# alu_flag_queue_flat

[src/rtl/alu_flag_queue_if.sv]
// Bus bundle between the ALU/control side and the alu_flag_queue flag staging block.
interface alu_flag_queue_if #(
    parameter int unsigned WIDTH = 4,
    parameter int unsigned DEPTH = 4
);
    localparam int unsigned CW = $clog2(DEPTH + 1);

    logic             sync;
    logic [WIDTH-1:0] flagi;
    logic             we;
    logic [WIDTH-1:0] wmask;
    logic             flush;
    logic [WIDTH-1:0] flago;
    logic [CW-1:0]    count;
    logic             empty;
    logic             full;
    logic             ovf;

    modport master (
        output sync, flagi, we, wmask, flush,
        input  flago, count, empty, full, ovf
    );

    modport slave (
        input  sync, flagi, we, wmask, flush,
        output flago, count, empty, full, ovf
    );
endinterface

[src/rtl/alu_flag_queue.sv]
// alu_flag_queue: stages ALU flag snapshots in a circular buffer and commits the
// oldest one into the architectural flag register under a per-bit mask.
// Optional feature macro: ALU_FLAG_BYPASS_EN (empty-queue sync+we commits flagi directly).
module alu_flag_queue #(
    parameter int unsigned WIDTH = 4,
    parameter int unsigned DEPTH = 4
) (
    input logic             clk,
    input logic             rst_n,
    alu_flag_queue_if.slave bus
);
    localparam int unsigned PW = $clog2(DEPTH);
    localparam int unsigned CW = $clog2(DEPTH + 1);

    logic [WIDTH-1:0] mem [DEPTH];
    logic [PW-1:0]    wptr_q, rptr_q;
    logic [CW-1:0]    count_q, count_d;
    logic [WIDTH-1:0] flago_q, flago_d;
    logic             ovf_q, ovf_d;

    logic empty, full, pop, push, drop, bypass;
    logic [WIDTH-1:0] head;

    assign empty = (count_q == '0);
    assign full  = (count_q == CW'(DEPTH));
    assign head  = mem[rptr_q];

`ifdef ALU_FLAG_BYPASS_EN
    assign bypass = !bus.flush && empty && bus.sync && bus.we;
`else
    assign bypass = 1'b0;
`endif

    // A pop frees the head slot, so a push into a full queue is legal alongside it.
    assign pop  = !bus.flush && bus.we && !empty;
    assign push = !bus.flush && bus.sync && (!full || pop) && !bypass;
    assign drop = !bus.flush && bus.sync && full && !pop;

    // Next-state for occupancy, sticky overflow and the architectural flags.
    always_comb begin
        count_d = count_q;
        ovf_d   = ovf_q;
        flago_d = flago_q;
        if (bus.flush) begin
            count_d = '0;
            ovf_d   = 1'b0;
        end else begin
            unique case ({push, pop})
                2'b10:   count_d = count_q + CW'(1);
                2'b01:   count_d = count_q - CW'(1);
                default: count_d = count_q;
            endcase
            if (drop) ovf_d = 1'b1;
            if (pop) begin
                flago_d = (flago_q & ~bus.wmask) | (head & bus.wmask);
            end else if (bypass) begin
                flago_d = (flago_q & ~bus.wmask) | (bus.flagi & bus.wmask);
            end
        end
    end

    // Registered pointers, occupancy, overflow and flags with async reset.
    always_ff @(posedge clk or negedge rst_n) begin
        if (!rst_n) begin
            wptr_q  <= '0;
            rptr_q  <= '0;
            count_q <= '0;
            ovf_q   <= 1'b0;
            flago_q <= '0;
        end else begin
            if (bus.flush) begin
                wptr_q <= '0;
                rptr_q <= '0;
            end else begin
                if (push) wptr_q <= wptr_q + PW'(1);
                if (pop)  rptr_q <= rptr_q + PW'(1);
            end
            count_q <= count_d;
            ovf_q   <= ovf_d;
            flago_q <= flago_d;
        end
    end

    // Snapshot storage; contents need no reset since count gates every read.
    always_ff @(posedge clk) begin
        if (push) mem[wptr_q] <= bus.flagi;
    end

    assign bus.flago = flago_q;
    assign bus.count = count_q;
    assign bus.empty = empty;
    assign bus.full  = full;
    assign bus.ovf   = ovf_q;
endmodule
[src/flat_wrapper.sv]
// flat-port wrapper written by rule: the top's interface ports become plain ports
module alu_flag_queue_flat 
#(
    parameter int unsigned WIDTH = 4,
    parameter int unsigned DEPTH = 4
)
  (clk, rst_n, bus_sync, bus_flagi, bus_we, bus_wmask, bus_flush, bus_flago, bus_count, bus_empty, bus_full, bus_ovf);
  alu_flag_queue_if #(.WIDTH(WIDTH), .DEPTH(DEPTH)) bus_i ();
  input logic clk;
  input logic rst_n;
  input wire logic [$bits(bus_i.sync)-1:0] bus_sync;
  input wire logic [$bits(bus_i.flagi)-1:0] bus_flagi;
  input wire logic [$bits(bus_i.we)-1:0] bus_we;
  input wire logic [$bits(bus_i.wmask)-1:0] bus_wmask;
  input wire logic [$bits(bus_i.flush)-1:0] bus_flush;
  output wire logic [$bits(bus_i.flago)-1:0] bus_flago;
  output wire logic [$bits(bus_i.count)-1:0] bus_count;
  output wire logic [$bits(bus_i.empty)-1:0] bus_empty;
  output wire logic [$bits(bus_i.full)-1:0] bus_full;
  output wire logic [$bits(bus_i.ovf)-1:0] bus_ovf;
  assign bus_i.sync = bus_sync;
  assign bus_i.flagi = bus_flagi;
  assign bus_i.we = bus_we;
  assign bus_i.wmask = bus_wmask;
  assign bus_i.flush = bus_flush;
  assign bus_flago = bus_i.flago;
  assign bus_count = bus_i.count;
  assign bus_empty = bus_i.empty;
  assign bus_full = bus_i.full;
  assign bus_ovf = bus_i.ovf;
  alu_flag_queue #(.WIDTH(WIDTH), .DEPTH(DEPTH)) u_core (.clk(clk), .rst_n(rst_n), .bus(bus_i));
endmodule
[config.mk]
export PLATFORM = sky130hd
export DESIGN_NAME = alu_flag_queue_flat
export DESIGN_NICKNAME = d
export VERILOG_FILES = /design/src/rtl/alu_flag_queue_if.sv /design/src/rtl/alu_flag_queue.sv /design/src/flat_wrapper.sv
export SDC_FILE = /design/constraint.sdc
export NUM_CORES = 1
export LEC_CHECK = 0
export CORE_ASPECT_RATIO = 2
export CORE_MARGIN = 4
export CORE_UTILIZATION = 31
export DETAILED_ROUTE_END_ITERATION = 6
export PLACE_DENSITY = 0.54
export SETUP_SLACK_MARGIN = 0.2
export SLEW_MARGIN = 20
export SYNTH_ARGS = -nofsm -noshare
export SYNTH_HDL_FRONTEND = slang
export SYNTH_SLANG_ARGS = --single-unit
[constraint.sdc]
create_clock -name clk -period 3 [get_ports clk]
set_input_delay 0.75 -clock clk [delete_from_list [all_inputs] [get_ports clk]]
set_output_delay 0.75 -clock clk [all_outputs]
set_load 0.05 [all_outputs]
# branch_resolve_update_flat

$ cat config.mk
export PLATFORM = sky130hd
export DESIGN_NAME = branch_resolve_update_flat
export DESIGN_NICKNAME = d
export VERILOG_FILES = /design/src/rtl/branch_resolve_update_pkg.sv /design/src/rtl/branch_resolve_update_if.sv /design/src/rtl/upd_fifo.sv /design/src/rtl/branch_resolve_update.sv /design/src/flat_wrapper.sv
export SDC_FILE = /design/constraint.sdc
export NUM_CORES = 1
export LEC_CHECK = 0
export CELL_PAD_IN_SITES_DETAIL_PLACEMENT = 2
export CELL_PAD_IN_SITES_GLOBAL_PLACEMENT = 2
export CORE_MARGIN = 1.5
export CORE_UTILIZATION = 36
export DETAILED_ROUTE_END_ITERATION = 10
export GPL_TIMING_DRIVEN = 0
export PLACE_DENSITY_LB_ADDON = 0.1
export SETUP_SLACK_MARGIN = 0.3
export SYNTH_ARGS = -nofsm -noshare
export SYNTH_HDL_FRONTEND = slang
export SYNTH_SLANG_ARGS = --single-unit
$ cat constraint.sdc
create_clock -name clk -period 4.09 [get_ports clk]
set_input_delay 0.409 -clock clk [delete_from_list [all_inputs] [get_ports clk]]
set_output_delay 0.409 -clock clk [all_outputs]
set_load 0.05 [all_outputs]
$ cat src/rtl/branch_resolve_update_pkg.sv
// branch_resolve_update_pkg: opcodes, funct3 codes and the predictor update entry
package branch_resolve_update_pkg;
    localparam logic [4:0] OP_BRANCH = 5'b11000;
    localparam logic [4:0] OP_JAL    = 5'b11011;
    localparam logic [4:0] OP_JALR   = 5'b11001;
    localparam logic [2:0] F3_BEQ  = 3'd0;
    localparam logic [2:0] F3_BNE  = 3'd1;
    localparam logic [2:0] F3_BLT  = 3'd4;
    localparam logic [2:0] F3_BGE  = 3'd5;
    localparam logic [2:0] F3_BLTU = 3'd6;
    localparam logic [2:0] F3_BGEU = 3'd7;
    // index_tag is pc[31:2] = {tag, index}; the top splits it at IDX_W so the entry stays width-independent
    typedef struct packed {
        logic [29:0] index_tag;
        logic [31:0] target;
        logic        taken;
        logic        btb_we;
    } upd_entry_t;
endpackage

$ cat src/rtl/branch_resolve_update_if.sv
// branch_resolve_update_if: valid/ready write port into the BTB/BHT storage
interface branch_resolve_update_if #(parameter int IDX_W = 8);
    logic              upd_valid;
    logic              upd_ready;
    logic [IDX_W-1:0]  upd_index;
    logic [29-IDX_W:0] upd_tag;
    logic [31:0]       upd_target;
    logic              upd_taken;
    logic              upd_btb_we;
    modport master(output upd_valid, upd_index, upd_tag, upd_target, upd_taken, upd_btb_we, input upd_ready);
    modport slave(input upd_valid, upd_index, upd_tag, upd_target, upd_taken, upd_btb_we, output upd_ready);
endinterface

$ cat src/rtl/upd_fifo.sv
// upd_fifo: first-word-fall-through sync FIFO; push into a full FIFO succeeds when a pop frees a slot
module upd_fifo #(
    parameter int W     = 64,
    parameter int DEPTH = 4
) (
    input  logic         clk,
    input  logic         rst_n,
    input  logic         push,
    input  logic         pop,
    input  logic [W-1:0] din,
    output logic [W-1:0] dout,
    output logic         full,
    output logic         empty
);
    localparam int AW = $clog2(DEPTH);
    logic [W-1:0] mem [DEPTH];
    logic [AW:0]  wp, rp;
    logic         do_push, do_pop;
    assign empty   = wp == rp;
    assign full    = wp[AW] != rp[AW] && wp[AW-1:0] == rp[AW-1:0];
    assign do_pop  = pop && !empty;
    assign do_push = push && (!full || do_pop);
    assign dout    = mem[rp[AW-1:0]];
    always_ff @(posedge clk)
        if (do_push) mem[wp[AW-1:0]] <= din;
    always_ff @(posedge clk) begin
        if (!rst_n) begin
            wp <= '0;
            rp <= '0;
        end else begin
            if (do_push) wp <= wp + (AW+1)'(1);
            if (do_pop) rp <= rp + (AW+1)'(1);
        end
    end
endmodule

$ cat src/rtl/branch_resolve_update.sv
// branch_resolve_update: EX-stage branch resolution, redirect/flush and buffered predictor table update
module branch_resolve_update
    import branch_resolve_update_pkg::*;
#(
    parameter int IDX_W      = 8,
    parameter int FIFO_DEPTH = 4,
    parameter int CNT_W      = 16
) (
    input  logic                   clk,
    input  logic                   rst_n,
    input  logic                   ex_valid,
    input  logic [31:0]            ex_pc,
    input  logic [31:0]            ex_inst,
    input  logic                   ex_breq,
    input  logic                   ex_brlt,
    input  logic [31:0]            ex_alu,
    input  logic                   ex_pred_taken,
    input  logic [31:0]            ex_pred_target,
    output logic                   redirect_valid,
    output logic [31:0]            redirect_pc,
    output logic                   rs_IF_ID,
    output logic                   rs_ID_EX,
    branch_resolve_update_if.master upd,
    output logic [CNT_W-1:0]       stat_branches,
    output logic [CNT_W-1:0]       stat_mispred,
    output logic [CNT_W-1:0]       stat_dropped
);
    logic [4:0]  opc;
    logic [2:0]  f3;
    logic        is_br, is_jalr, resolve, br_taken, taken, mispred, full, empty, pop;
    logic [31:0] target;
    upd_entry_t  din, dout;
    logic        unused_inst;
    assign opc         = ex_inst[6:2];
    assign f3          = ex_inst[14:12];
    assign unused_inst = ^{ex_inst[31:15], ex_inst[11:7], ex_inst[1:0]};
    always_comb begin
        is_br          = opc == OP_BRANCH && f3 != 3'd2 && f3 != 3'd3;
        is_jalr        = opc == OP_JALR;
        resolve        = ex_valid && (is_br || is_jalr || opc == OP_JAL);
        br_taken       = f3 == F3_BEQ ? ex_breq : f3 == F3_BNE ? !ex_breq : f3[0] ? !ex_brlt : ex_brlt;
        taken          = is_br ? br_taken : 1'b1;
        target         = is_jalr ? {ex_alu[31:1], 1'b0} : ex_alu;
        mispred        = resolve && (taken != ex_pred_taken || (taken && ex_pred_target != target));
        redirect_valid = mispred;
        rs_IF_ID       = mispred;
        rs_ID_EX       = mispred;
        redirect_pc    = mispred && taken ? target : ex_pc + 32'd4;
        din            = '{index_tag: ex_pc[31:2], target: target, taken: taken, btb_we: taken};
    end
    assign pop = upd.upd_valid && upd.upd_ready;
    upd_fifo #(.W($bits(upd_entry_t)), .DEPTH(FIFO_DEPTH)) u_fifo (
        .clk,
        .rst_n,
        .push(resolve),
        .pop,
        .din,
        .dout,
        .full,
        .empty
    );
    assign upd.upd_valid  = !empty;
    assign upd.upd_index  = dout.index_tag[IDX_W-1:0];
    assign upd.upd_tag    = dout.index_tag[29:IDX_W];
    assign upd.upd_target = dout.target;
    assign upd.upd_taken  = dout.taken;
    assign upd.upd_btb_we = dout.btb_we;
    always_ff @(posedge clk) begin
        if (!rst_n) begin
            stat_branches <= '0;
            stat_mispred  <= '0;
            stat_dropped  <= '0;
        end else begin
            if (resolve && !(&stat_branches)) stat_branches <= stat_branches + CNT_W'(1);
            if (mispred && !(&stat_mispred)) stat_mispred <= stat_mispred + CNT_W'(1);
            if (resolve && full && !pop && !(&stat_dropped)) stat_dropped <= stat_dropped + CNT_W'(1);
        end
    end
endmodule

$ cat src/flat_wrapper.sv
// flat-port wrapper written by rule: the top's interface ports become plain ports
module branch_resolve_update_flat import branch_resolve_update_pkg::*;
#(
    parameter int IDX_W      = 8,
    parameter int FIFO_DEPTH = 4,
    parameter int CNT_W      = 16
)
  (clk, rst_n, ex_valid, ex_pc, ex_inst, ex_breq, ex_brlt, ex_alu, ex_pred_taken, ex_pred_target, redirect_valid, redirect_pc, rs_IF_ID, rs_ID_EX, stat_branches, stat_mispred, stat_dropped, upd_upd_valid, upd_upd_index, upd_upd_tag, upd_upd_target, upd_upd_taken, upd_upd_btb_we, upd_upd_ready);
  branch_resolve_update_if #(.IDX_W(IDX_W)) upd_i ();
  input  logic clk;
  input  logic rst_n;
  input  logic ex_valid;
  input  logic [31:0] ex_pc;
  input  logic [31:0] ex_inst;
  input  logic ex_breq;
  input  logic ex_brlt;
  input  logic [31:0] ex_alu;
  input  logic ex_pred_taken;
  input  logic [31:0] ex_pred_target;
  output logic redirect_valid;
  output logic [31:0] redirect_pc;
  output logic rs_IF_ID;
  output logic rs_ID_EX;
  output logic [CNT_W-1:0] stat_branches;
  output logic [CNT_W-1:0] stat_mispred;
  output logic [CNT_W-1:0] stat_dropped;
  output wire logic [$bits(upd_i.upd_valid)-1:0] upd_upd_valid;
  output wire logic [$bits(upd_i.upd_index)-1:0] upd_upd_index;
  output wire logic [$bits(upd_i.upd_tag)-1:0] upd_upd_tag;
  output wire logic [$bits(upd_i.upd_target)-1:0] upd_upd_target;
  output wire logic [$bits(upd_i.upd_taken)-1:0] upd_upd_taken;
  output wire logic [$bits(upd_i.upd_btb_we)-1:0] upd_upd_btb_we;
  input wire logic [$bits(upd_i.upd_ready)-1:0] upd_upd_ready;
  assign upd_upd_valid = upd_i.upd_valid;
  assign upd_upd_index = upd_i.upd_index;
  assign upd_upd_tag = upd_i.upd_tag;
  assign upd_upd_target = upd_i.upd_target;
  assign upd_upd_taken = upd_i.upd_taken;
  assign upd_upd_btb_we = upd_i.upd_btb_we;
  assign upd_i.upd_ready = upd_upd_ready;
  branch_resolve_update #(.IDX_W(IDX_W), .FIFO_DEPTH(FIFO_DEPTH), .CNT_W(CNT_W)) u_core (.clk(clk), .rst_n(rst_n), .ex_valid(ex_valid), .ex_pc(ex_pc), .ex_inst(ex_inst), .ex_breq(ex_breq), .ex_brlt(ex_brlt), .ex_alu(ex_alu), .ex_pred_taken(ex_pred_taken), .ex_pred_target(ex_pred_target), .redirect_valid(redirect_valid), .redirect_pc(redirect_pc), .rs_IF_ID(rs_IF_ID), .rs_ID_EX(rs_ID_EX), .upd(upd_i), .stat_branches(stat_branches), .stat_mispred(stat_mispred), .stat_dropped(stat_dropped));
endmodule

==> notes/layouts.md <==
Pictures saved along the way, in no particular order.

Signal wires on met2.
shot_01.png
Scale: 6 px per um. Cells faint in the background.
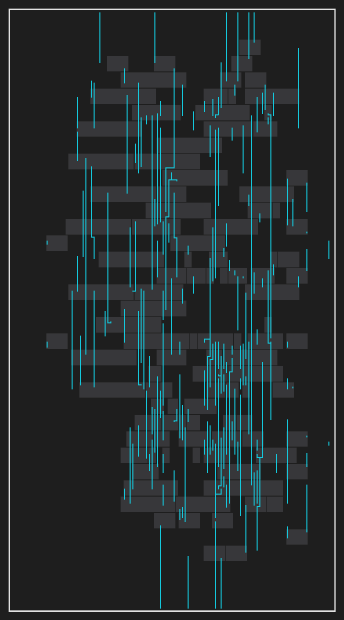
shot_02.png
Scale: 2 px per um. Cells faint in the background.
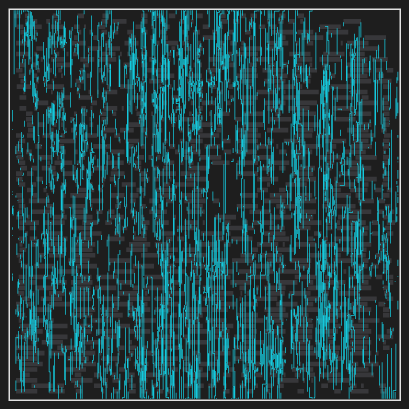
Of these, largest die: shot_02.png
| from | picture |
|---|---|
| alu_flag_queue_flat | shot_01.png |
| branch_resolve_update_flat | shot_02.png |

**alu_flag_queue_flat: routed clock nets over the placement**

Scale: 6 px per um.
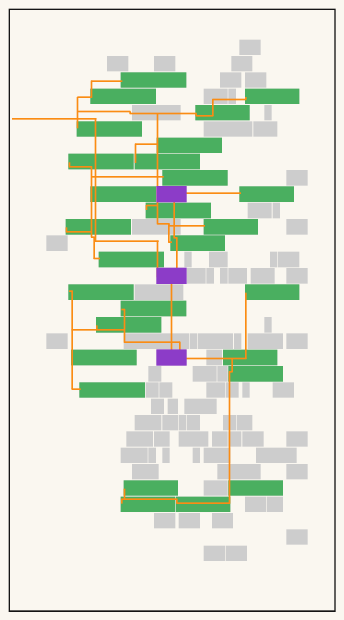
Key: clock wires = orange [length 334 um]; flip-flops = green [count 28]; clock-net drivers = purple [count 3]
There are 4 routed clock nets.
Clock power frac: 21.4%
clk_skew: 0.00700 ns
clk pwr: 0.293 mW

==> results.toml, alu_flag_queue_flat <==
# implementation run metrics
[finish]
nFlopsAndLatches = 28
buf_share_pct = 14.5
syn2layout_area_growth_pct = 27.4
nClkBuffers = 3
sh_comb_area_pct = 29.6
layout.cells.most_common = "clkdlybuf4s50_1"
final-clk-cell-share_pct = 4.26

[worst_setup_path]
r2r_cells = 6
reg2reg_from = "u_core.bus.count[1]"
worstReg2RegEnd = "u_core.bus.count[2]"
worst-path-max-fanout = 5
path_buffers = 2

[synth]
syn_area_per_cell_sq_um = 15.3
synth-edff-count = 16
adder_share_pct = 5.33
syn-cell-area_sq_um = 1310
top_logic_kind = "multiplexers"
xor_area_share_pct = 2.00
synth_cell_types = 35
yosysChipArea_sq_um = 1310
async_flop_share_pct = 42.9

[worst_hold_path]
worstHoldPathType = "flip-flop to flip-flop"

[cts]
clkTransAtPathRegs_ns = 0.09
post_cts_resized = 0
postCtsHoldBufs = 0
cts_made_buffers = 3
post_cts_buffers = 0
clock_path_buffers = 2

[routing]
viasPerCell = 4.65
drc = 0
vias = 762
wl_per_cell_um = 14.3
final_antenna_net_count = 0
wl_met3_um = 92
top_layer_used = "met4"

[sta]
tns_ns = 0
holdWs_ns = 0.509
worst_pin_slew_ns = 0.558

[pwr]
p_int_mw = 0.878
power.leakage_nw = 0.628

[global_route]
grt_max_degree = 17
antenna_found_initial = 0

[outcome]
status = "completed"

[placed_design]
hpwlAfterDp_um = 1840
==> alu_flag_queue_flat: layer usage <==
metal  global-route usage, %  vias to the layer above
li1                        -                      364
met1                    10.7                      380
met2                    18.0                       16
met3                    1.78                        2
met4                    4.03                        0
met5                       0                        -
==> alu_flag_queue_flat: per-stage QoR <==
stage               setup slack [ns]  instances  total power [mW]  instance area [sq um]
finish                         0.342        164              1.37                   1670
global route                   0.241        164              1.45                   1670
CTS                            0.308        164              1.39                   1670
detailed placement             0.378        160              1.10                   1600
global placement               0.461        160              1.10                   1600
floorplan                      0.255         86             0.909                   1310
**branch_resolve_update_flat: wires at chosen ports, followed through buffers**

Scale: 2 px per um.
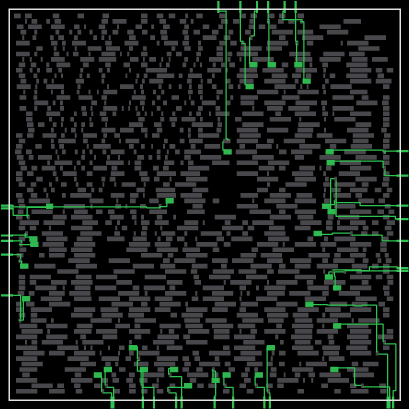
Key: redirect_pc = green [bits 32, direction output, edge 13 bottom, 7 right, 6 left, 6 top, end cells 32, buffers 32, wire 1,130 um]
port buffer count: 258
IO Pins: 283

==> results.toml, branch_resolve_update_flat <==
# implementation run metrics
[synth]
async_flop_share_pct = 0
top_cells_by_area = "edfxtp_1, mux4_2, dfxtp_1"
syn-cell-area_sq_um = 13200
ys.flops = 308
mux_area_share_pct = 14.0
adder_share_pct = 0.851
simple_gate_share_pct = 10.0
syn_area_per_cell_sq_um = 15.6

[finish]
comb.multi_input.count = 490
nFlopsAndLatches = 308
fillerInstances = 3437
layout.cells.most_common = "edfxtp_1"

[sta]
period_needed_ns = 3.73
tns_ns = 0
setup_slack_ns = 0.365
worst_pin_slew_ns = 0.845
achievable-frequency_mhz = 268

[worst_setup_path]
cp_slowest_stage_delay_ns = 0.51
setup.worst_path.end = "redirect_pc[14]"
worstPathCellList = "clkdlybuf4s50_1, xor2_1, nor4_4, nand4_1, buf_4, nor3_1, or3b_1, clkbuf_4, buf_6, mux2_2, clkbuf_2"
worst-path-max-fanout = 10
worstSetupPathType = "input pin to output port"
worstReg2RegEnd = "u_core.u_fifo.mem[2][38]"

[global_route]
met1_usage_pct = 28.4
grt_overflow = 0
antenna_found_initial = 6

[floorplanning]
dieArea_sq_um = 37900
taps = 468
fp-row-count = 70
core_area_sq_um = 36300

[routing]
wirelength_um = 40500
final_antenna_net_count = 0
top_layer_used = "met5"

[cts]
cts_made_buffers = 37
post_cts_resized = 180
clkTransAtPathRegs_ns = 0.06
postCtsHoldBufs = 0
cts-root-buf = "clkbuf_16"

[pwr]
switching_share_pct = 23.7
p_comb_share_pct = 9.3

[job]
cap_violations = 0

[outcome]
status = "completed"
branch_resolve_update_flat: worst register-to-register path, cell delays in order, from the launching register on:
cell and delay, ns:
dfxtp_1 0.43, xnor2_1 0.12, and4b_1 0.21, nor3_1 0.64, and2_4 0.56, buf_16 0.31
branch_resolve_update_flat: sequential cells by signal, summed over array words and instances (netlist names), named ones only:
name,cells
u_core.stat_branches,16
u_core.stat_dropped,16
u_core.stat_mispred,16
u_core.u_fifo.mem,252
u_core.u_fifo.rp,3
u_core.u_fifo.wp,3

# cpu_sequencer

**cpu_sequencer: wires at chosen ports, followed through buffers**

Scale: 4 px per um.
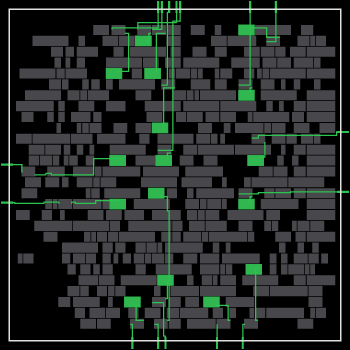

[src/rtl/cpu_sequencer.sv]
// Multi-cycle accumulator sequencer: fetches 16-bit instructions, drives an external ALU,
// and presents OUT values over a valid/ready handshake.
module cpu_sequencer #(
  parameter int unsigned         ADDR_W   = 8,
  parameter logic [ADDR_W-1:0]   RESET_PC = '0
) (
  input  logic              clk,
  input  logic              rst,
  input  logic              start,
  output logic              instr_req,
  output logic [ADDR_W-1:0] instr_addr,
  input  logic              instr_ack,
  input  logic [15:0]       instr_data,
  output logic [3:0]        alu_code,
  output logic [15:0]       alu_a,
  output logic [15:0]       alu_b,
  input  logic [15:0]       alu_result,
  output logic              out_valid,
  output logic [15:0]       out_data,
  input  logic              out_ready,
  output logic              busy,
  output logic              halted
);

  typedef enum logic [2:0] {
    StIdle,
    StFetch,
    StDecode,
    StExec,
    StOutw,
    StHalt
  } state_e;

  state_e            state_q, state_d;
  logic [ADDR_W-1:0] pc_q, pc_d;
  logic [15:0]       acc_q, acc_d;
  logic [15:0]       ir_q, ir_d;

  logic [3:0]        opcode;
  logic [15:0]       imm_ext;
  logic [ADDR_W-1:0] target;
  logic [ADDR_W-1:0] pc_inc;
  logic              is_alu_op;

  assign opcode    = ir_q[15:12];
  assign imm_ext   = {4'b0000, ir_q[11:0]};
  // Jump/branch targets take only the low ADDR_W bits of the immediate.
  assign target    = ADDR_W'(ir_q[11:0]);
  assign pc_inc    = pc_q + ADDR_W'(1);
  assign is_alu_op = (opcode <= 4'd6);

  assign instr_addr = pc_q;
  assign alu_a      = acc_q;
  assign alu_b      = imm_ext;
  assign busy       = (state_q != StIdle) && (state_q != StHalt);
  assign halted     = (state_q == StHalt);

  always_ff @(posedge clk or posedge rst) begin
    if (rst) begin
      state_q <= StIdle;
      pc_q    <= RESET_PC;
      acc_q   <= '0;
      ir_q    <= '0;
    end else begin
      state_q <= state_d;
      pc_q    <= pc_d;
      acc_q   <= acc_d;
      ir_q    <= ir_d;
    end
  end

  always_comb begin
    state_d   = state_q;
    pc_d      = pc_q;
    acc_d     = acc_q;
    ir_d      = ir_q;
    instr_req = 1'b0;
    alu_code  = 4'b0000;
    out_valid = 1'b0;
    out_data  = '0;

    case (state_q)
      StIdle: begin
        if (start) state_d = StFetch;
      end

      StFetch: begin
        instr_req = 1'b1;
        if (instr_ack) begin
          ir_d    = instr_data;
          state_d = StDecode;
        end
      end

      StDecode: begin
        if (is_alu_op) alu_code = opcode;
        if (opcode == 4'hA)      state_d = StOutw;
        else if (opcode == 4'hF) state_d = StHalt;
        else                     state_d = StExec;
      end

      StExec: begin
        // ir is stable here, so re-deriving alu_code holds the DECODE value.
        if (is_alu_op) alu_code = opcode;
        state_d = StFetch;
        case (opcode)
          4'h7: pc_d = acc_q[15] ? target : pc_inc;
          4'h8: begin
            acc_d = imm_ext;
            pc_d  = pc_inc;
          end
          4'h9: pc_d = target;
          default: begin
            if (is_alu_op) acc_d = alu_result;
            pc_d = pc_inc;
          end
        endcase
      end

      StOutw: begin
        out_valid = 1'b1;
        out_data  = acc_q;
        if (out_ready) begin
          pc_d    = pc_inc;
          state_d = StFetch;
        end
      end

      StHalt: ;

      default: state_d = StIdle;
    endcase
  end

endmodule

[config.mk]
export PLATFORM = sky130hd
export DESIGN_NAME = cpu_sequencer
export DESIGN_NICKNAME = d
export VERILOG_FILES = /design/src/rtl/cpu_sequencer.sv
export SDC_FILE = /design/constraint.sdc
export NUM_CORES = 1
export LEC_CHECK = 0
export CAP_MARGIN = 10
export CORE_UTILIZATION = 38
export CTS_CLUSTER_SIZE = 25
export DETAILED_ROUTE_END_ITERATION = 16
export GPL_TIMING_DRIVEN = 0
export PLACE_DENSITY = 0.69
export SYNTH_ARGS = -nofsm -noshare
export SYNTH_HDL_FRONTEND = slang
export SYNTH_SLANG_ARGS = --single-unit
[constraint.sdc]
create_clock -name clk -period 1.92 [get_ports clk]
set_input_delay 0.384 -clock clk [delete_from_list [all_inputs] [get_ports clk]]
set_output_delay 0.384 -clock clk [all_outputs]
set_load 0.1 [all_outputs]
# regfile_sb

## src/rtl/regfile_sb.sv

```systemverilog
// Register file with per-register pending (scoreboard) bits and registered read ports.
// Optional macro REGFILE_BYPASS_EN: same-cycle write data forwarded to reads (write-first).
module regfile_sb #(
    parameter  int XLEN  = 32,
    parameter  int NREGS = 32,
    localparam int AW    = $clog2(NREGS)
) (
    input  logic             clk,
    input  logic             rst_n,
    input  logic [XLEN-1:0]  rd_data,
    input  logic [AW-1:0]    rd,
    input  logic             wen,
    input  logic [AW-1:0]    rs1,
    input  logic [AW-1:0]    rs2,
    input  logic             ren,
    output logic [XLEN-1:0]  o1,
    output logic [XLEN-1:0]  o2,
    input  logic             alloc,
    input  logic [AW-1:0]    alloc_rd,
    output logic             rs1_busy,
    output logic             rs2_busy,
    output logic [NREGS-1:0] busy_vec
);

    logic [XLEN-1:0]  regs [NREGS];
    logic [NREGS-1:0] busy_q;
    logic [NREGS-1:0] busy_next;
    logic [XLEN-1:0]  rd1_val;
    logic [XLEN-1:0]  rd2_val;
    logic             wr_hit;
    logic             alloc_hit;

    assign wr_hit    = wen && (rd != '0);
    assign alloc_hit = alloc && (alloc_rd != '0);

    // Entry 0 is never written, so it stays at its reset value of zero.
    always_ff @(posedge clk or negedge rst_n) begin
        if (!rst_n) begin
            for (int i = 0; i < NREGS; i++) begin
                regs[i] <= '0;
            end
        end else if (wr_hit) begin
            regs[rd] <= rd_data;
        end
    end

    function automatic logic [XLEN-1:0] read_port(input logic [AW-1:0] rs);
        logic [XLEN-1:0] val;
        val = '0;
        if (rs != '0) begin
`ifdef REGFILE_BYPASS_EN
            if (wr_hit && (rs == rd)) begin
                val = rd_data;
            end else begin
                val = regs[rs];
            end
`else
            val = regs[rs];
`endif
        end
        return val;
    endfunction

    always_comb begin
        rd1_val = read_port(rs1);
        rd2_val = read_port(rs2);
    end

    always_ff @(posedge clk or negedge rst_n) begin
        if (!rst_n) begin
            o1 <= '0;
            o2 <= '0;
        end else if (ren) begin
            o1 <= rd1_val;
            o2 <= rd2_val;
        end
    end

    // Clear on write-back first, then set on allocate so a newer producer wins.
    always_comb begin
        busy_next = busy_q;
        if (wr_hit) begin
            busy_next[rd] = 1'b0;
        end
        if (alloc_hit) begin
            busy_next[alloc_rd] = 1'b1;
        end
        busy_next[0] = 1'b0;
    end

    always_ff @(posedge clk or negedge rst_n) begin
        if (!rst_n) begin
            busy_q <= '0;
        end else begin
            busy_q <= busy_next;
        end
    end

    assign busy_vec = busy_q;

    function automatic logic busy_of(input logic [AW-1:0] rs);
        logic b;
        b = 1'b0;
        if (rs != '0) begin
`ifdef REGFILE_BYPASS_EN
            if (wr_hit && (rs == rd)) begin
                b = alloc_hit && (alloc_rd == rs);
            end else begin
                b = busy_q[rs];
            end
`else
            b = busy_q[rs];
`endif
        end
        return b;
    endfunction

    // Gated by rst_n so the bypass path cannot report busy while in reset.
    always_comb begin
        rs1_busy = rst_n && busy_of(rs1);
        rs2_busy = rst_n && busy_of(rs2);
    end

endmodule

```

## config.mk

```make
export PLATFORM = sky130hd
export DESIGN_NAME = regfile_sb
export DESIGN_NICKNAME = d
export VERILOG_FILES = /design/src/rtl/regfile_sb.sv
export SDC_FILE = /design/constraint.sdc
export NUM_CORES = 2
export LEC_CHECK = 0
export ABC_CLOCK_PERIOD_IN_PS = 5300
export CAP_MARGIN = 20
export CORE_MARGIN = 4
export CORE_UTILIZATION = 65
export CTS_CLUSTER_SIZE = 28
export DETAILED_ROUTE_END_ITERATION = 8
export PLACE_DENSITY = 0.83
export SYNTH_ARGS = -nofsm -noshare
export SYNTH_HDL_FRONTEND = slang
export SYNTH_SLANG_ARGS = --single-unit
export TNS_END_PERCENT = 20
```

## constraint.sdc

```tcl
create_clock -name clk -period 5.3 [get_ports clk]
set_input_delay 0.795 -clock clk [delete_from_list [all_inputs] [get_ports clk]]
set_output_delay 0.795 -clock clk [all_outputs]
set_load 0.02 [all_outputs]
```

# ddr4_rx_dq_delay_trainer

===== src/rtl/ddr4_phy_train_pkg.sv =====
// Shared constants for DDR4 PHY read-training blocks.
// Holds the trainer FSM encoding and default training values.
package ddr4_phy_train_pkg;

   typedef logic [3:0] train_state_t;

   localparam train_state_t ST_IDLE   = 4'd0;
   localparam train_state_t ST_LOAD   = 4'd1;
   localparam train_state_t ST_SETTLE = 4'd2;
   localparam train_state_t ST_SAMPLE = 4'd3;
   localparam train_state_t ST_EVAL   = 4'd4;
   localparam train_state_t ST_STEP   = 4'd5;
   localparam train_state_t ST_CHECK  = 4'd6;
   localparam train_state_t ST_CENTER = 4'd7;
   localparam train_state_t ST_DONE   = 4'd8;
   localparam train_state_t ST_ERR    = 4'd9;

   localparam logic [3:0] TRAIN_EXP_PATTERN = 4'b0101;
   localparam int         TRAIN_MAX_TAP     = 127;

   function automatic int cnt_width(input int n);
      return (n > 1) ? $clog2(n) : 1;
   endfunction

endpackage


===== src/rtl/ddr4_rx_pattern_checker.sv =====
// Checks a run of consecutive RX words against the training pattern.
// done fires on the first mismatch or on the last matching word.
module ddr4_rx_pattern_checker
   import ddr4_phy_train_pkg::*;
#(
   parameter int         SAMPLE_WORDS = 16,
   parameter logic [3:0] EXP_PATTERN  = TRAIN_EXP_PATTERN
) (
   input  logic       clk,
   input  logic       rst,
   input  logic       clear,
   input  logic       enable,
   input  logic [3:0] word,
   output logic       pass,
   output logic       fail,
   output logic       done
);

   localparam int            CW   = cnt_width(SAMPLE_WORDS);
   localparam logic [CW-1:0] LAST = CW'(SAMPLE_WORDS - 1);

   logic [CW-1:0] cnt;
   logic          mismatch;

   assign mismatch = (word != EXP_PATTERN);
   assign done     = enable & (mismatch | (cnt == LAST));
   assign pass     = done & ~mismatch;
   assign fail     = done & mismatch;

   // count matching words until the window completes
   always_ff @(posedge clk or posedge rst) begin
      if (rst) begin
         cnt <= '0;
      end else if (clear) begin
         cnt <= '0;
      end else if (enable & ~done) begin
         cnt <= cnt + 1'b1;
      end
   end

endmodule


===== src/rtl/ddr4_rx_dq_delay_trainer.sv =====
// Scans one DQ input delay line for the read eye and parks it
// at the eye centre; reports both edges and the final tap.
module ddr4_rx_dq_delay_trainer
   import ddr4_phy_train_pkg::*;
#(
   parameter int         TAP_W         = 8,
   parameter int         MAX_TAP       = TRAIN_MAX_TAP,
   parameter int         SETTLE_CYCLES = 8,
   parameter int         SAMPLE_WORDS  = 16,
   parameter logic [3:0] EXP_PATTERN   = TRAIN_EXP_PATTERN,
   parameter int         MIN_EYE       = 4
) (
   input  logic             FAB_CLK,
   input  logic             ARST,
   input  logic             TRAIN_START,
   input  logic [3:0]       RX_DATA_0,
   input  logic             DELAY_LINE_OUT_OF_RANGE_0,
   output logic             DELAY_LINE_LOAD_0,
   output logic             DELAY_LINE_MOVE_0,
   output logic             DELAY_LINE_DIRECTION_0,
   output logic             TRAIN_BUSY,
   output logic             TRAIN_DONE,
   output logic             TRAIN_ERR,
   output logic [TAP_W-1:0] EYE_LEFT,
   output logic [TAP_W-1:0] EYE_RIGHT,
   output logic [TAP_W-1:0] FINAL_TAP
);

   localparam int               EW       = TAP_W + 1;
   localparam int               SW       = cnt_width(SETTLE_CYCLES);
   localparam logic [TAP_W-1:0] TAP_MAX  = TAP_W'(MAX_TAP);
   localparam logic [SW-1:0]    SET_LAST = SW'(SETTLE_CYCLES - 1);
   localparam logic [EW-1:0]    EYE_MIN  = EW'(MIN_EYE);

   train_state_t     state;
   logic [TAP_W-1:0] tap;
   logic [TAP_W-1:0] centre;
   logic [SW-1:0]    settle_cnt;
   logic             found_left;
   logic             end_flag;
   logic             tap_pass;
   logic             phase;
   logic             dir;
   logic [EW-1:0]    eye_len;
   logic [EW-1:0]    edge_sum;
   logic             chk_pass;
   logic             chk_fail;
   logic             chk_done;
   logic             chk_clear;
   logic             chk_en;

   assign eye_len  = {1'b0, EYE_RIGHT} - {1'b0, EYE_LEFT} + 1'b1;
   assign edge_sum = {1'b0, EYE_RIGHT} + {1'b0, EYE_LEFT};

   assign chk_clear = (state == ST_SETTLE);
   assign chk_en    = (state == ST_SAMPLE);

   assign DELAY_LINE_LOAD_0      = (state == ST_LOAD);
   assign DELAY_LINE_MOVE_0      = (state == ST_STEP) |
                                   ((state == ST_CENTER) &
                                    (tap != centre) & ~phase);
   assign DELAY_LINE_DIRECTION_0 = dir;

   ddr4_rx_pattern_checker #(
      .SAMPLE_WORDS (SAMPLE_WORDS),
      .EXP_PATTERN  (EXP_PATTERN)
   ) u_chk (
      .clk    (FAB_CLK),
      .rst    (ARST),
      .clear  (chk_clear),
      .enable (chk_en),
      .word   (RX_DATA_0),
      .pass   (chk_pass),
      .fail   (chk_fail),
      .done   (chk_done)
   );

   // training FSM, tap counter, edge and status registers
   always_ff @(posedge FAB_CLK or posedge ARST) begin
      if (ARST) begin
         state      <= ST_IDLE;
         tap        <= '0;
         centre     <= '0;
         settle_cnt <= '0;
         found_left <= 1'b0;
         end_flag   <= 1'b0;
         tap_pass   <= 1'b0;
         phase      <= 1'b0;
         dir        <= 1'b0;
         TRAIN_BUSY <= 1'b0;
         TRAIN_DONE <= 1'b0;
         TRAIN_ERR  <= 1'b0;
         EYE_LEFT   <= '0;
         EYE_RIGHT  <= '0;
         FINAL_TAP  <= '0;
      end else begin
         case (state)
            ST_IDLE: begin
               if (TRAIN_START) begin
                  TRAIN_BUSY <= 1'b1;
                  TRAIN_DONE <= 1'b0;
                  TRAIN_ERR  <= 1'b0;
                  state      <= ST_LOAD;
               end
            end
            ST_LOAD: begin
               tap        <= '0;
               EYE_LEFT   <= '0;
               EYE_RIGHT  <= '0;
               found_left <= 1'b0;
               end_flag   <= 1'b0;
               settle_cnt <= '0;
               state      <= ST_SETTLE;
            end
            ST_SETTLE: begin
               if (DELAY_LINE_OUT_OF_RANGE_0) begin
                  end_flag <= 1'b1;
               end
               if (settle_cnt == SET_LAST) begin
                  tap_pass <= 1'b0;
                  if (end_flag | DELAY_LINE_OUT_OF_RANGE_0) begin
                     state <= ST_EVAL;
                  end else begin
                     state <= ST_SAMPLE;
                  end
               end else begin
                  settle_cnt <= settle_cnt + 1'b1;
               end
            end
            ST_SAMPLE: begin
               if (chk_done) begin
                  tap_pass <= chk_pass & ~chk_fail;
                  state    <= ST_EVAL;
               end
            end
            ST_EVAL: begin
               if (!found_left && tap_pass) begin
                  EYE_LEFT   <= tap;
                  found_left <= 1'b1;
                  if (tap == TAP_MAX) begin
                     EYE_RIGHT <= tap;
                     state     <= ST_CHECK;
                  end else begin
                     dir   <= 1'b1;
                     state <= ST_STEP;
                  end
               end else if (found_left && !tap_pass) begin
                  EYE_RIGHT <= tap - 1'b1;
                  state     <= ST_CHECK;
               end else if (found_left && tap == TAP_MAX) begin
                  EYE_RIGHT <= TAP_MAX;
                  state     <= ST_CHECK;
               end else if (!found_left &&
                            (tap == TAP_MAX || end_flag)) begin
                  state <= ST_ERR;
               end else begin
                  dir   <= 1'b1;
                  state <= ST_STEP;
               end
            end
            ST_STEP: begin
               if (tap != TAP_MAX) begin
                  tap <= tap + 1'b1;
               end
               settle_cnt <= '0;
               state      <= ST_SETTLE;
            end
            ST_CHECK: begin
               if (eye_len < EYE_MIN) begin
                  state <= ST_ERR;
               end else begin
                  centre <= edge_sum[TAP_W:1];
                  phase  <= 1'b0;
                  dir    <= 1'b0;
                  state  <= ST_CENTER;
               end
            end
            ST_CENTER: begin
               if (tap == centre) begin
                  FINAL_TAP <= tap;
                  state     <= ST_DONE;
               end else begin
                  if (!phase && tap != '0) begin
                     tap <= tap - 1'b1;
                  end
                  phase <= ~phase;
               end
            end
            ST_DONE: begin
               TRAIN_BUSY <= 1'b0;
               TRAIN_DONE <= 1'b1;
               state      <= ST_IDLE;
            end
            ST_ERR: begin
               TRAIN_BUSY <= 1'b0;
               TRAIN_ERR  <= 1'b1;
               FINAL_TAP  <= tap;
               state      <= ST_IDLE;
            end
            default: begin
               state <= ST_IDLE;
            end
         endcase
      end
   end

endmodule

===== config.mk =====
export PLATFORM = sky130hd
export DESIGN_NAME = ddr4_rx_dq_delay_trainer
export DESIGN_NICKNAME = d
export VERILOG_FILES = /design/src/rtl/ddr4_phy_train_pkg.sv /design/src/rtl/ddr4_rx_pattern_checker.sv /design/src/rtl/ddr4_rx_dq_delay_trainer.sv
export SDC_FILE = /design/constraint.sdc
export NUM_CORES = 1
export LEC_CHECK = 0
export ABC_CLOCK_PERIOD_IN_PS = 3700
export CAP_MARGIN = 20
export CORE_ASPECT_RATIO = 1.4
export CORE_MARGIN = 2
export CORE_UTILIZATION = 40
export CTS_BUF_LIST = sky130_fd_sc_hd__clkbuf_8
export DETAILED_ROUTE_END_ITERATION = 6
export HOLD_SLACK_MARGIN = 0.15
export SYNTH_ARGS = -nofsm -noshare
export SYNTH_HDL_FRONTEND = slang
export SYNTH_SLANG_ARGS = --single-unit

===== constraint.sdc =====
create_clock -name FAB_CLK -period 3.7 [get_ports FAB_CLK]
set_input_delay 0.74 -clock FAB_CLK [delete_from_list [all_inputs] [get_ports FAB_CLK]]
set_output_delay 0.74 -clock FAB_CLK [all_outputs]
set_load 0.03 [all_outputs]

# ahblite_decoder_mux

$ cat config.mk
export PLATFORM = sky130hd
export DESIGN_NAME = ahblite_decoder_mux
export DESIGN_NICKNAME = d
export VERILOG_FILES = /design/src/rtl/ahblite_decoder_mux.sv
export SDC_FILE = /design/constraint.sdc
export NUM_CORES = 1
export LEC_CHECK = 0
export CORE_MARGIN = 3
export CORE_UTILIZATION = 30
export CTS_CLUSTER_DIAMETER = 80
export CTS_CLUSTER_SIZE = 8
export DETAILED_ROUTE_END_ITERATION = 16
export PLACE_DENSITY = 0.79
export SKIP_LAST_GASP = 1
export SLEW_MARGIN = 10
export SYNTH_ARGS = -nofsm -noshare
export SYNTH_HDL_FRONTEND = slang
export SYNTH_SLANG_ARGS = --single-unit
$ cat constraint.sdc
create_clock -name HCLK -period 2.1 [get_ports HCLK]
set_input_delay 0.42 -clock HCLK [delete_from_list [all_inputs] [get_ports HCLK]]
set_output_delay 0.42 -clock HCLK [all_outputs]
set_load 0.02 [all_outputs]
$ cat src/rtl/ahblite_decoder_mux.sv
// AHB-Lite decode/mux stage: address-phase decode to NPORT slaves,
// data-phase response mux, built-in default slave issuing two-cycle
// ERROR responses for unmapped active transfers, plus a decode-error log.
module ahblite_decoder_mux #(
  parameter int                     NPORT     = 5,
  parameter logic [NPORT-1:0]       PORT_EN   = {NPORT{1'b1}},
  parameter logic [NPORT*16-1:0]    PORT_BASE = {16'h5000, 16'h4001, 16'h4000, 16'h2000, 16'h0000},
  parameter logic [NPORT*16-1:0]    PORT_LAST = {16'h5000, 16'h4005, 16'h4000, 16'h2000, 16'h0000}
) (
  input  logic                  HCLK,
  input  logic                  HRESET,
  input  logic [31:0]           HADDR,
  input  logic [1:0]            HTRANS,
  output logic [NPORT-1:0]      HSEL,
  input  logic [NPORT-1:0]      HREADYOUT_S,
  input  logic [NPORT-1:0]      HRESP_S,
  input  logic [NPORT*32-1:0]   HRDATA_S,
  output logic                  HREADY,
  output logic                  HRESP,
  output logic [31:0]           HRDATA,
  input  logic                  ERR_CLR,
  output logic [7:0]            ERR_CNT,
  output logic [31:0]           ERR_ADDR
);
  localparam int IW = (NPORT > 1) ? $clog2(NPORT) : 1;

  localparam logic [1:0] DS_IDLE = 2'd0;
  localparam logic [1:0] DS_ERR1 = 2'd1;
  localparam logic [1:0] DS_ERR2 = 2'd2;

  logic [NPORT-1:0] hsel_c;
  logic [IW-1:0]    hit_idx;
  logic             hit;
  logic             trans_act;
  logic             err_start;

  logic [IW-1:0] dsel_idx_d, dsel_idx_q;
  logic          dsel_def_d, dsel_def_q;
  logic [1:0]    ds_d, ds_q;
  logic [7:0]    err_cnt_d, err_cnt_q;
  logic [31:0]   err_addr_d, err_addr_q;

  logic ds_ready, ds_resp;

  // Priority range decode: lowest-index enabled port wins, so HSEL is at most one-hot.
  always_comb begin
    hsel_c  = '0;
    hit_idx = '0;
    hit     = 1'b0;
    for (int i = 0; i < NPORT; i++) begin
      if (!hit && PORT_EN[i] &&
          (HADDR[31:16] >= PORT_BASE[16*i +: 16]) &&
          (HADDR[31:16] <= PORT_LAST[16*i +: 16])) begin
        hsel_c[i] = 1'b1;
        hit_idx   = IW'(i);
        hit       = 1'b1;
      end
    end
  end

  assign HSEL      = hsel_c;
  assign trans_act = (HTRANS == 2'b10) || (HTRANS == 2'b11);
  // An unmapped NONSEQ/SEQ accepted this cycle starts a default-slave error.
  assign err_start = HREADY && !hit && trans_act;

  // Default-slave outputs per state.
  always_comb begin
    ds_ready = 1'b1;
    ds_resp  = 1'b0;
    case (ds_q)
      DS_ERR1: begin ds_ready = 1'b0; ds_resp = 1'b1; end
      DS_ERR2: begin ds_ready = 1'b1; ds_resp = 1'b1; end
      default: begin ds_ready = 1'b1; ds_resp = 1'b0; end
    endcase
  end

  // Data-phase mux; the selected slave drives the master combinationally.
  always_comb begin
    HREADY = ds_ready;
    HRESP  = ds_resp;
    HRDATA = '0;
    for (int i = 0; i < NPORT; i++) begin
      if (!dsel_def_q && (dsel_idx_q == IW'(i))) begin
        HREADY = HREADYOUT_S[i];
        HRESP  = HRESP_S[i];
        HRDATA = HRDATA_S[32*i +: 32];
      end
    end
  end

  // Next-state: data-phase select, default-slave FSM and error log.
  always_comb begin
    dsel_idx_d = dsel_idx_q;
    dsel_def_d = dsel_def_q;
    if (HREADY) begin
      dsel_idx_d = hit_idx;
      dsel_def_d = !hit;
    end

    ds_d = ds_q;
    case (ds_q)
      DS_IDLE: if (err_start) ds_d = DS_ERR1;
      DS_ERR1: ds_d = DS_ERR2;
      DS_ERR2: ds_d = err_start ? DS_ERR1 : DS_IDLE;
      default: ds_d = DS_IDLE;
    endcase

    err_addr_d = err_start ? HADDR : err_addr_q;
    if (ERR_CLR)
      err_cnt_d = err_start ? 8'd1 : 8'd0;
    else if (err_start && (err_cnt_q != 8'hFF))
      err_cnt_d = err_cnt_q + 8'd1;
    else
      err_cnt_d = err_cnt_q;
  end

  // State registers; reset parks the data phase on the idle default slave.
  always_ff @(posedge HCLK or posedge HRESET) begin
    if (HRESET) begin
      dsel_idx_q <= '0;
      dsel_def_q <= 1'b1;
      ds_q       <= DS_IDLE;
      err_cnt_q  <= '0;
      err_addr_q <= '0;
    end else begin
      dsel_idx_q <= dsel_idx_d;
      dsel_def_q <= dsel_def_d;
      ds_q       <= ds_d;
      err_cnt_q  <= err_cnt_d;
      err_addr_q <= err_addr_d;
    end
  end

  assign ERR_CNT  = err_cnt_q;
  assign ERR_ADDR = err_addr_q;

endmodule
# bcd_to_bin

File: src/rtl/bcd_to_bin.sv
// Converts a four-digit BCD value to binary by reverse double dabble.
// Latency: 16 SHIFT cycles plus 1 DONE cycle; a bad digit goes straight to DONE.
// Backpressure: none; start is only taken in IDLE and is dropped while busy.
module bcd_to_bin (
  input  logic        clk,
  input  logic        rst_n,
  input  logic        start,
  input  logic [3:0]  thous,
  input  logic [3:0]  hunds,
  input  logic [3:0]  tens,
  input  logic [3:0]  ones,
  output logic [15:0] freq,
  output logic        done,
  output logic        busy,
  output logic        err
);

  typedef enum logic [1:0] {
    IDLE  = 2'd0,
    SHIFT = 2'd1,
    DONE  = 2'd2
  } state_t;

  state_t      state_q;
  state_t      state_d;
  logic [15:0] bcd_q;
  logic [15:0] bin_q;
  logic [3:0]  cnt_q;
  logic        digits_ok;
  logic [31:0] shifted;
  logic [15:0] bcd_adj;

  assign digits_ok = (thous <= 4'd9) && (hunds <= 4'd9) &&
                     (tens  <= 4'd9) && (ones  <= 4'd9);

  assign shifted = {bcd_q, bin_q} >> 1;

  // A digit that gained 8 from the shift gained only 5 in decimal terms.
  always_comb begin
    bcd_adj = shifted[31:16];
    for (int i = 0; i < 4; i++) begin
      if (shifted[16+4*i +: 4] >= 4'd8) begin
        bcd_adj[4*i +: 4] = shifted[16+4*i +: 4] - 4'd3;
      end
    end
  end

  always_comb begin
    state_d = state_q;
    case (state_q)
      IDLE: begin
        if (start) begin
          state_d = digits_ok ? SHIFT : DONE;
        end
      end
      SHIFT: begin
        if (cnt_q == 4'd15) begin
          state_d = DONE;
        end
      end
      DONE: begin
        state_d = IDLE;
      end
      default: begin
        state_d = IDLE;
      end
    endcase
  end

  always_ff @(posedge clk) begin
    if (!rst_n) begin
      state_q <= IDLE;
    end else begin
      state_q <= state_d;
    end
  end

  always_ff @(posedge clk) begin
    if (!rst_n) begin
      bcd_q <= 16'd0;
      bin_q <= 16'd0;
      cnt_q <= 4'd0;
      freq  <= 16'd0;
      err   <= 1'b0;
    end else begin
      case (state_q)
        IDLE: begin
          if (start) begin
            if (digits_ok) begin
              bcd_q <= {thous, hunds, tens, ones};
              bin_q <= 16'd0;
              cnt_q <= 4'd0;
              err   <= 1'b0;
            end else begin
              err   <= 1'b1;
            end
          end
        end
        SHIFT: begin
          bcd_q <= bcd_adj;
          bin_q <= shifted[15:0];
          cnt_q <= cnt_q + 4'd1;
          if (cnt_q == 4'd15) begin
            freq <= shifted[15:0];
          end
        end
        default: begin
        end
      endcase
    end
  end

  assign done = (state_q == DONE);
  assign busy = (state_q != IDLE);

endmodule
File: config.mk
export PLATFORM = sky130hd
export DESIGN_NAME = bcd_to_bin
export DESIGN_NICKNAME = d
export VERILOG_FILES = /design/src/rtl/bcd_to_bin.sv
export SDC_FILE = /design/constraint.sdc
export NUM_CORES = 1
export LEC_CHECK = 0
export CAP_MARGIN = 20
export CORE_MARGIN = 2
export CORE_UTILIZATION = 54
export DETAILED_ROUTE_END_ITERATION = 10
export GPL_ROUTABILITY_DRIVEN = 0
export PLACE_DENSITY_LB_ADDON = 0.15
export SYNTH_ARGS = -nofsm -noshare
export SYNTH_HDL_FRONTEND = slang
export SYNTH_SLANG_ARGS = --single-unit
File: constraint.sdc
create_clock -name clk -period 2.95 [get_ports clk]
set_input_delay 0.7375 -clock clk [delete_from_list [all_inputs] [get_ports clk]]
set_output_delay 0.7375 -clock clk [all_outputs]
set_load 0.01 [all_outputs]

## Gallery

Placed cells, one colour a class.
picture 1
Scale: 4 px per um. Fill, decap, tap and diode cells in grey.
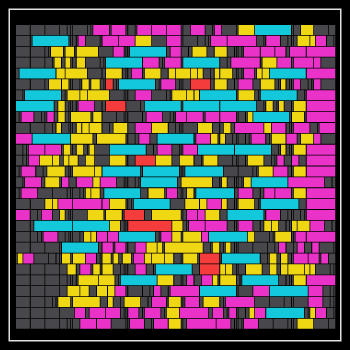
picture 2
Scale: 3 px per um. Fill, decap, tap and diode cells in grey.
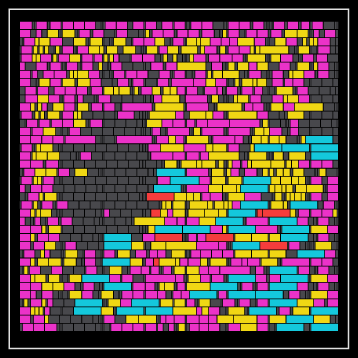
picture 3
Scale: 4 px per um. Fill, decap, tap and diode cells in grey.
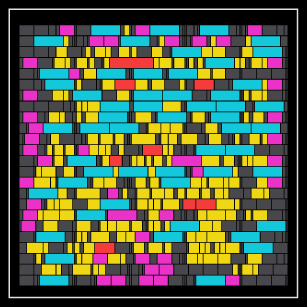
picture 4
Scale: 3 px per um. Fill, decap, tap and diode cells in grey.
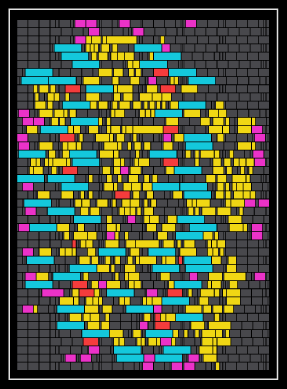
picture 5
Scale: 1 px per um. Fill, decap, tap and diode cells in grey.
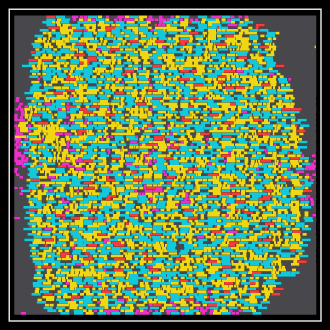
bcd_to_bin: picture 3
regfile_sb: picture 5
cpu_sequencer: picture 1
ddr4_rx_dq_delay_trainer: picture 4
ahblite_decoder_mux: picture 2
- largest die: picture 5

Key to picture 1:
Key: clock drivers and dummy loads = red [cells 8, share of their area 2.9%]; remaining logic cells = yellow [cells 167, share of their area 32%]; registers = cyan [cells 43, share of their area 27%]; remaining buffers and delay cells = magenta [cells 146, share of their area 38%]

**bcd_to_bin: clock nets**

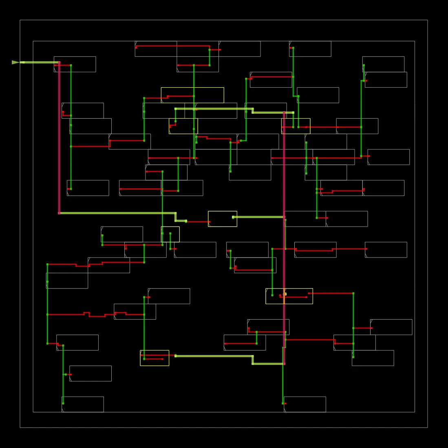
later-pin clock latency in the skew report: 0.32 ns
flop count: 54

==> results.toml, bcd_to_bin <==
# implementation run metrics
[sta]
drv_slew = 0
finalSetupViolations = 0
fin_skew_ns = 0.00494
rsz0062_at_grt = "no"
period_needed_ns = 2.27

[synth]
top_logic_kind = "AND-OR/OR-AND gates"
async_flop_share_pct = 0
yosysTopAreaCell = "dfxtp_1"
yosysMostFrequentCell = "nand2_1"
syn-cell-area_sq_um = 2480
common_cells = "nand2_1, dfxtp_1, a22o_1, mux2i_1, o211ai_1"
top_cells_by_area = "dfxtp_1, nand2_1, a22o_1"
synth_stat.cells = 265
adder_share_pct = 3.54
mux_area_share_pct = 6.67

[worst_setup_path]
critPathCaptureType = "output port"
worst-path-max-fanout = 8
arrival_ns = 1.53

[finish]
nNonClkBuffers = 43
lay_top_cells = "nand2_1, dfxtp_1, clkdlybuf4s50_1, a22o_1"
finalInstanceArea_sq_um = 2970
regArea_sq_um = 1080

[routing]
wl_met2_um = 2160
wirelength_um = 4790

[cts]
cts_made_buffers = 5
cts_htree_levels = 2
post_cts_resized = 0
clkTransAtPathRegs_ns = 0.10

[global_route]
met1_usage_pct = 28.3
grt_overflow = 0

[placed_design]
placed_area_sq_um = 2850

[floorplanning]
initCoreUtil_pct = 56.5
core_area_sq_um = 4380

[job]
warnings = 32

[outcome]
status = "completed"
==> bcd_to_bin: metrics by stage <==
step,util (%),hold WS (ns),cells
5_1_grt,67.8,0.480,351
4_1_cts,67.8,0.463,351
6_report,67.8,0.460,351
2_1_floorplan,-,0.436,265
3_5_place_dp,65.1,0.448,343
3_3_place_gp,65.1,0.445,343
==> bcd_to_bin: sequential cells by signal, summed over array words and instances (netlist names) <==
signal / count
bin_q: 15
err: 1
freq: 16
cnt_q: 4
bcd_q: 16
state_q: 2
**regfile_sb: wires at chosen ports, followed through buffers**

Scale: 1 px per um.
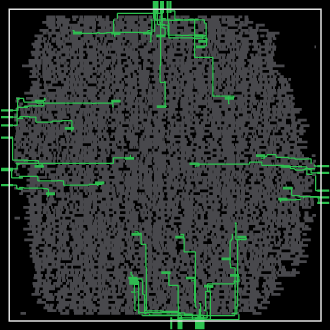
Key: o1 = green [bits 32, direction output, edge 11 bottom, 9 top, 7 left, 5 right, end cells 32, buffers 32, wire 2,890 um]
port buffer count: 153
IO Pins: 155

==> results.toml, regfile_sb <==
# implementation run metrics
[synth]
adder_share_pct = 0
syn_inst = 4236
ys_seq_share_pct = 47.2
top_cells_by_area = "dfrtp_1, mux2_2, mux4_2"
yosysTopAreaCell = "dfrtp_1"

[global_route]
top_usage_layer = "met2"
grt_util_met3_pct = 13.9

[sta]
period_needed_ns = 4.01
setup_slack_ns = 1.29

[placed_design]
hpwlAfterDp_um = 106000
placed_area_sq_um = 61400

[worst_setup_path]
rrSetupSlack_ns = 3.25
setup.worst_path.end = "rs2_busy"
critPathCaptureType = "output port"

[floorplanning]
core_area_sq_um = 90300

[finish]
seq_area_share_pct = 42.6
nClkBuffers = 154

[outcome]
status = "completed"

[job]
warnings = 51
==> regfile_sb: cells in the final DEF (no fill, tap or decap), types with 17 or more instances in the layout <==
cell type	n
clkbuf_8	22
clkdlybuf4s50_1	141
buf_4	100
clkinv_2	33
o21ai_0	20
o22ai_1	95
mux2i_1	465
dfrtp_1	1119
a221oi_2	35
clkbuf_16	118
a221oi_1	86
nand2_2	17
inv_1	70
nand2_1	29
mux4_2	274
a22o_1	103
a21oi_1	121
o221ai_1	57
buf_12	21
mux2_2	1171
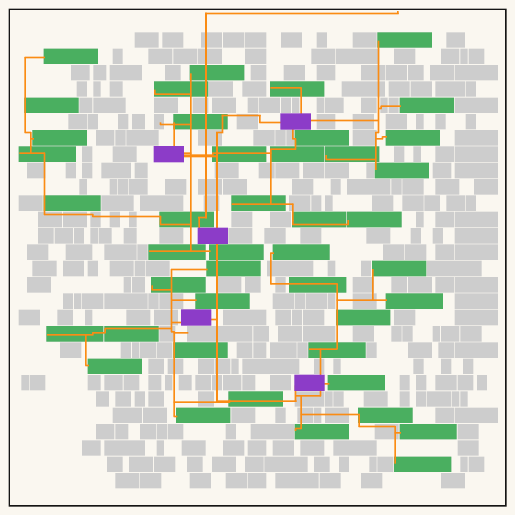
**Above:** cpu_sequencer (routed clock nets over the placement).
Scale: 6 px per um.
Key: flip-flops = green [count 43]; clock-net drivers = purple [count 5]; clock wires = orange [length 577 um]
There are 6 routed clock nets. Position of the flops: widely spread.
clk_skew: 0.00794 ns

**cpu_sequencer: signal wires on met2**

Scale: 6 px per um. Cells faint in the background.
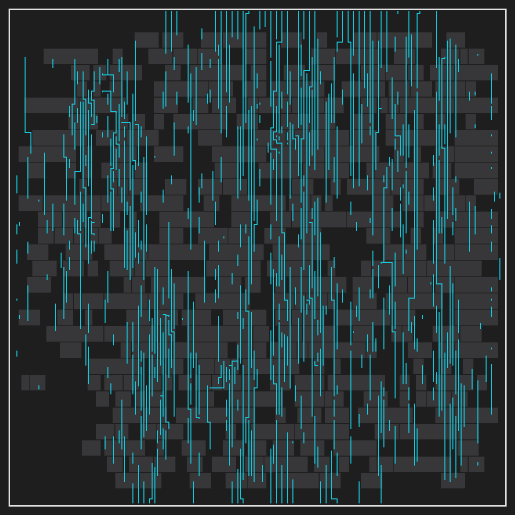
The layer holds 51% of the routed length. The layer carries 3,470 um of wire. The wires run mostly vertical.
final WL: 6780 um
via count: 2,170
met2 Usage GRT: 35.2%

About 'wires at chosen ports, followed through buffers' of cpu_sequencer:
Key: instr_data = green [bits 16, direction input, edge 7 top, 5 bottom, 2 left, 2 right, end cells 16, buffers 16, wire 392 um]
port buffer count: 95
IO Pins: 101

==> results.toml, cpu_sequencer <==
# implementation run metrics
[worst_setup_path]
required_ns = 1.54
cp_slowest_cell = "or3b_4"
worstReg2RegEnd = "instr_addr[5]"
cp_slowest_stage_delay_ns = 0.46
startpoint = "state_q[1]"
worstSetupPathType = "flip-flop to output port"
cp-start-kind = "flip-flop"

[routing]
viasPerCell = 4.94
wl_met3_um = 353
final_antenna_net_count = 0

[floorplanning]
dieArea_sq_um = 6810

[cts]
post_cts_resized = 299
post_cts_buffers = 7
clkSinkCount = 43
clkTransAtPathRegs_ns = 0.08

[synth]
xor_area_share_pct = 0.711
synthAoiAreaFrac_pct = 11.5
ys.flops = 43
top_area_share_pct = 43.7
syn-cell-area_sq_um = 2460
synthFlopType = "dfrtp_1"
yosysMostFrequentCell = "dfrtp_1"

[finish]
finalInstanceArea_sq_um = 4150

[sta]
holdWs_ns = 0.365
slew_headroom_pct = 36.6
period_used_pct = 109
finalSetupViolations = 26
setup_slack_ns = -0.179

[outcome]
status = "finished, violations left"
violations = "negative setup slack"

[placed_design]
pre_cts_slack_ns = -0.890
dpl.cell_count = 415
place_congestion = 0.801
hpwlAfterDp_um = 4770

[global_route]
grt_util_all_layers_pct = 20.2
[cpu_sequencer: area by class of cell]
| type | count | area (sq um) |
|---|---|---|
| buffer | 33 | 268 |
| clock buffer | 6 | 82.6 |
| clock inverter | 2 | 35.0 |
| fill | 497 | 1950 |
| inverter | 7 | 31.3 |
| multi-input combinational | 160 | 1270 |
| sequential | 43 | 1090 |
| tap | 75 | 93.8 |
| timing repair buffer | 113 | 1280 |
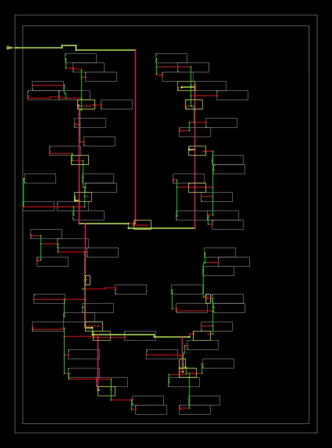
**Above:** ddr4_rx_dq_delay_trainer (clock nets).
flop count: 59
clkbuf count: 13
clk_skew: 0.00684 ns

==> results.toml, ddr4_rx_dq_delay_trainer <==
# implementation run metrics
[finish]
comb_area_sq_um = 2350
area_dominant_class = "multi-input combinational cells"
num_antenna_cells = 0

[sta]
finalHoldViolCount = 0
worst_pin_slew_ns = 0.688
drv_slew = 0

[floorplanning]
fp-row-count = 43
initCoreUtil_pct = 41.0
core_area_sq_um = 9850

[worst_hold_path]
min-delay-start = "FINAL_TAP[2]"
worstHoldPathCells = 1

[worst_setup_path]
path_depth = 6

[synth]
synth_cell_types = 72
synth_stat.cells = 418

[outcome]
status = "completed"
ddr4_rx_dq_delay_trainer: synthesized netlist by cell type, drive strengths merged, types with 5 or more instances:
cell    count  share of area, %
nor2       22               2.0
nand2b      6              0.93
nor2b      14               2.2
buf        11               1.9
nor3b       5               1.3
dfrtp      59                37
nand2      42               4.1
a21oi      27               3.4
clkbuf     11               1.0
inv        25               2.3
xor2       11               2.4
a31oi       5              0.78
a22o        9               2.0
nor3        9               1.1
mux2       14               4.4
mux2i       6               1.5
o31ai       9               2.0
xnor2       7               1.5
o21ai      24               3.1
ha         29               9.0
**ahblite_decoder_mux: clock nets**

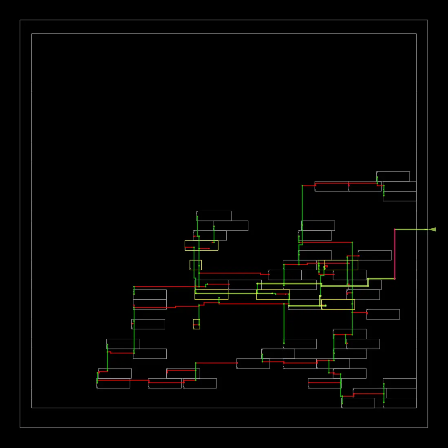
clock sink total: 46
clkbuf count: 5
flop count: 46
Num CTS Buffers: 5

==> results.toml, ahblite_decoder_mux <==
# implementation run metrics
[outcome]
status = "finished, violations left"
violations = "negative setup slack"

[worst_setup_path]
crit_path_frequent_cell = "buf_6"
arrival_ns = 2.01
required_ns = 1.68
cp_slowest_stage_delay_ns = 0.56
crit_family = "simple AND/OR/NAND/NOR gates"
worst-path-max-fanout = 8

[floorplanning]
die_h_um = 113
fp-row-count = 38

[sta]
fin_skew_ns = 0.0125
setup_slack_ns = -0.332
finalSetupViolations = 80
achievable-frequency_mhz = 411
holdWs_ns = 0.395
period_used_pct = 116

[synth]
fp_nets = 562
ys.flops = 46
simple_gate_share_pct = 17.5
synth_stat.cells = 349
ys_seq_share_pct = 33.8
synth-edff-count = 0
yosysTopAreaCell = "dfrtp_1"
syn-cell-area_sq_um = 3410

[cts]
clkLatencyLatePin_ns = 0.29
clkTransAtPathRegs_ns = 0.07
post_cts_buffers = 15

[finish]
fillerInstances = 759
nNetsFinal = 912
buf_share_pct = 48.4
regArea_sq_um = 1150
layout.cells.most_common = "clkdlybuf4s50_1"
area_dominant_class = "buffers"
seq_area_share_pct = 14.7
final_util_pct = 71.5
finalInstanceArea_sq_um = 7850

[routing]
wl_met2_um = 9830
vias = 4334
drt-initial-drc-count = 315

[global_route]
met1_usage_pct = 29.2
top_usage_layer = "met2"

[placed_design]
port_buffers = 284
-- ahblite_decoder_mux: worst paths after layout --
kind                       slack (ns)           end           from  cells past startpoint
setup / recovery                -0.33     HRDATA[5]  dsel_idx_q[0]                      6
hold / removal                   0.40  ERR_ADDR[26]      HADDR[26]                      2
setup reg to reg                -0.30  ERR_ADDR[10]  dsel_idx_q[0]                      7
hold reg to reg                  0.51  ERR_ADDR[12]   ERR_ADDR[12]                      1
max in group asynchronous        1.18  ERR_ADDR[18]         HRESET                      3
min in group asynchronous        0.43    ERR_CNT[4]         HRESET                      2

# sr_ff_bank_flat

**sr_ff_bank_flat: placed cells, one colour a class**

Scale: 6 px per um. Fill, decap, tap and diode cells in grey.
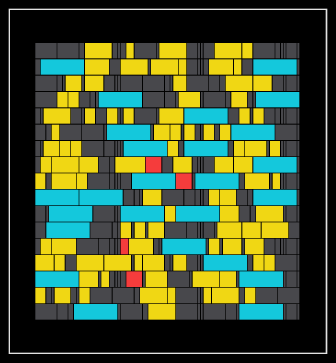

[src/rtl/sr_ff_bank_if.sv]
// Bus bundle for sr_ff_bank: per-channel set/reset requests in, registered state and status out.
// The inv_count signal exists only when SR_INV_CNT_EN is defined.
interface sr_ff_bank_if #(
  parameter int WIDTH = 8,
  parameter int CNT_W = 8
);
  logic             en;
  logic [WIDTH-1:0] s;
  logic [WIDTH-1:0] r;
  logic [WIDTH-1:0] q;
  logic [WIDTH-1:0] q_bar;
  logic [WIDTH-1:0] q_chg;
  logic             invalid;
`ifdef SR_INV_CNT_EN
  logic [CNT_W-1:0] inv_count;
`endif

  if (WIDTH < 1 || CNT_W < 1) begin : g_bad_param
    $error("sr_ff_bank_if: WIDTH and CNT_W must be >= 1");
  end

  modport master (
    output en, s, r,
    input  q, q_bar, q_chg, invalid
`ifdef SR_INV_CNT_EN
    , input inv_count
`endif
  );

  modport slave (
    input  en, s, r,
    output q, q_bar, q_chg, invalid
`ifdef SR_INV_CNT_EN
    , output inv_count
`endif
  );
endinterface

[src/rtl/sr_ff_bank.sv]
// Bank of WIDTH clocked SR flip-flops with selectable S=R=1 policy, change strobes and invalid flag.
// Optional saturating invalid-event counter enabled by defining SR_INV_CNT_EN.
module sr_ff_bank #(
  parameter int WIDTH = 8,
  parameter int MODE  = 0,
  parameter int CNT_W = 8
) (
  input logic        clk,
  input logic        rst,
  sr_ff_bank_if.slave bus
);
  typedef enum logic [1:0] {
    SRR_HOLD   = 2'd0,
    SRR_SET    = 2'd1,
    SRR_RESET  = 2'd2,
    SRR_TOGGLE = 2'd3
  } srr_t;

  // Out-of-range MODE values fall back to hold.
  function automatic srr_t policy_f(input int m);
    case (m)
      1:       return SRR_SET;
      2:       return SRR_RESET;
      3:       return SRR_TOGGLE;
      default: return SRR_HOLD;
    endcase
  endfunction

  localparam srr_t POLICY = policy_f(MODE);

  if (WIDTH < 1 || CNT_W < 1) begin : g_bad_param
    $error("sr_ff_bank: WIDTH and CNT_W must be >= 1");
  end

  logic [WIDTH-1:0] q_r;
  logic [WIDTH-1:0] q_bar_r;
  logic [WIDTH-1:0] q_chg_r;
  logic             invalid_r;
  logic [WIDTH-1:0] nxt;
  logic             any_inv;

  assign any_inv = |(bus.s & bus.r);

  always_comb begin
    nxt = q_r;
    for (int unsigned i = 0; i < WIDTH; i++) begin
      unique case ({bus.s[i], bus.r[i]})
        2'b10: nxt[i] = 1'b1;
        2'b01: nxt[i] = 1'b0;
        2'b11: begin
          case (POLICY)
            SRR_SET:    nxt[i] = 1'b1;
            SRR_RESET:  nxt[i] = 1'b0;
            SRR_TOGGLE: nxt[i] = ~q_r[i];
            default:    nxt[i] = q_r[i];
          endcase
        end
        default: nxt[i] = q_r[i];
      endcase
    end
  end

  // q_bar is its own register loaded with ~nxt, so it is complementary on every cycle.
  always_ff @(posedge clk) begin
    if (rst) begin
      q_r       <= '0;
      q_bar_r   <= '1;
      q_chg_r   <= '0;
      invalid_r <= 1'b0;
    end else if (bus.en) begin
      q_r       <= nxt;
      q_bar_r   <= ~nxt;
      q_chg_r   <= nxt ^ q_r;
      invalid_r <= any_inv;
    end else begin
      q_chg_r   <= '0;
      invalid_r <= 1'b0;
    end
  end

  assign bus.q       = q_r;
  assign bus.q_bar   = q_bar_r;
  assign bus.q_chg   = q_chg_r;
  assign bus.invalid = invalid_r;

`ifdef SR_INV_CNT_EN
  logic [CNT_W-1:0] cnt_r;

  // Counts on the same edge that sets invalid, saturating at all ones.
  always_ff @(posedge clk) begin
    if (rst) begin
      cnt_r <= '0;
    end else if (bus.en && any_inv && (cnt_r != '1)) begin
      cnt_r <= cnt_r + 1'b1;
    end
  end

  assign bus.inv_count = cnt_r;
`endif
endmodule

[src/flat_wrapper.sv]
// flat-port wrapper written by rule: the top's interface ports become plain ports
module sr_ff_bank_flat 
#(
  parameter int WIDTH = 8,
  parameter int MODE  = 0,
  parameter int CNT_W = 8
)
  (clk, rst, bus_en, bus_s, bus_r, bus_q, bus_q_bar, bus_q_chg, bus_invalid);
  sr_ff_bank_if #(.WIDTH(WIDTH), .CNT_W(CNT_W)) bus_i ();
  input logic clk;
  input logic rst;
  input wire logic [$bits(bus_i.en)-1:0] bus_en;
  input wire logic [$bits(bus_i.s)-1:0] bus_s;
  input wire logic [$bits(bus_i.r)-1:0] bus_r;
  output wire logic [$bits(bus_i.q)-1:0] bus_q;
  output wire logic [$bits(bus_i.q_bar)-1:0] bus_q_bar;
  output wire logic [$bits(bus_i.q_chg)-1:0] bus_q_chg;
  output wire logic [$bits(bus_i.invalid)-1:0] bus_invalid;
  assign bus_i.en = bus_en;
  assign bus_i.s = bus_s;
  assign bus_i.r = bus_r;
  assign bus_q = bus_i.q;
  assign bus_q_bar = bus_i.q_bar;
  assign bus_q_chg = bus_i.q_chg;
  assign bus_invalid = bus_i.invalid;
  sr_ff_bank #(.WIDTH(WIDTH), .MODE(MODE), .CNT_W(CNT_W)) u_core (.clk(clk), .rst(rst), .bus(bus_i));
endmodule
[config.mk]
export PLATFORM = sky130hd
export DESIGN_NAME = sr_ff_bank_flat
export DESIGN_NICKNAME = d
export VERILOG_FILES = /design/src/rtl/sr_ff_bank_if.sv /design/src/rtl/sr_ff_bank.sv /design/src/flat_wrapper.sv
export SDC_FILE = /design/constraint.sdc
export NUM_CORES = 1
export LEC_CHECK = 0
export CAP_MARGIN = 20
export CORE_ASPECT_RATIO = 1.1
export CORE_MARGIN = 4
export CORE_UTILIZATION = 60
export DETAILED_ROUTE_END_ITERATION = 7
export DONT_BUFFER_PORTS = 1
export GPL_ROUTABILITY_DRIVEN = 0
export PLACE_DENSITY_LB_ADDON = 0.12
export RECOVER_POWER = 25
export SYNTH_ARGS = -nofsm -noshare
export SYNTH_HDL_FRONTEND = slang
export SYNTH_SLANG_ARGS = --single-unit
[constraint.sdc]
create_clock -name clk -period 2.55 [get_ports clk]
set_clock_uncertainty 0.15 [all_clocks]
set_input_delay 0.51 -clock clk [delete_from_list [all_inputs] [get_ports clk]]
set_output_delay 0.51 -clock clk [all_outputs]
set_load 0.005 [all_outputs]
# mdu

===== src/rtl/mdu.sv =====
// Iterative multiply/divide unit with HI/LO result registers.
// A multiply or divide takes 33 cycles from capture to done; MTHI/MTLO write in one cycle.
module mdu (
  input  logic        clk,
  input  logic        rst,
  input  logic        start,
  input  logic [2:0]  op,
  input  logic [31:0] A,
  input  logic [31:0] B,
  output logic        busy,
  output logic        done,
  output logic [31:0] HI,
  output logic [31:0] LO
);

  typedef enum logic [1:0] {IDLE, CALC, FIX} state_t;

  localparam logic [2:0] OP_MULT  = 3'b000;
  localparam logic [2:0] OP_MULTU = 3'b001;
  localparam logic [2:0] OP_DIV   = 3'b010;
  localparam logic [2:0] OP_DIVU  = 3'b011;
  localparam logic [2:0] OP_MTHI  = 3'b100;
  localparam logic [2:0] OP_MTLO  = 3'b101;

  state_t      state;
  logic [5:0]  count;
  logic        is_div;
  logic        neg_q;      // sign of product / quotient
  logic        neg_r;      // sign of remainder (dividend sign)
  logic        div_zero;
  logic [31:0] opnd;       // multiplicand or divisor magnitude
  logic [63:0] p;          // {acc/remainder, multiplier/dividend-quotient}

  logic        is_arith;
  logic        is_signed;
  logic        a_neg;
  logic        b_neg;
  logic [31:0] a_mag;
  logic [31:0] b_mag;
  logic [32:0] mul_sum;
  logic [32:0] rem_sh;
  logic [32:0] rem_diff;
  logic [63:0] prod_fix;
  logic [31:0] quo_fix;
  logic [31:0] rem_fix;

  always_comb begin
    is_arith  = (op == OP_MULT) || (op == OP_MULTU) || (op == OP_DIV) || (op == OP_DIVU);
    is_signed = (op == OP_MULT) || (op == OP_DIV);
    a_neg     = is_signed && A[31];
    b_neg     = is_signed && B[31];
    a_mag     = a_neg ? (~A + 32'd1) : A;
    b_mag     = b_neg ? (~B + 32'd1) : B;

    mul_sum   = {1'b0, p[63:32]} + (p[0] ? {1'b0, opnd} : 33'd0);
    // Restoring step: a set borrow bit means the trial subtraction is discarded.
    rem_sh    = {p[63:32], p[31]};
    rem_diff  = rem_sh - {1'b0, opnd};

    prod_fix  = neg_q ? (~p + 64'd1) : p;
    quo_fix   = neg_q ? (~p[31:0] + 32'd1) : p[31:0];
    rem_fix   = neg_r ? (~p[63:32] + 32'd1) : p[63:32];
  end

  always_ff @(posedge clk or posedge rst) begin
    if (rst) begin
      state    <= IDLE;
      count    <= 6'd0;
      is_div   <= 1'b0;
      neg_q    <= 1'b0;
      neg_r    <= 1'b0;
      div_zero <= 1'b0;
      opnd     <= 32'd0;
      p        <= 64'd0;
      busy     <= 1'b0;
      done     <= 1'b0;
      HI       <= 32'd0;
      LO       <= 32'd0;
    end else begin
      done <= 1'b0;
      case (state)
        IDLE: begin
          if (start && is_arith) begin
            is_div   <= op[1];
            neg_q    <= a_neg ^ b_neg;
            neg_r    <= a_neg;
            div_zero <= op[1] && (B == 32'd0);
            opnd     <= op[1] ? b_mag : a_mag;
            p        <= op[1] ? {32'd0, a_mag} : {32'd0, b_mag};
            count    <= 6'd0;
            busy     <= 1'b1;
            state    <= CALC;
          end else if (start && op == OP_MTHI) begin
            HI <= A;
          end else if (start && op == OP_MTLO) begin
            LO <= A;
          end
        end
        CALC: begin
          if (is_div) begin
            if (rem_diff[32])
              p <= {rem_sh[31:0], p[30:0], 1'b0};
            else
              p <= {rem_diff[31:0], p[30:0], 1'b1};
          end else begin
            p <= {mul_sum, p[31:1]};
          end
          count <= count + 6'd1;
          if (count == 6'd31)
            state <= FIX;
        end
        FIX: begin
          if (is_div) begin
            LO <= div_zero ? 32'hFFFF_FFFF : quo_fix;
            HI <= rem_fix;
          end else begin
            HI <= prod_fix[63:32];
            LO <= prod_fix[31:0];
          end
          done  <= 1'b1;
          busy  <= 1'b0;
          state <= IDLE;
        end
        default: state <= IDLE;
      endcase
    end
  end

endmodule

===== config.mk =====
export PLATFORM = sky130hd
export DESIGN_NAME = mdu
export DESIGN_NICKNAME = d
export VERILOG_FILES = /design/src/rtl/mdu.sv
export SDC_FILE = /design/constraint.sdc
export NUM_CORES = 1
export LEC_CHECK = 0
export CORE_AREA = 3 3 176 178
export DETAILED_ROUTE_END_ITERATION = 6
export DIE_AREA = 0 0 179 181
export PLACE_DENSITY = 0.71
export SLEW_MARGIN = 30
export SYNTH_ARGS = -nofsm -noshare
export SYNTH_HDL_FRONTEND = slang
export SYNTH_SLANG_ARGS = --single-unit

===== constraint.sdc =====
create_clock -name clk -period 17.73 [get_ports clk]
set_input_delay 5.319 -clock clk [delete_from_list [all_inputs] [get_ports clk]]
set_output_delay 5.319 -clock clk [all_outputs]
set_load 0.01 [all_outputs]

# noc_fifo_ctrl_flat

File: config.mk
export PLATFORM = sky130hd
export DESIGN_NAME = noc_fifo_ctrl_flat
export DESIGN_NICKNAME = d
export VERILOG_FILES = /design/src/rtl/noc_fifo_ctrl_pkg.sv /design/src/rtl/noc_fifo_ctrl_if.sv /design/src/rtl/noc_fifo_out_stage.sv /design/src/rtl/noc_fifo_ctrl.sv /design/src/flat_wrapper.sv
export SDC_FILE = /design/constraint.sdc
export NUM_CORES = 1
export LEC_CHECK = 0
export CAP_MARGIN = 30
export CORE_ASPECT_RATIO = 0.5
export CORE_MARGIN = 2
export CORE_UTILIZATION = 43
export DETAILED_ROUTE_END_ITERATION = 16
export GPL_TIMING_DRIVEN = 0
export PLACE_DENSITY = 0.76
export SYNTH_ARGS = -nofsm -noshare
export SYNTH_HDL_FRONTEND = slang
export SYNTH_SLANG_ARGS = --single-unit
File: constraint.sdc
create_clock -name clk -period 3.1 [get_ports clk]
set_input_delay 0.62 -clock clk [delete_from_list [all_inputs] [get_ports clk]]
set_output_delay 0.62 -clock clk [all_outputs]
set_load 0.03 [all_outputs]
File: src/rtl/noc_fifo_ctrl_pkg.sv
// Shared widths, sizes and helper types for the router input-buffer FIFO
// controller and its output stage. The optional almost-full threshold only
// exists when FIFO_AFULL_EN is defined.
package noc_fifo_ctrl_pkg;

   localparam int DATA_WIDTH      = 32;
   localparam int ADDR_WIDTH      = 3;
   localparam int RAM_SIZE        = 8;
   localparam int DEPTH           = RAM_SIZE;
   localparam int OUT_STAGE_DEPTH = 2;
   localparam int OCNT_W          = $clog2(OUT_STAGE_DEPTH + 1);
`ifdef FIFO_AFULL_EN
   localparam int AFULL_TH        = 6;
`endif

   typedef logic [DATA_WIDTH-1:0] flit_t;
   typedef logic [ADDR_WIDTH-1:0] addr_t;
   typedef logic [ADDR_WIDTH:0]   cnt_t;
   typedef logic [OCNT_W-1:0]     ocnt_t;

   // Pointers wrap 7 -> 0 by natural overflow because DEPTH == 2**ADDR_WIDTH.
   function automatic addr_t ptr_inc(input addr_t p);
      return p + addr_t'(1);
   endfunction

endpackage

File: src/rtl/noc_fifo_ctrl_if.sv
// Bus bundle for noc_fifo_ctrl: push side, pop side and both RAM ports.
// The slave modport is the controller; master is its environment.
// almost_full exists only when FIFO_AFULL_EN is defined.
interface noc_fifo_ctrl_if;
   import noc_fifo_ctrl_pkg::*;

   logic  in_valid;
   logic  in_ready;
   flit_t in_data;
   logic  out_valid;
   logic  out_ready;
   flit_t out_data;
   logic  ram_rst_n;
   logic  ram_wr_en;
   addr_t ram_wr_addr;
   flit_t ram_wr_data;
   logic  ram_rd_en;
   addr_t ram_rd_addr;
   flit_t ram_rd_data;
`ifdef FIFO_AFULL_EN
   logic  almost_full;
`endif

   modport slave (
      input  in_valid, in_data, out_ready, ram_rd_data,
      output in_ready, out_valid, out_data, ram_rst_n,
      output ram_wr_en, ram_wr_addr, ram_wr_data, ram_rd_en, ram_rd_addr
`ifdef FIFO_AFULL_EN
      , output almost_full
`endif
   );

   modport master (
      output in_valid, in_data, out_ready, ram_rd_data,
      input  in_ready, out_valid, out_data, ram_rst_n,
      input  ram_wr_en, ram_wr_addr, ram_wr_data, ram_rd_en, ram_rd_addr
`ifdef FIFO_AFULL_EN
      , input almost_full
`endif
   );

endinterface

File: src/rtl/noc_fifo_out_stage.sv
// Two-entry first-word-fall-through output stage (head + skid). Captures
// RAM read data one cycle after a read issue and serves the pop handshake.
// occ_after_pop_o lets the parent reserve a slot for every read in flight.
module noc_fifo_out_stage
   import noc_fifo_ctrl_pkg::*;
(
   input  logic  clk,
   input  logic  rst,
   input  logic  rd_pend_i,
   input  flit_t rd_data_i,
   input  logic  out_ready_i,
   output logic  out_valid_o,
   output flit_t out_data_o,
   output ocnt_t occ_after_pop_o
);

   flit_t head_q;
   flit_t skid_q;
   ocnt_t cnt_q;
   ocnt_t cnt_d;
   logic  pop;

   assign out_valid_o     = (cnt_q != '0);
   assign out_data_o      = head_q;
   assign pop             = out_valid_o && out_ready_i;
   assign occ_after_pop_o = cnt_q - ocnt_t'(pop);
   assign cnt_d           = occ_after_pop_o + ocnt_t'(rd_pend_i);

   // Shift skid to head on pop, then drop returning RAM data into the first
   // slot that is free once this cycle's pop is accounted for.
   always_ff @(posedge clk or posedge rst) begin
      if (rst) begin
         head_q <= '0;
         skid_q <= '0;
         cnt_q  <= '0;
      end else begin
         cnt_q <= cnt_d;
         // Head only moves when a second entry exists, so out_data holds
         // the last flit while the stage is empty.
         if (pop && (cnt_q == ocnt_t'(OUT_STAGE_DEPTH)))
            head_q <= skid_q;
         if (rd_pend_i) begin
            if (occ_after_pop_o == '0)
               head_q <= rd_data_i;
            else
               skid_q <= rd_data_i;
         end
      end
   end

endmodule

File: src/rtl/noc_fifo_ctrl.sv
// Router input-buffer FIFO controller in front of ram_8x32. Writes pushes
// straight into the RAM and issues reads to keep a 2-entry output stage full.
// Total capacity is DEPTH + 2 flits. Define FIFO_AFULL_EN to add a registered
// almost_full flag on RAM occupancy.
module noc_fifo_ctrl
   import noc_fifo_ctrl_pkg::*;
(
   input  logic           clk,
   input  logic           rst,
   noc_fifo_ctrl_if.slave fifo_if
);

   addr_t           wr_ptr_q;
   addr_t           rd_ptr_q;
   cnt_t            ram_cnt_q;
   cnt_t            ram_cnt_d;
   logic            rd_pend_q;
   logic            wr_fire;
   logic            rd_issue;
   ocnt_t           occ_after_pop;
   logic [OCNT_W:0] stage_use;

   assign fifo_if.ram_rst_n = ~rst;
   assign fifo_if.in_ready  = (ram_cnt_q != cnt_t'(DEPTH));
   assign wr_fire           = fifo_if.in_valid && fifo_if.in_ready;

   // Slots already taken after this cycle's pop, plus the read still in flight.
   assign stage_use = {1'b0, occ_after_pop} + {{OCNT_W{1'b0}}, rd_pend_q};
   // A just-written entry is not counted yet, so rd/wr never hit one address.
   assign rd_issue  = (ram_cnt_q != '0) &&
                      (stage_use < (OCNT_W+1)'(OUT_STAGE_DEPTH));
   assign ram_cnt_d = ram_cnt_q + cnt_t'(wr_fire) - cnt_t'(rd_issue);

   assign fifo_if.ram_wr_en   = wr_fire;
   assign fifo_if.ram_wr_addr = wr_ptr_q;
   assign fifo_if.ram_wr_data = fifo_if.in_data;
   assign fifo_if.ram_rd_en   = rd_issue;
   assign fifo_if.ram_rd_addr = rd_ptr_q;

   // Pointer, occupancy and read-in-flight bookkeeping.
   always_ff @(posedge clk or posedge rst) begin
      if (rst) begin
         wr_ptr_q  <= '0;
         rd_ptr_q  <= '0;
         ram_cnt_q <= '0;
         rd_pend_q <= 1'b0;
      end else begin
         if (wr_fire)
            wr_ptr_q <= ptr_inc(wr_ptr_q);
         if (rd_issue)
            rd_ptr_q <= ptr_inc(rd_ptr_q);
         ram_cnt_q <= ram_cnt_d;
         rd_pend_q <= rd_issue;
      end
   end

`ifdef FIFO_AFULL_EN
   logic almost_full_q;

   // Lookahead flag for NoC credits: tracks next-cycle RAM occupancy.
   always_ff @(posedge clk or posedge rst) begin
      if (rst)
         almost_full_q <= 1'b0;
      else
         almost_full_q <= (ram_cnt_d >= cnt_t'(AFULL_TH));
   end

   assign fifo_if.almost_full = almost_full_q;
`endif

   noc_fifo_out_stage u_out_stage (
      .clk             (clk),
      .rst             (rst),
      .rd_pend_i       (rd_pend_q),
      .rd_data_i       (fifo_if.ram_rd_data),
      .out_ready_i     (fifo_if.out_ready),
      .out_valid_o     (fifo_if.out_valid),
      .out_data_o      (fifo_if.out_data),
      .occ_after_pop_o (occ_after_pop)
   );

endmodule

File: src/flat_wrapper.sv
// flat-port wrapper written by rule: the top's interface ports become plain ports
module noc_fifo_ctrl_flat import noc_fifo_ctrl_pkg::*;
  (clk, rst, fifo_if_in_valid, fifo_if_in_data, fifo_if_out_ready, fifo_if_ram_rd_data, fifo_if_in_ready, fifo_if_out_valid, fifo_if_out_data, fifo_if_ram_rst_n, fifo_if_ram_wr_en, fifo_if_ram_wr_addr, fifo_if_ram_wr_data, fifo_if_ram_rd_en, fifo_if_ram_rd_addr);
  noc_fifo_ctrl_if fifo_if_i ();
  input  logic clk;
  input  logic rst;
  input wire logic [$bits(fifo_if_i.in_valid)-1:0] fifo_if_in_valid;
  input wire logic [$bits(fifo_if_i.in_data)-1:0] fifo_if_in_data;
  input wire logic [$bits(fifo_if_i.out_ready)-1:0] fifo_if_out_ready;
  input wire logic [$bits(fifo_if_i.ram_rd_data)-1:0] fifo_if_ram_rd_data;
  output wire logic [$bits(fifo_if_i.in_ready)-1:0] fifo_if_in_ready;
  output wire logic [$bits(fifo_if_i.out_valid)-1:0] fifo_if_out_valid;
  output wire logic [$bits(fifo_if_i.out_data)-1:0] fifo_if_out_data;
  output wire logic [$bits(fifo_if_i.ram_rst_n)-1:0] fifo_if_ram_rst_n;
  output wire logic [$bits(fifo_if_i.ram_wr_en)-1:0] fifo_if_ram_wr_en;
  output wire logic [$bits(fifo_if_i.ram_wr_addr)-1:0] fifo_if_ram_wr_addr;
  output wire logic [$bits(fifo_if_i.ram_wr_data)-1:0] fifo_if_ram_wr_data;
  output wire logic [$bits(fifo_if_i.ram_rd_en)-1:0] fifo_if_ram_rd_en;
  output wire logic [$bits(fifo_if_i.ram_rd_addr)-1:0] fifo_if_ram_rd_addr;
  assign fifo_if_i.in_valid = fifo_if_in_valid;
  assign fifo_if_i.in_data = fifo_if_in_data;
  assign fifo_if_i.out_ready = fifo_if_out_ready;
  assign fifo_if_i.ram_rd_data = fifo_if_ram_rd_data;
  assign fifo_if_in_ready = fifo_if_i.in_ready;
  assign fifo_if_out_valid = fifo_if_i.out_valid;
  assign fifo_if_out_data = fifo_if_i.out_data;
  assign fifo_if_ram_rst_n = fifo_if_i.ram_rst_n;
  assign fifo_if_ram_wr_en = fifo_if_i.ram_wr_en;
  assign fifo_if_ram_wr_addr = fifo_if_i.ram_wr_addr;
  assign fifo_if_ram_wr_data = fifo_if_i.ram_wr_data;
  assign fifo_if_ram_rd_en = fifo_if_i.ram_rd_en;
  assign fifo_if_ram_rd_addr = fifo_if_i.ram_rd_addr;
  noc_fifo_ctrl u_core (.clk(clk), .rst(rst), .fifo_if(fifo_if_i));
endmodule
# real_mul_seq_ctrl

$ cat src/rtl/real_mul_seq_ctrl.sv
// real_mul_seq_ctrl
//   Sequential IEEE-754 multiplier controller. It handles one operation at a time.
//   Operands are accepted over a valid/ready handshake.
//   The mantissas are multiplied with an iterative shift-add, one multiplier bit per cycle.
//   The product is then normalised and rounded to nearest-even.
//   Out-of-range exponents are flushed to zero or saturated to infinity.
//   NaN, infinity, zero and denormal operands skip the multiply and go straight to DONE.
//
// Ports
//   clk        rising-edge clock
//   rst_n      synchronous active-low reset
//   in_valid   operands a/b valid
//   in_ready   controller can accept (state == IDLE)
//   a, b       operands, captured on accept
//   out_valid  result/flags valid, held until out_ready
//   out_ready  consumer accepts result
//   result     packed product
//   flags      {invalid, overflow, underflow, inexact}
//   busy       state != IDLE
module real_mul_seq_ctrl #(
    parameter int IS_DOUBLE  = 0,
    parameter int EXP_WIDTH  = IS_DOUBLE ? 11 : 8,
    parameter int MANT_WIDTH = IS_DOUBLE ? 52 : 23
) (
    input  logic                                clk,
    input  logic                                rst_n,
    input  logic                                in_valid,
    output logic                                in_ready,
    input  logic [EXP_WIDTH+MANT_WIDTH:0]       a,
    input  logic [EXP_WIDTH+MANT_WIDTH:0]       b,
    output logic                                out_valid,
    input  logic                                out_ready,
    output logic [EXP_WIDTH+MANT_WIDTH:0]       result,
    output logic [3:0]                          flags,
    output logic                                busy
);
    localparam int BIAS = IS_DOUBLE ? 1023 : 127;
    localparam int W    = 1 + EXP_WIDTH + MANT_WIDTH;
    localparam int P    = 2 * MANT_WIDTH + 2;          // full product width
    localparam int CW   = $clog2(MANT_WIDTH + 1);      // iteration counter width
    localparam int XW   = EXP_WIDTH + 2;               // signed working exponent width

    localparam logic [XW-1:0] BIAS_X  = XW'(BIAS);
    localparam logic [XW-1:0] EXP_MAX = {2'b00, {EXP_WIDTH{1'b1}}};
    localparam logic [W-1:0]  QNAN    = {1'b0, {EXP_WIDTH{1'b1}}, 1'b1, {(MANT_WIDTH-1){1'b0}}};

    typedef enum logic [2:0] {IDLE, MUL, NORM, RND, DONE} state_t;

    state_t                  state_reg;
    logic                    out_valid_reg;
    logic [W-1:0]            result_reg;
    logic [3:0]              flags_reg;
    logic                    sign_reg;
    logic [XW-1:0]           exp_reg;
    logic [MANT_WIDTH:0]     mcand_reg;
    logic [MANT_WIDTH:0]     mplier_reg;
    logic [P-1:0]            acc_reg;
    logic [CW-1:0]           cnt_reg;
    logic [MANT_WIDTH-1:0]   frac_reg;
    logic                    g_reg, r_reg, s_reg;

    // Operand field decode
    logic [EXP_WIDTH-1:0]    a_exp, b_exp;
    logic [MANT_WIDTH-1:0]   a_frac, b_frac;
    logic a_exp_zero, a_exp_ones, a_nan, a_snan, a_inf;
    logic b_exp_zero, b_exp_ones, b_nan, b_snan, b_inf;
    logic sign_next, special_next;
    logic [XW-1:0]           exp_sum_next;

    assign a_exp  = a[W-2 -: EXP_WIDTH];
    assign b_exp  = b[W-2 -: EXP_WIDTH];
    assign a_frac = a[MANT_WIDTH-1:0];
    assign b_frac = b[MANT_WIDTH-1:0];

    assign a_exp_zero = (a_exp == '0);
    assign b_exp_zero = (b_exp == '0);
    assign a_exp_ones = &a_exp;
    assign b_exp_ones = &b_exp;
    assign a_nan  = a_exp_ones && (|a_frac);
    assign b_nan  = b_exp_ones && (|b_frac);
    assign a_snan = a_nan && !a_frac[MANT_WIDTH-1];
    assign b_snan = b_nan && !b_frac[MANT_WIDTH-1];
    assign a_inf  = a_exp_ones && !(|a_frac);
    assign b_inf  = b_exp_ones && !(|b_frac);

    assign sign_next    = a[W-1] ^ b[W-1];
    assign special_next = a_exp_zero | a_exp_ones | b_exp_zero | b_exp_ones;
    // Two's-complement wrap of the subtraction gives the signed biased sum.
    assign exp_sum_next = {2'b00, a_exp} + {2'b00, b_exp} - BIAS_X;

    // Special-case result, in priority order. Denormals count as zero.
    logic [W-1:0] sp_result_next;
    logic [3:0]   sp_flags_next;
    always_comb begin
        sp_result_next = '0;
        sp_flags_next  = '0;
        if (a_nan || b_nan) begin
            sp_result_next   = QNAN;
            sp_flags_next[3] = a_snan | b_snan;
        end else if ((a_inf && b_exp_zero) || (b_inf && a_exp_zero)) begin
            sp_result_next   = QNAN;
            sp_flags_next[3] = 1'b1;
        end else if (a_inf || b_inf) begin
            sp_result_next = {sign_next, {EXP_WIDTH{1'b1}}, {MANT_WIDTH{1'b0}}};
        end else begin
            sp_result_next = {sign_next, {(W-1){1'b0}}};
        end
    end

    // Rounding and range check, evaluated from the normalised registers
    logic                  rnd_inc;
    logic [MANT_WIDTH:0]   rnd_sum;
    logic [XW-1:0]         exp_fin;
    logic                  inexact_next, ovf_next, unf_next;
    logic [W-1:0]          rnd_result_next;
    logic [3:0]            rnd_flags_next;
    always_comb begin
        rnd_inc      = g_reg & (r_reg | s_reg | frac_reg[0]);
        rnd_sum      = {1'b0, frac_reg} + {{MANT_WIDTH{1'b0}}, rnd_inc};
        // A mantissa carry-out leaves the low bits at zero, so only the exponent moves.
        exp_fin      = exp_reg + {{(XW-1){1'b0}}, rnd_sum[MANT_WIDTH]};
        inexact_next = g_reg | r_reg | s_reg;
        ovf_next     = ($signed(exp_fin) >= $signed(EXP_MAX));
        unf_next     = exp_fin[XW-1] || (exp_fin == '0);
        rnd_result_next = {sign_reg, exp_fin[EXP_WIDTH-1:0], rnd_sum[MANT_WIDTH-1:0]};
        rnd_flags_next  = {3'b000, inexact_next};
        if (ovf_next) begin
            rnd_result_next = {sign_reg, {EXP_WIDTH{1'b1}}, {MANT_WIDTH{1'b0}}};
            rnd_flags_next  = 4'b0101;
        end else if (unf_next) begin
            rnd_result_next = {sign_reg, {(W-1){1'b0}}};
            rnd_flags_next  = 4'b0011;
        end
    end

    always_ff @(posedge clk) begin
        if (!rst_n) begin
            state_reg     <= IDLE;
            out_valid_reg <= 1'b0;
            result_reg    <= '0;
            flags_reg     <= '0;
            sign_reg      <= 1'b0;
            exp_reg       <= '0;
            mcand_reg     <= '0;
            mplier_reg    <= '0;
            acc_reg       <= '0;
            cnt_reg       <= '0;
            frac_reg      <= '0;
            g_reg         <= 1'b0;
            r_reg         <= 1'b0;
            s_reg         <= 1'b0;
        end else begin
            case (state_reg)
                IDLE: begin
                    if (in_valid) begin
                        sign_reg   <= sign_next;
                        exp_reg    <= exp_sum_next;
                        mcand_reg  <= {1'b1, a_frac};
                        mplier_reg <= {1'b1, b_frac};
                        acc_reg    <= '0;
                        cnt_reg    <= '0;
                        if (special_next) begin
                            result_reg <= sp_result_next;
                            flags_reg  <= sp_flags_next;
                            state_reg  <= DONE;
                        end else begin
                            state_reg  <= MUL;
                        end
                    end
                end
                MUL: begin
                    if (mplier_reg[cnt_reg])
                        acc_reg <= acc_reg + (P'(mcand_reg) << cnt_reg);
                    if (cnt_reg == CW'(MANT_WIDTH))
                        state_reg <= NORM;
                    else
                        cnt_reg <= cnt_reg + CW'(1);
                end
                NORM: begin
                    // Product lies in [1,4); the top bit selects a one-place right shift.
                    if (acc_reg[P-1]) begin
                        frac_reg <= acc_reg[P-2 -: MANT_WIDTH];
                        g_reg    <= acc_reg[MANT_WIDTH];
                        r_reg    <= acc_reg[MANT_WIDTH-1];
                        s_reg    <= |acc_reg[MANT_WIDTH-2:0];
                    end else begin
                        frac_reg <= acc_reg[P-3 -: MANT_WIDTH];
                        g_reg    <= acc_reg[MANT_WIDTH-1];
                        r_reg    <= acc_reg[MANT_WIDTH-2];
                        s_reg    <= |acc_reg[MANT_WIDTH-3:0];
                    end
                    exp_reg   <= exp_reg + {{(XW-1){1'b0}}, acc_reg[P-1]};
                    state_reg <= RND;
                end
                RND: begin
                    result_reg <= rnd_result_next;
                    flags_reg  <= rnd_flags_next;
                    state_reg  <= DONE;
                end
                DONE: begin
                    // First DONE cycle raises out_valid; then it waits for the consumer.
                    if (!out_valid_reg) begin
                        out_valid_reg <= 1'b1;
                    end else if (out_ready) begin
                        out_valid_reg <= 1'b0;
                        state_reg     <= IDLE;
                    end
                end
                default: state_reg <= IDLE;
            endcase
        end
    end

    assign in_ready  = (state_reg == IDLE);
    assign busy      = (state_reg != IDLE);
    assign out_valid = out_valid_reg;
    assign result    = result_reg;
    assign flags     = flags_reg;

endmodule
$ cat config.mk
export PLATFORM = sky130hd
export DESIGN_NAME = real_mul_seq_ctrl
export DESIGN_NICKNAME = d
export VERILOG_FILES = /design/src/rtl/real_mul_seq_ctrl.sv
export SDC_FILE = /design/constraint.sdc
export NUM_CORES = 1
export LEC_CHECK = 0
export CAP_MARGIN = 20
export CELL_PAD_IN_SITES_DETAIL_PLACEMENT = 0
export CELL_PAD_IN_SITES_GLOBAL_PLACEMENT = 1
export CORE_MARGIN = 4
export CORE_UTILIZATION = 45
export CTS_BUF_LIST = sky130_fd_sc_hd__clkbuf_8 sky130_fd_sc_hd__clkbuf_16
export CTS_CLUSTER_DIAMETER = 50
export DETAILED_ROUTE_END_ITERATION = 6
export GPL_ROUTABILITY_DRIVEN = 0
export GPL_TIMING_DRIVEN = 0
export PLACE_DENSITY = 0.8
export RECOVER_POWER = 25
export SYNTH_ARGS = -nofsm -noshare
export SYNTH_HDL_FRONTEND = slang
export SYNTH_SLANG_ARGS = --single-unit
$ cat constraint.sdc
create_clock -name clk -period 6.4 [get_ports clk]
set_input_delay 0.96 -clock clk [delete_from_list [all_inputs] [get_ports clk]]
set_output_delay 0.96 -clock clk [all_outputs]
set_load 0.005 [all_outputs]

==> screenshots <==
Placed cells, one colour a class.
image #1
Scale: 4 px per um. Fill, decap, tap and diode cells in grey.
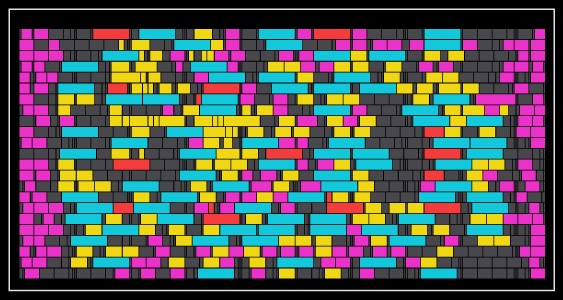
image #2
Scale: 2 px per um. Fill, decap, tap and diode cells in grey.
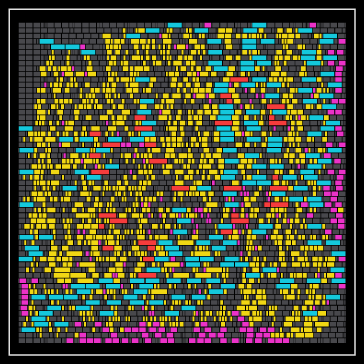
image #3
Scale: 2 px per um. Fill, decap, tap and diode cells in grey.
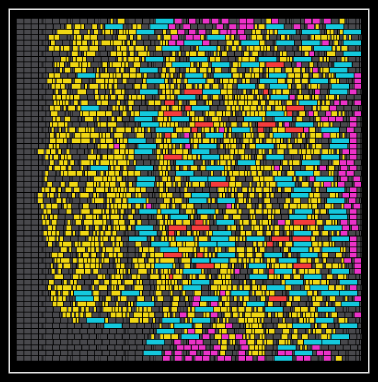
| picture | from |
|---|---|
| image #3 | mdu |
| image #2 | real_mul_seq_ctrl |
| image #1 | noc_fifo_ctrl_flat |

**noc_fifo_ctrl_flat: clock nets**

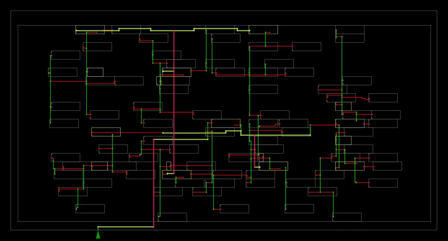
clk pwr: 1.00 mW
clock sink total: 77
clk_skew: 0.00355 ns
clkbuf count: 16
Num CTS Buffers: 9

==> results.toml, noc_fifo_ctrl_flat <==
# implementation run metrics
[pwr]
pg_seq_mw = 1.85

[sta]
period_used_pct = 94.9
achievable-frequency_mhz = 340

[outcome]
status = "completed"

[finish]
comb.multi_input.count = 129
final_util_pct = 64.9
area_dominant_class = "sequential cells"
seq_area_share_pct = 36.1
comb_area_sq_um = 1450

[cts]
clkLatencyLatePin_ns = 0.33
cts_tree = "yes"
clkTransAtPathRegs_ns = 0.05

[routing]
first_pass_iters = 4
wirelength_um = 7630

[synth]
top_cells_by_area = "dfrtp_1, mux2_2, buf_4"
fp_nets = 340
mux_area_share_pct = 29.7

[global_route]
grt_pass1_vias = 2705

[worst_hold_path]
worstHoldPathType = "flip-flop to flip-flop"
hold_path_end = "u_core.fifo_if.ram_rd_addr[2]"
min-delay-start = "u_core.fifo_if.ram_rd_addr[2]"

[floorplanning]
taps = 112
fp-row-count = 23
die_w_um = 136

[worst_setup_path]
cp-start-kind = "input pin"
worstSetupPathType = "input pin to flip-flop"
path_buffers = 5
crit_path_frequent_cell = "inv_1"
worstPathCellList = "clkdlybuf4s50_1, and2_1, ha_4, inv_1, ha_1, inv_1, ha_2, o31a_4, ha_2, inv_1, ha_1, inv_1, fa_1, xnor2_1"

[placed_design]
pre_cts_slack_ns = -0.445
port_buffers = 110
dpl.cell_count = 483
place_congestion = 0.728

[job]
cap_violations = 0
noc_fifo_ctrl_flat: state kept, by name, summed over array words and instances, names as in the netlist:
signal,cells
u_core.fifo_if.ram_rd_addr,3
u_core.fifo_if.ram_wr_addr,3
u_core.ram_cnt_q,4
u_core.rd_pend_q,1
u_core.u_out_stage.cnt_q,2
u_core.u_out_stage.out_data_o,32
u_core.u_out_stage.skid_q,32
noc_fifo_ctrl_flat: timing repair:
action | in CTS | in global routing
setup endpoints to repair | 1 | 4
resized | 5 | 4
buffers inserted | 0 | 2
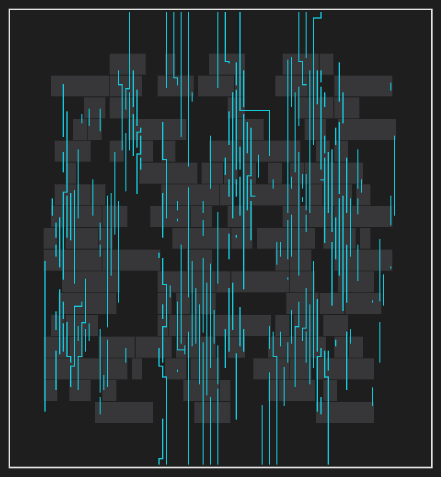
**Above:** sr_ff_bank_flat (signal wires on met2).
Scale: 8 px per um. Cells faint in the background.
126 nets have wire on it. The layer carries 1,190 um of wire.
met2 Usage GRT: 29.8%
final WL: 2360 um
via count: 874

## Picture notes: 'placed cells, one colour a class' of sr_ff_bank_flat
Key: registers = cyan [cells 25, share of their area 40%]; clock drivers and dummy loads = red [cells 4, share of their area 2.1%]; remaining logic cells = yellow [cells 93, share of their area 58%]
core area: 2040 sq um
num rows: 17
sequential share of cell area: 38.9%
Final Instance Area: 1290 sq um

==> results.toml, sr_ff_bank_flat <==
# implementation run metrics
[sta]
setup_slack_ns = 1.13
holdWs_ns = 0.0903
period_used_pct = 55.8
drv_slew = 0

[pwr]
power.leakage_nw = 0.511
top_power_group = "sequential cells"
switchingPower_mw = 0.174
combinationalPower_mw = 0.0971
total_power_mw = 0.692

[global_route]
grt_overflow = 0
grt_pass1_wl_um = 3890
grt_util_all_layers_pct = 17.0

[worst_setup_path]
critPathCaptureType = "output port"
worstSetupPathType = "flip-flop to output port"

[worst_hold_path]
worstHoldPathCells = 1

[finish]
final-clk-cell-share_pct = 2.04
syn2layout_area_growth_pct = -2.19
layout.cells.non_filler = 150

[synth]
synth_stat.cells = 124
syn_inst = 124
yosysChipArea_sq_um = 1320
async_flop_share_pct = 0
common_cells = "dfxtp_1, a21oi_1, ha_1"

[floorplanning]
die_w_um = 52.6

[outcome]
status = "completed"

[placed_design]
placed_area_sq_um = 1280

[cts]
post_cts_resized = 0
-- sr_ff_bank_flat: kinds of logic (layout without fill, tap and decap cells) --
| group | count (synthesis) | in the layout | synth area share, % |
|---|---|---|---|
| muxes | 9 | 9 | 7.61 |
| buffers and inverters | 15 | 13 | 7.90 |
| DFF | 25 | 25 | 38.1 |
| xor gates and xnor gates | 8 | 8 | 5.33 |
| adders and majority gates | 16 | 16 | 15.2 |
| and+or+nand+nor | 20 | 20 | 12.9 |
| AOI/OAI and AO/OA | 31 | 31 | 12.9 |
**mdu: signal wires on met2**

Scale: 2 px per um. Cells faint in the background.
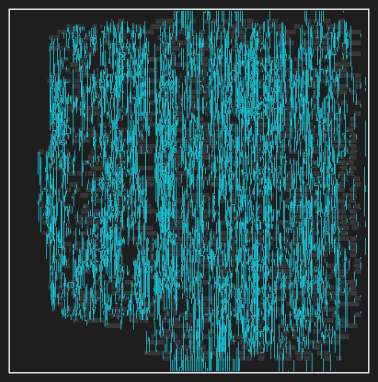
The layer carries 21.9 mm of wire. The longest straight run is 99.1 um. 1,680 nets have wire on it. The layer holds 45% of the routed length.
met2 Usage GRT: 46.5%
via count: 14,800

==> results.toml, mdu <==
# implementation run metrics
[synth]
yosysChipArea_sq_um = 14900
simple_gate_share_pct = 18.3
fp_nets = 2016
ys.flops = 174
xor_area_share_pct = 9.86
synthAoiAreaFrac_pct = 26.1

[routing]
drc = 3
drt-initial-drc-count = 1523
wirelength_um = 48500
top_layer_used = "met4"

[global_route]
grt_pass1_wl_um = 76200
top_usage_layer = "met2"

[pwr]
switchingPower_mw = 1.76
power.leakage_nw = 6.91
powerClk_mw = 0.373
pg_seq_mw = 0.864

[finish]
seq_area_share_pct = 25.6
finalInstanceArea_sq_um = 17000
comb.multi_input.count = 1512
num_antenna_cells = 0
nNonClkInverters = 68
largest_reg_flops = 64
layout.cells.most_common = "nand2_1"

[sta]
setup_slack_ns = 9.34
worst_pin_slew_ns = 0.943
achievable-frequency_mhz = 119
tns_ns = 0
finalSetupViolations = 0

[cts]
cts_made_buffers = 17
post_cts_resized = 0

[worst_setup_path]
reg2reg_from = "p[31]"
worst-path-max-fanout = 6
path_buffers = 2
cp_slowest_stage_delay_ns = 0.66

[placed_design]
port_buffers = 135
placed_area_sq_um = 16500

[floorplanning]
fp-row-count = 63
die_h_um = 181

[outcome]
violations = "design-rule violations"
status = "finished, violations left"
-- mdu: cell usage after synthesis, types with 21 or more instances --
master,number,area share (%)
nand2_1,209,5.3
dfrtp_1,174,29
o21ai_0,168,5.6
nor2_1,157,3.9
a21oi_1,144,4.8
xor2_1,107,6.3
clkbuf_1,103,2.6
mux2i_1,80,5.4
ha_1,69,5.8
inv_1,66,1.7
xnor2_1,61,3.6
a211oi_1,41,2.1
a22oi_1,40,2.0
nor3_1,40,1.3
a31oi_1,36,1.5
a32oi_1,32,1.9
nand3_1,31,1.0
a21o_1,24,1.2
o31ai_1,21,1.1
**real_mul_seq_ctrl: routed clock nets over the placement**

Scale: 3 px per um.
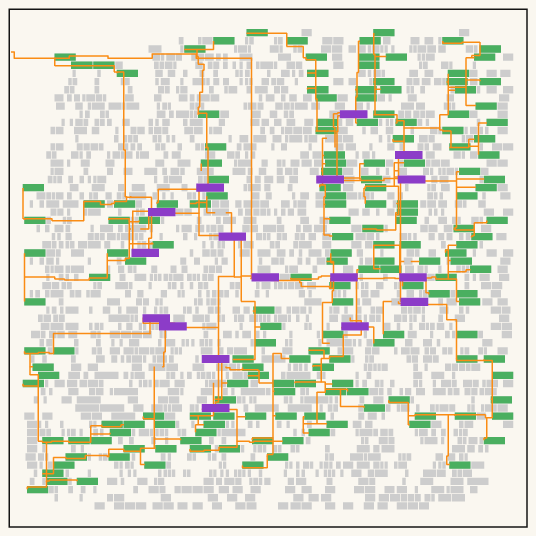
Key: flip-flops = green [count 177]; clock wires = orange [length 2,380 um]; clock-net drivers = purple [count 17]
Position of the flops: widely spread. There are 18 routed clock nets.
later-pin clock latency in the skew report: 0.45 ns
clk pwr: 1.10 mW

==> results.toml, real_mul_seq_ctrl <==
# implementation run metrics
[outcome]
status = "completed"

[synth]
yosysMostFrequentCell = "nand2_1"
syn_area_per_cell_sq_um = 7.70
yosysTopAreaCell = "dfxtp_1"
synth_cell_types = 69

[cts]
cts_tree = "yes"
post_cts_resized = 0

[floorplanning]
num_io_pins = 107
taps = 335
initCoreUtil_pct = 46.1

[finish]
comb_area_sq_um = 8040
syn2layout_area_growth_pct = 17.3
area_dominant_class = "multi-input combinational cells"
regArea_sq_um = 3540
finalInstanceArea_sq_um = 14200

[worst_setup_path]
path_buffers = 4
reg2reg_from = "cnt_reg[1]"
cp-start-kind = "flip-flop"

[worst_hold_path]
worstHoldPathType = "flip-flop to flip-flop"
min-delay-start = "mplier_reg[6]"

[routing]
wirelength_um = 37800

[global_route]
grt_pass1_wl_um = 59900
top_usage_layer = "met2"

[pwr]
power.leakage_nw = 5.38
-- real_mul_seq_ctrl: layer usage --
layer  up-vias  share of wire [%]
li1       5955                  -
met1      5523                 47
met2       302                 46
met3        48                4.5
met4         0                2.0
met5         -                  0
-- real_mul_seq_ctrl: worst paths after layout --
| kind | slack [ns] | depth (start not counted) | endpoint |
|---|---|---|---|
| worst max-delay path | 0.44 | 19 | acc_reg[47] |
| worst min-delay path | 0.46 | 2 | mplier_reg[6] |
| worst max register to register | 0.44 | 19 | acc_reg[47] |
| worst min register to register | 0.46 | 2 | mplier_reg[6] |


==> layout pictures side by side <==
Wires at chosen ports, followed through buffers.
(a)
Scale: 2 px per um.
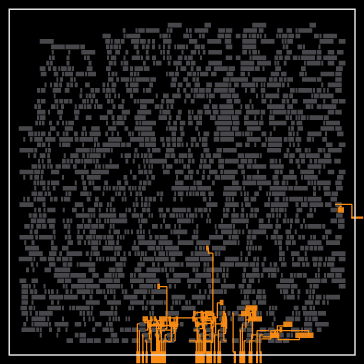
(b)
Scale: 4 px per um.
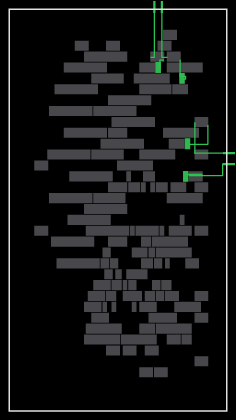
(c)
Scale: 3 px per um.
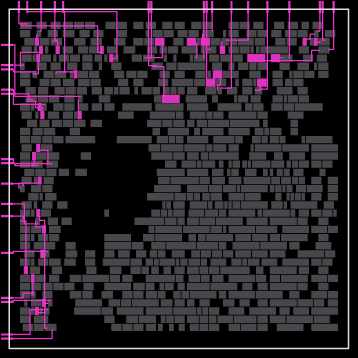
(d)
Scale: 2 px per um.
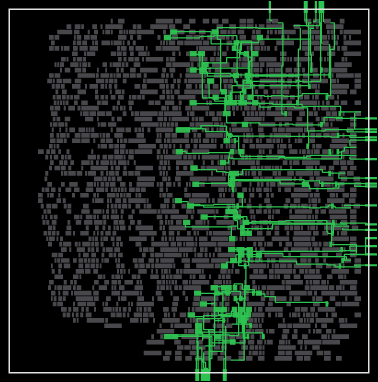
(e)
Scale: 3 px per um.
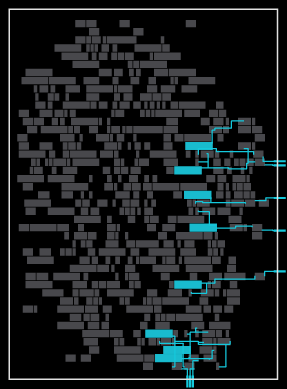
(f)
Scale: 4 px per um.
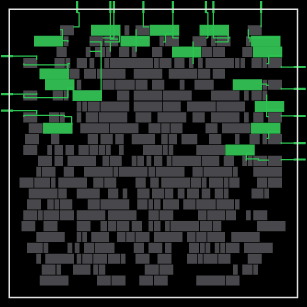
The one with the fewest cells is (b).
(f) is bcd_to_bin.
(d) is mdu.
(b) is alu_flag_queue_flat.
(a) is real_mul_seq_ctrl.
(e) is ddr4_rx_dq_delay_trainer.
(c) is ahblite_decoder_mux.

Key to (e):
Key: EYE_RIGHT = cyan [bits 8, direction output, edge 5 right, 3 bottom, end cells 8, buffers 8, wire 284 um]


==> notes/layouts.md <==
Pictures saved along the way, in no particular order.

Routed clock nets over the placement.
panel A
Scale: 4 px per um.
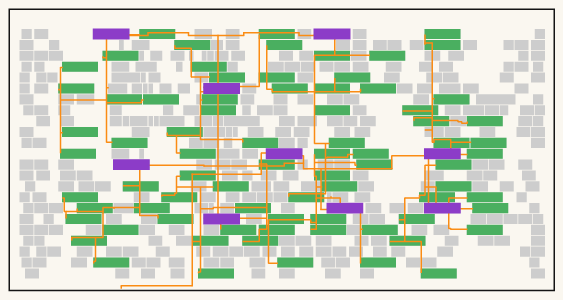
panel B
Scale: 6 px per um.
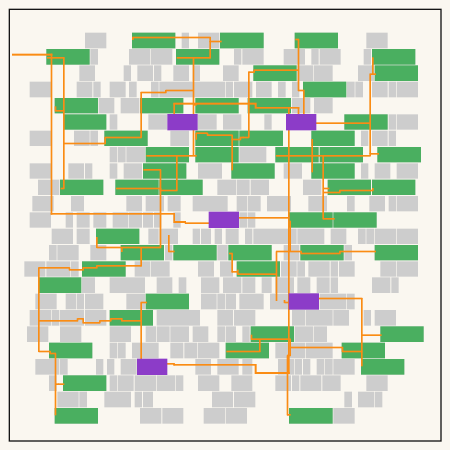
panel C
Scale: 4 px per um.
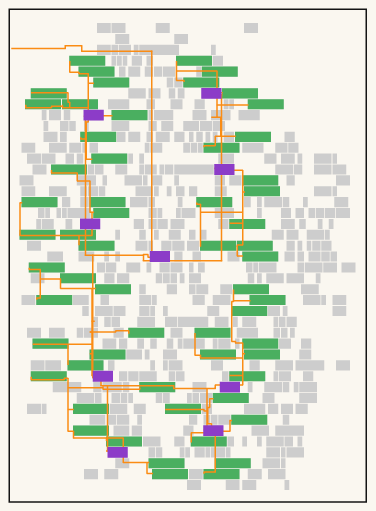
panel D
Scale: 1.5 px per um.
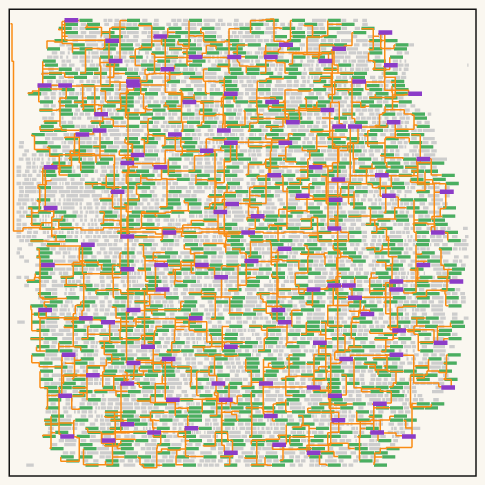
panel E
Scale: 4 px per um.
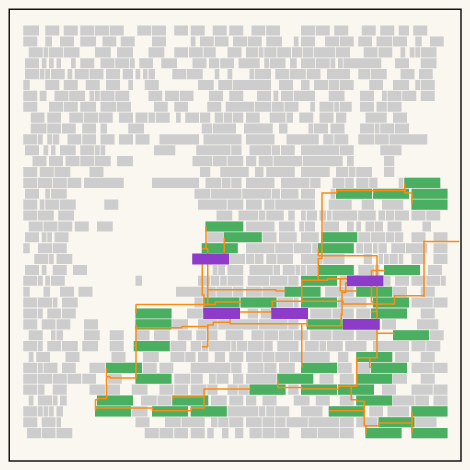
panel F
Scale: 8 px per um.
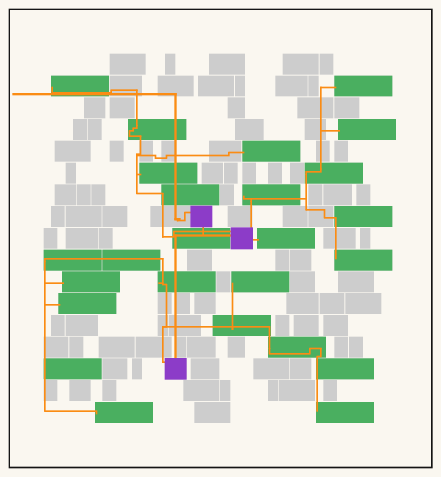
| picture | from |
|---|---|
| panel A | noc_fifo_ctrl_flat |
| panel B | bcd_to_bin |
| panel C | ddr4_rx_dq_delay_trainer |
| panel D | regfile_sb |
| panel E | ahblite_decoder_mux |
| panel F | sr_ff_bank_flat |

No activity file was given, so power comes from the tool's default toggle rates.
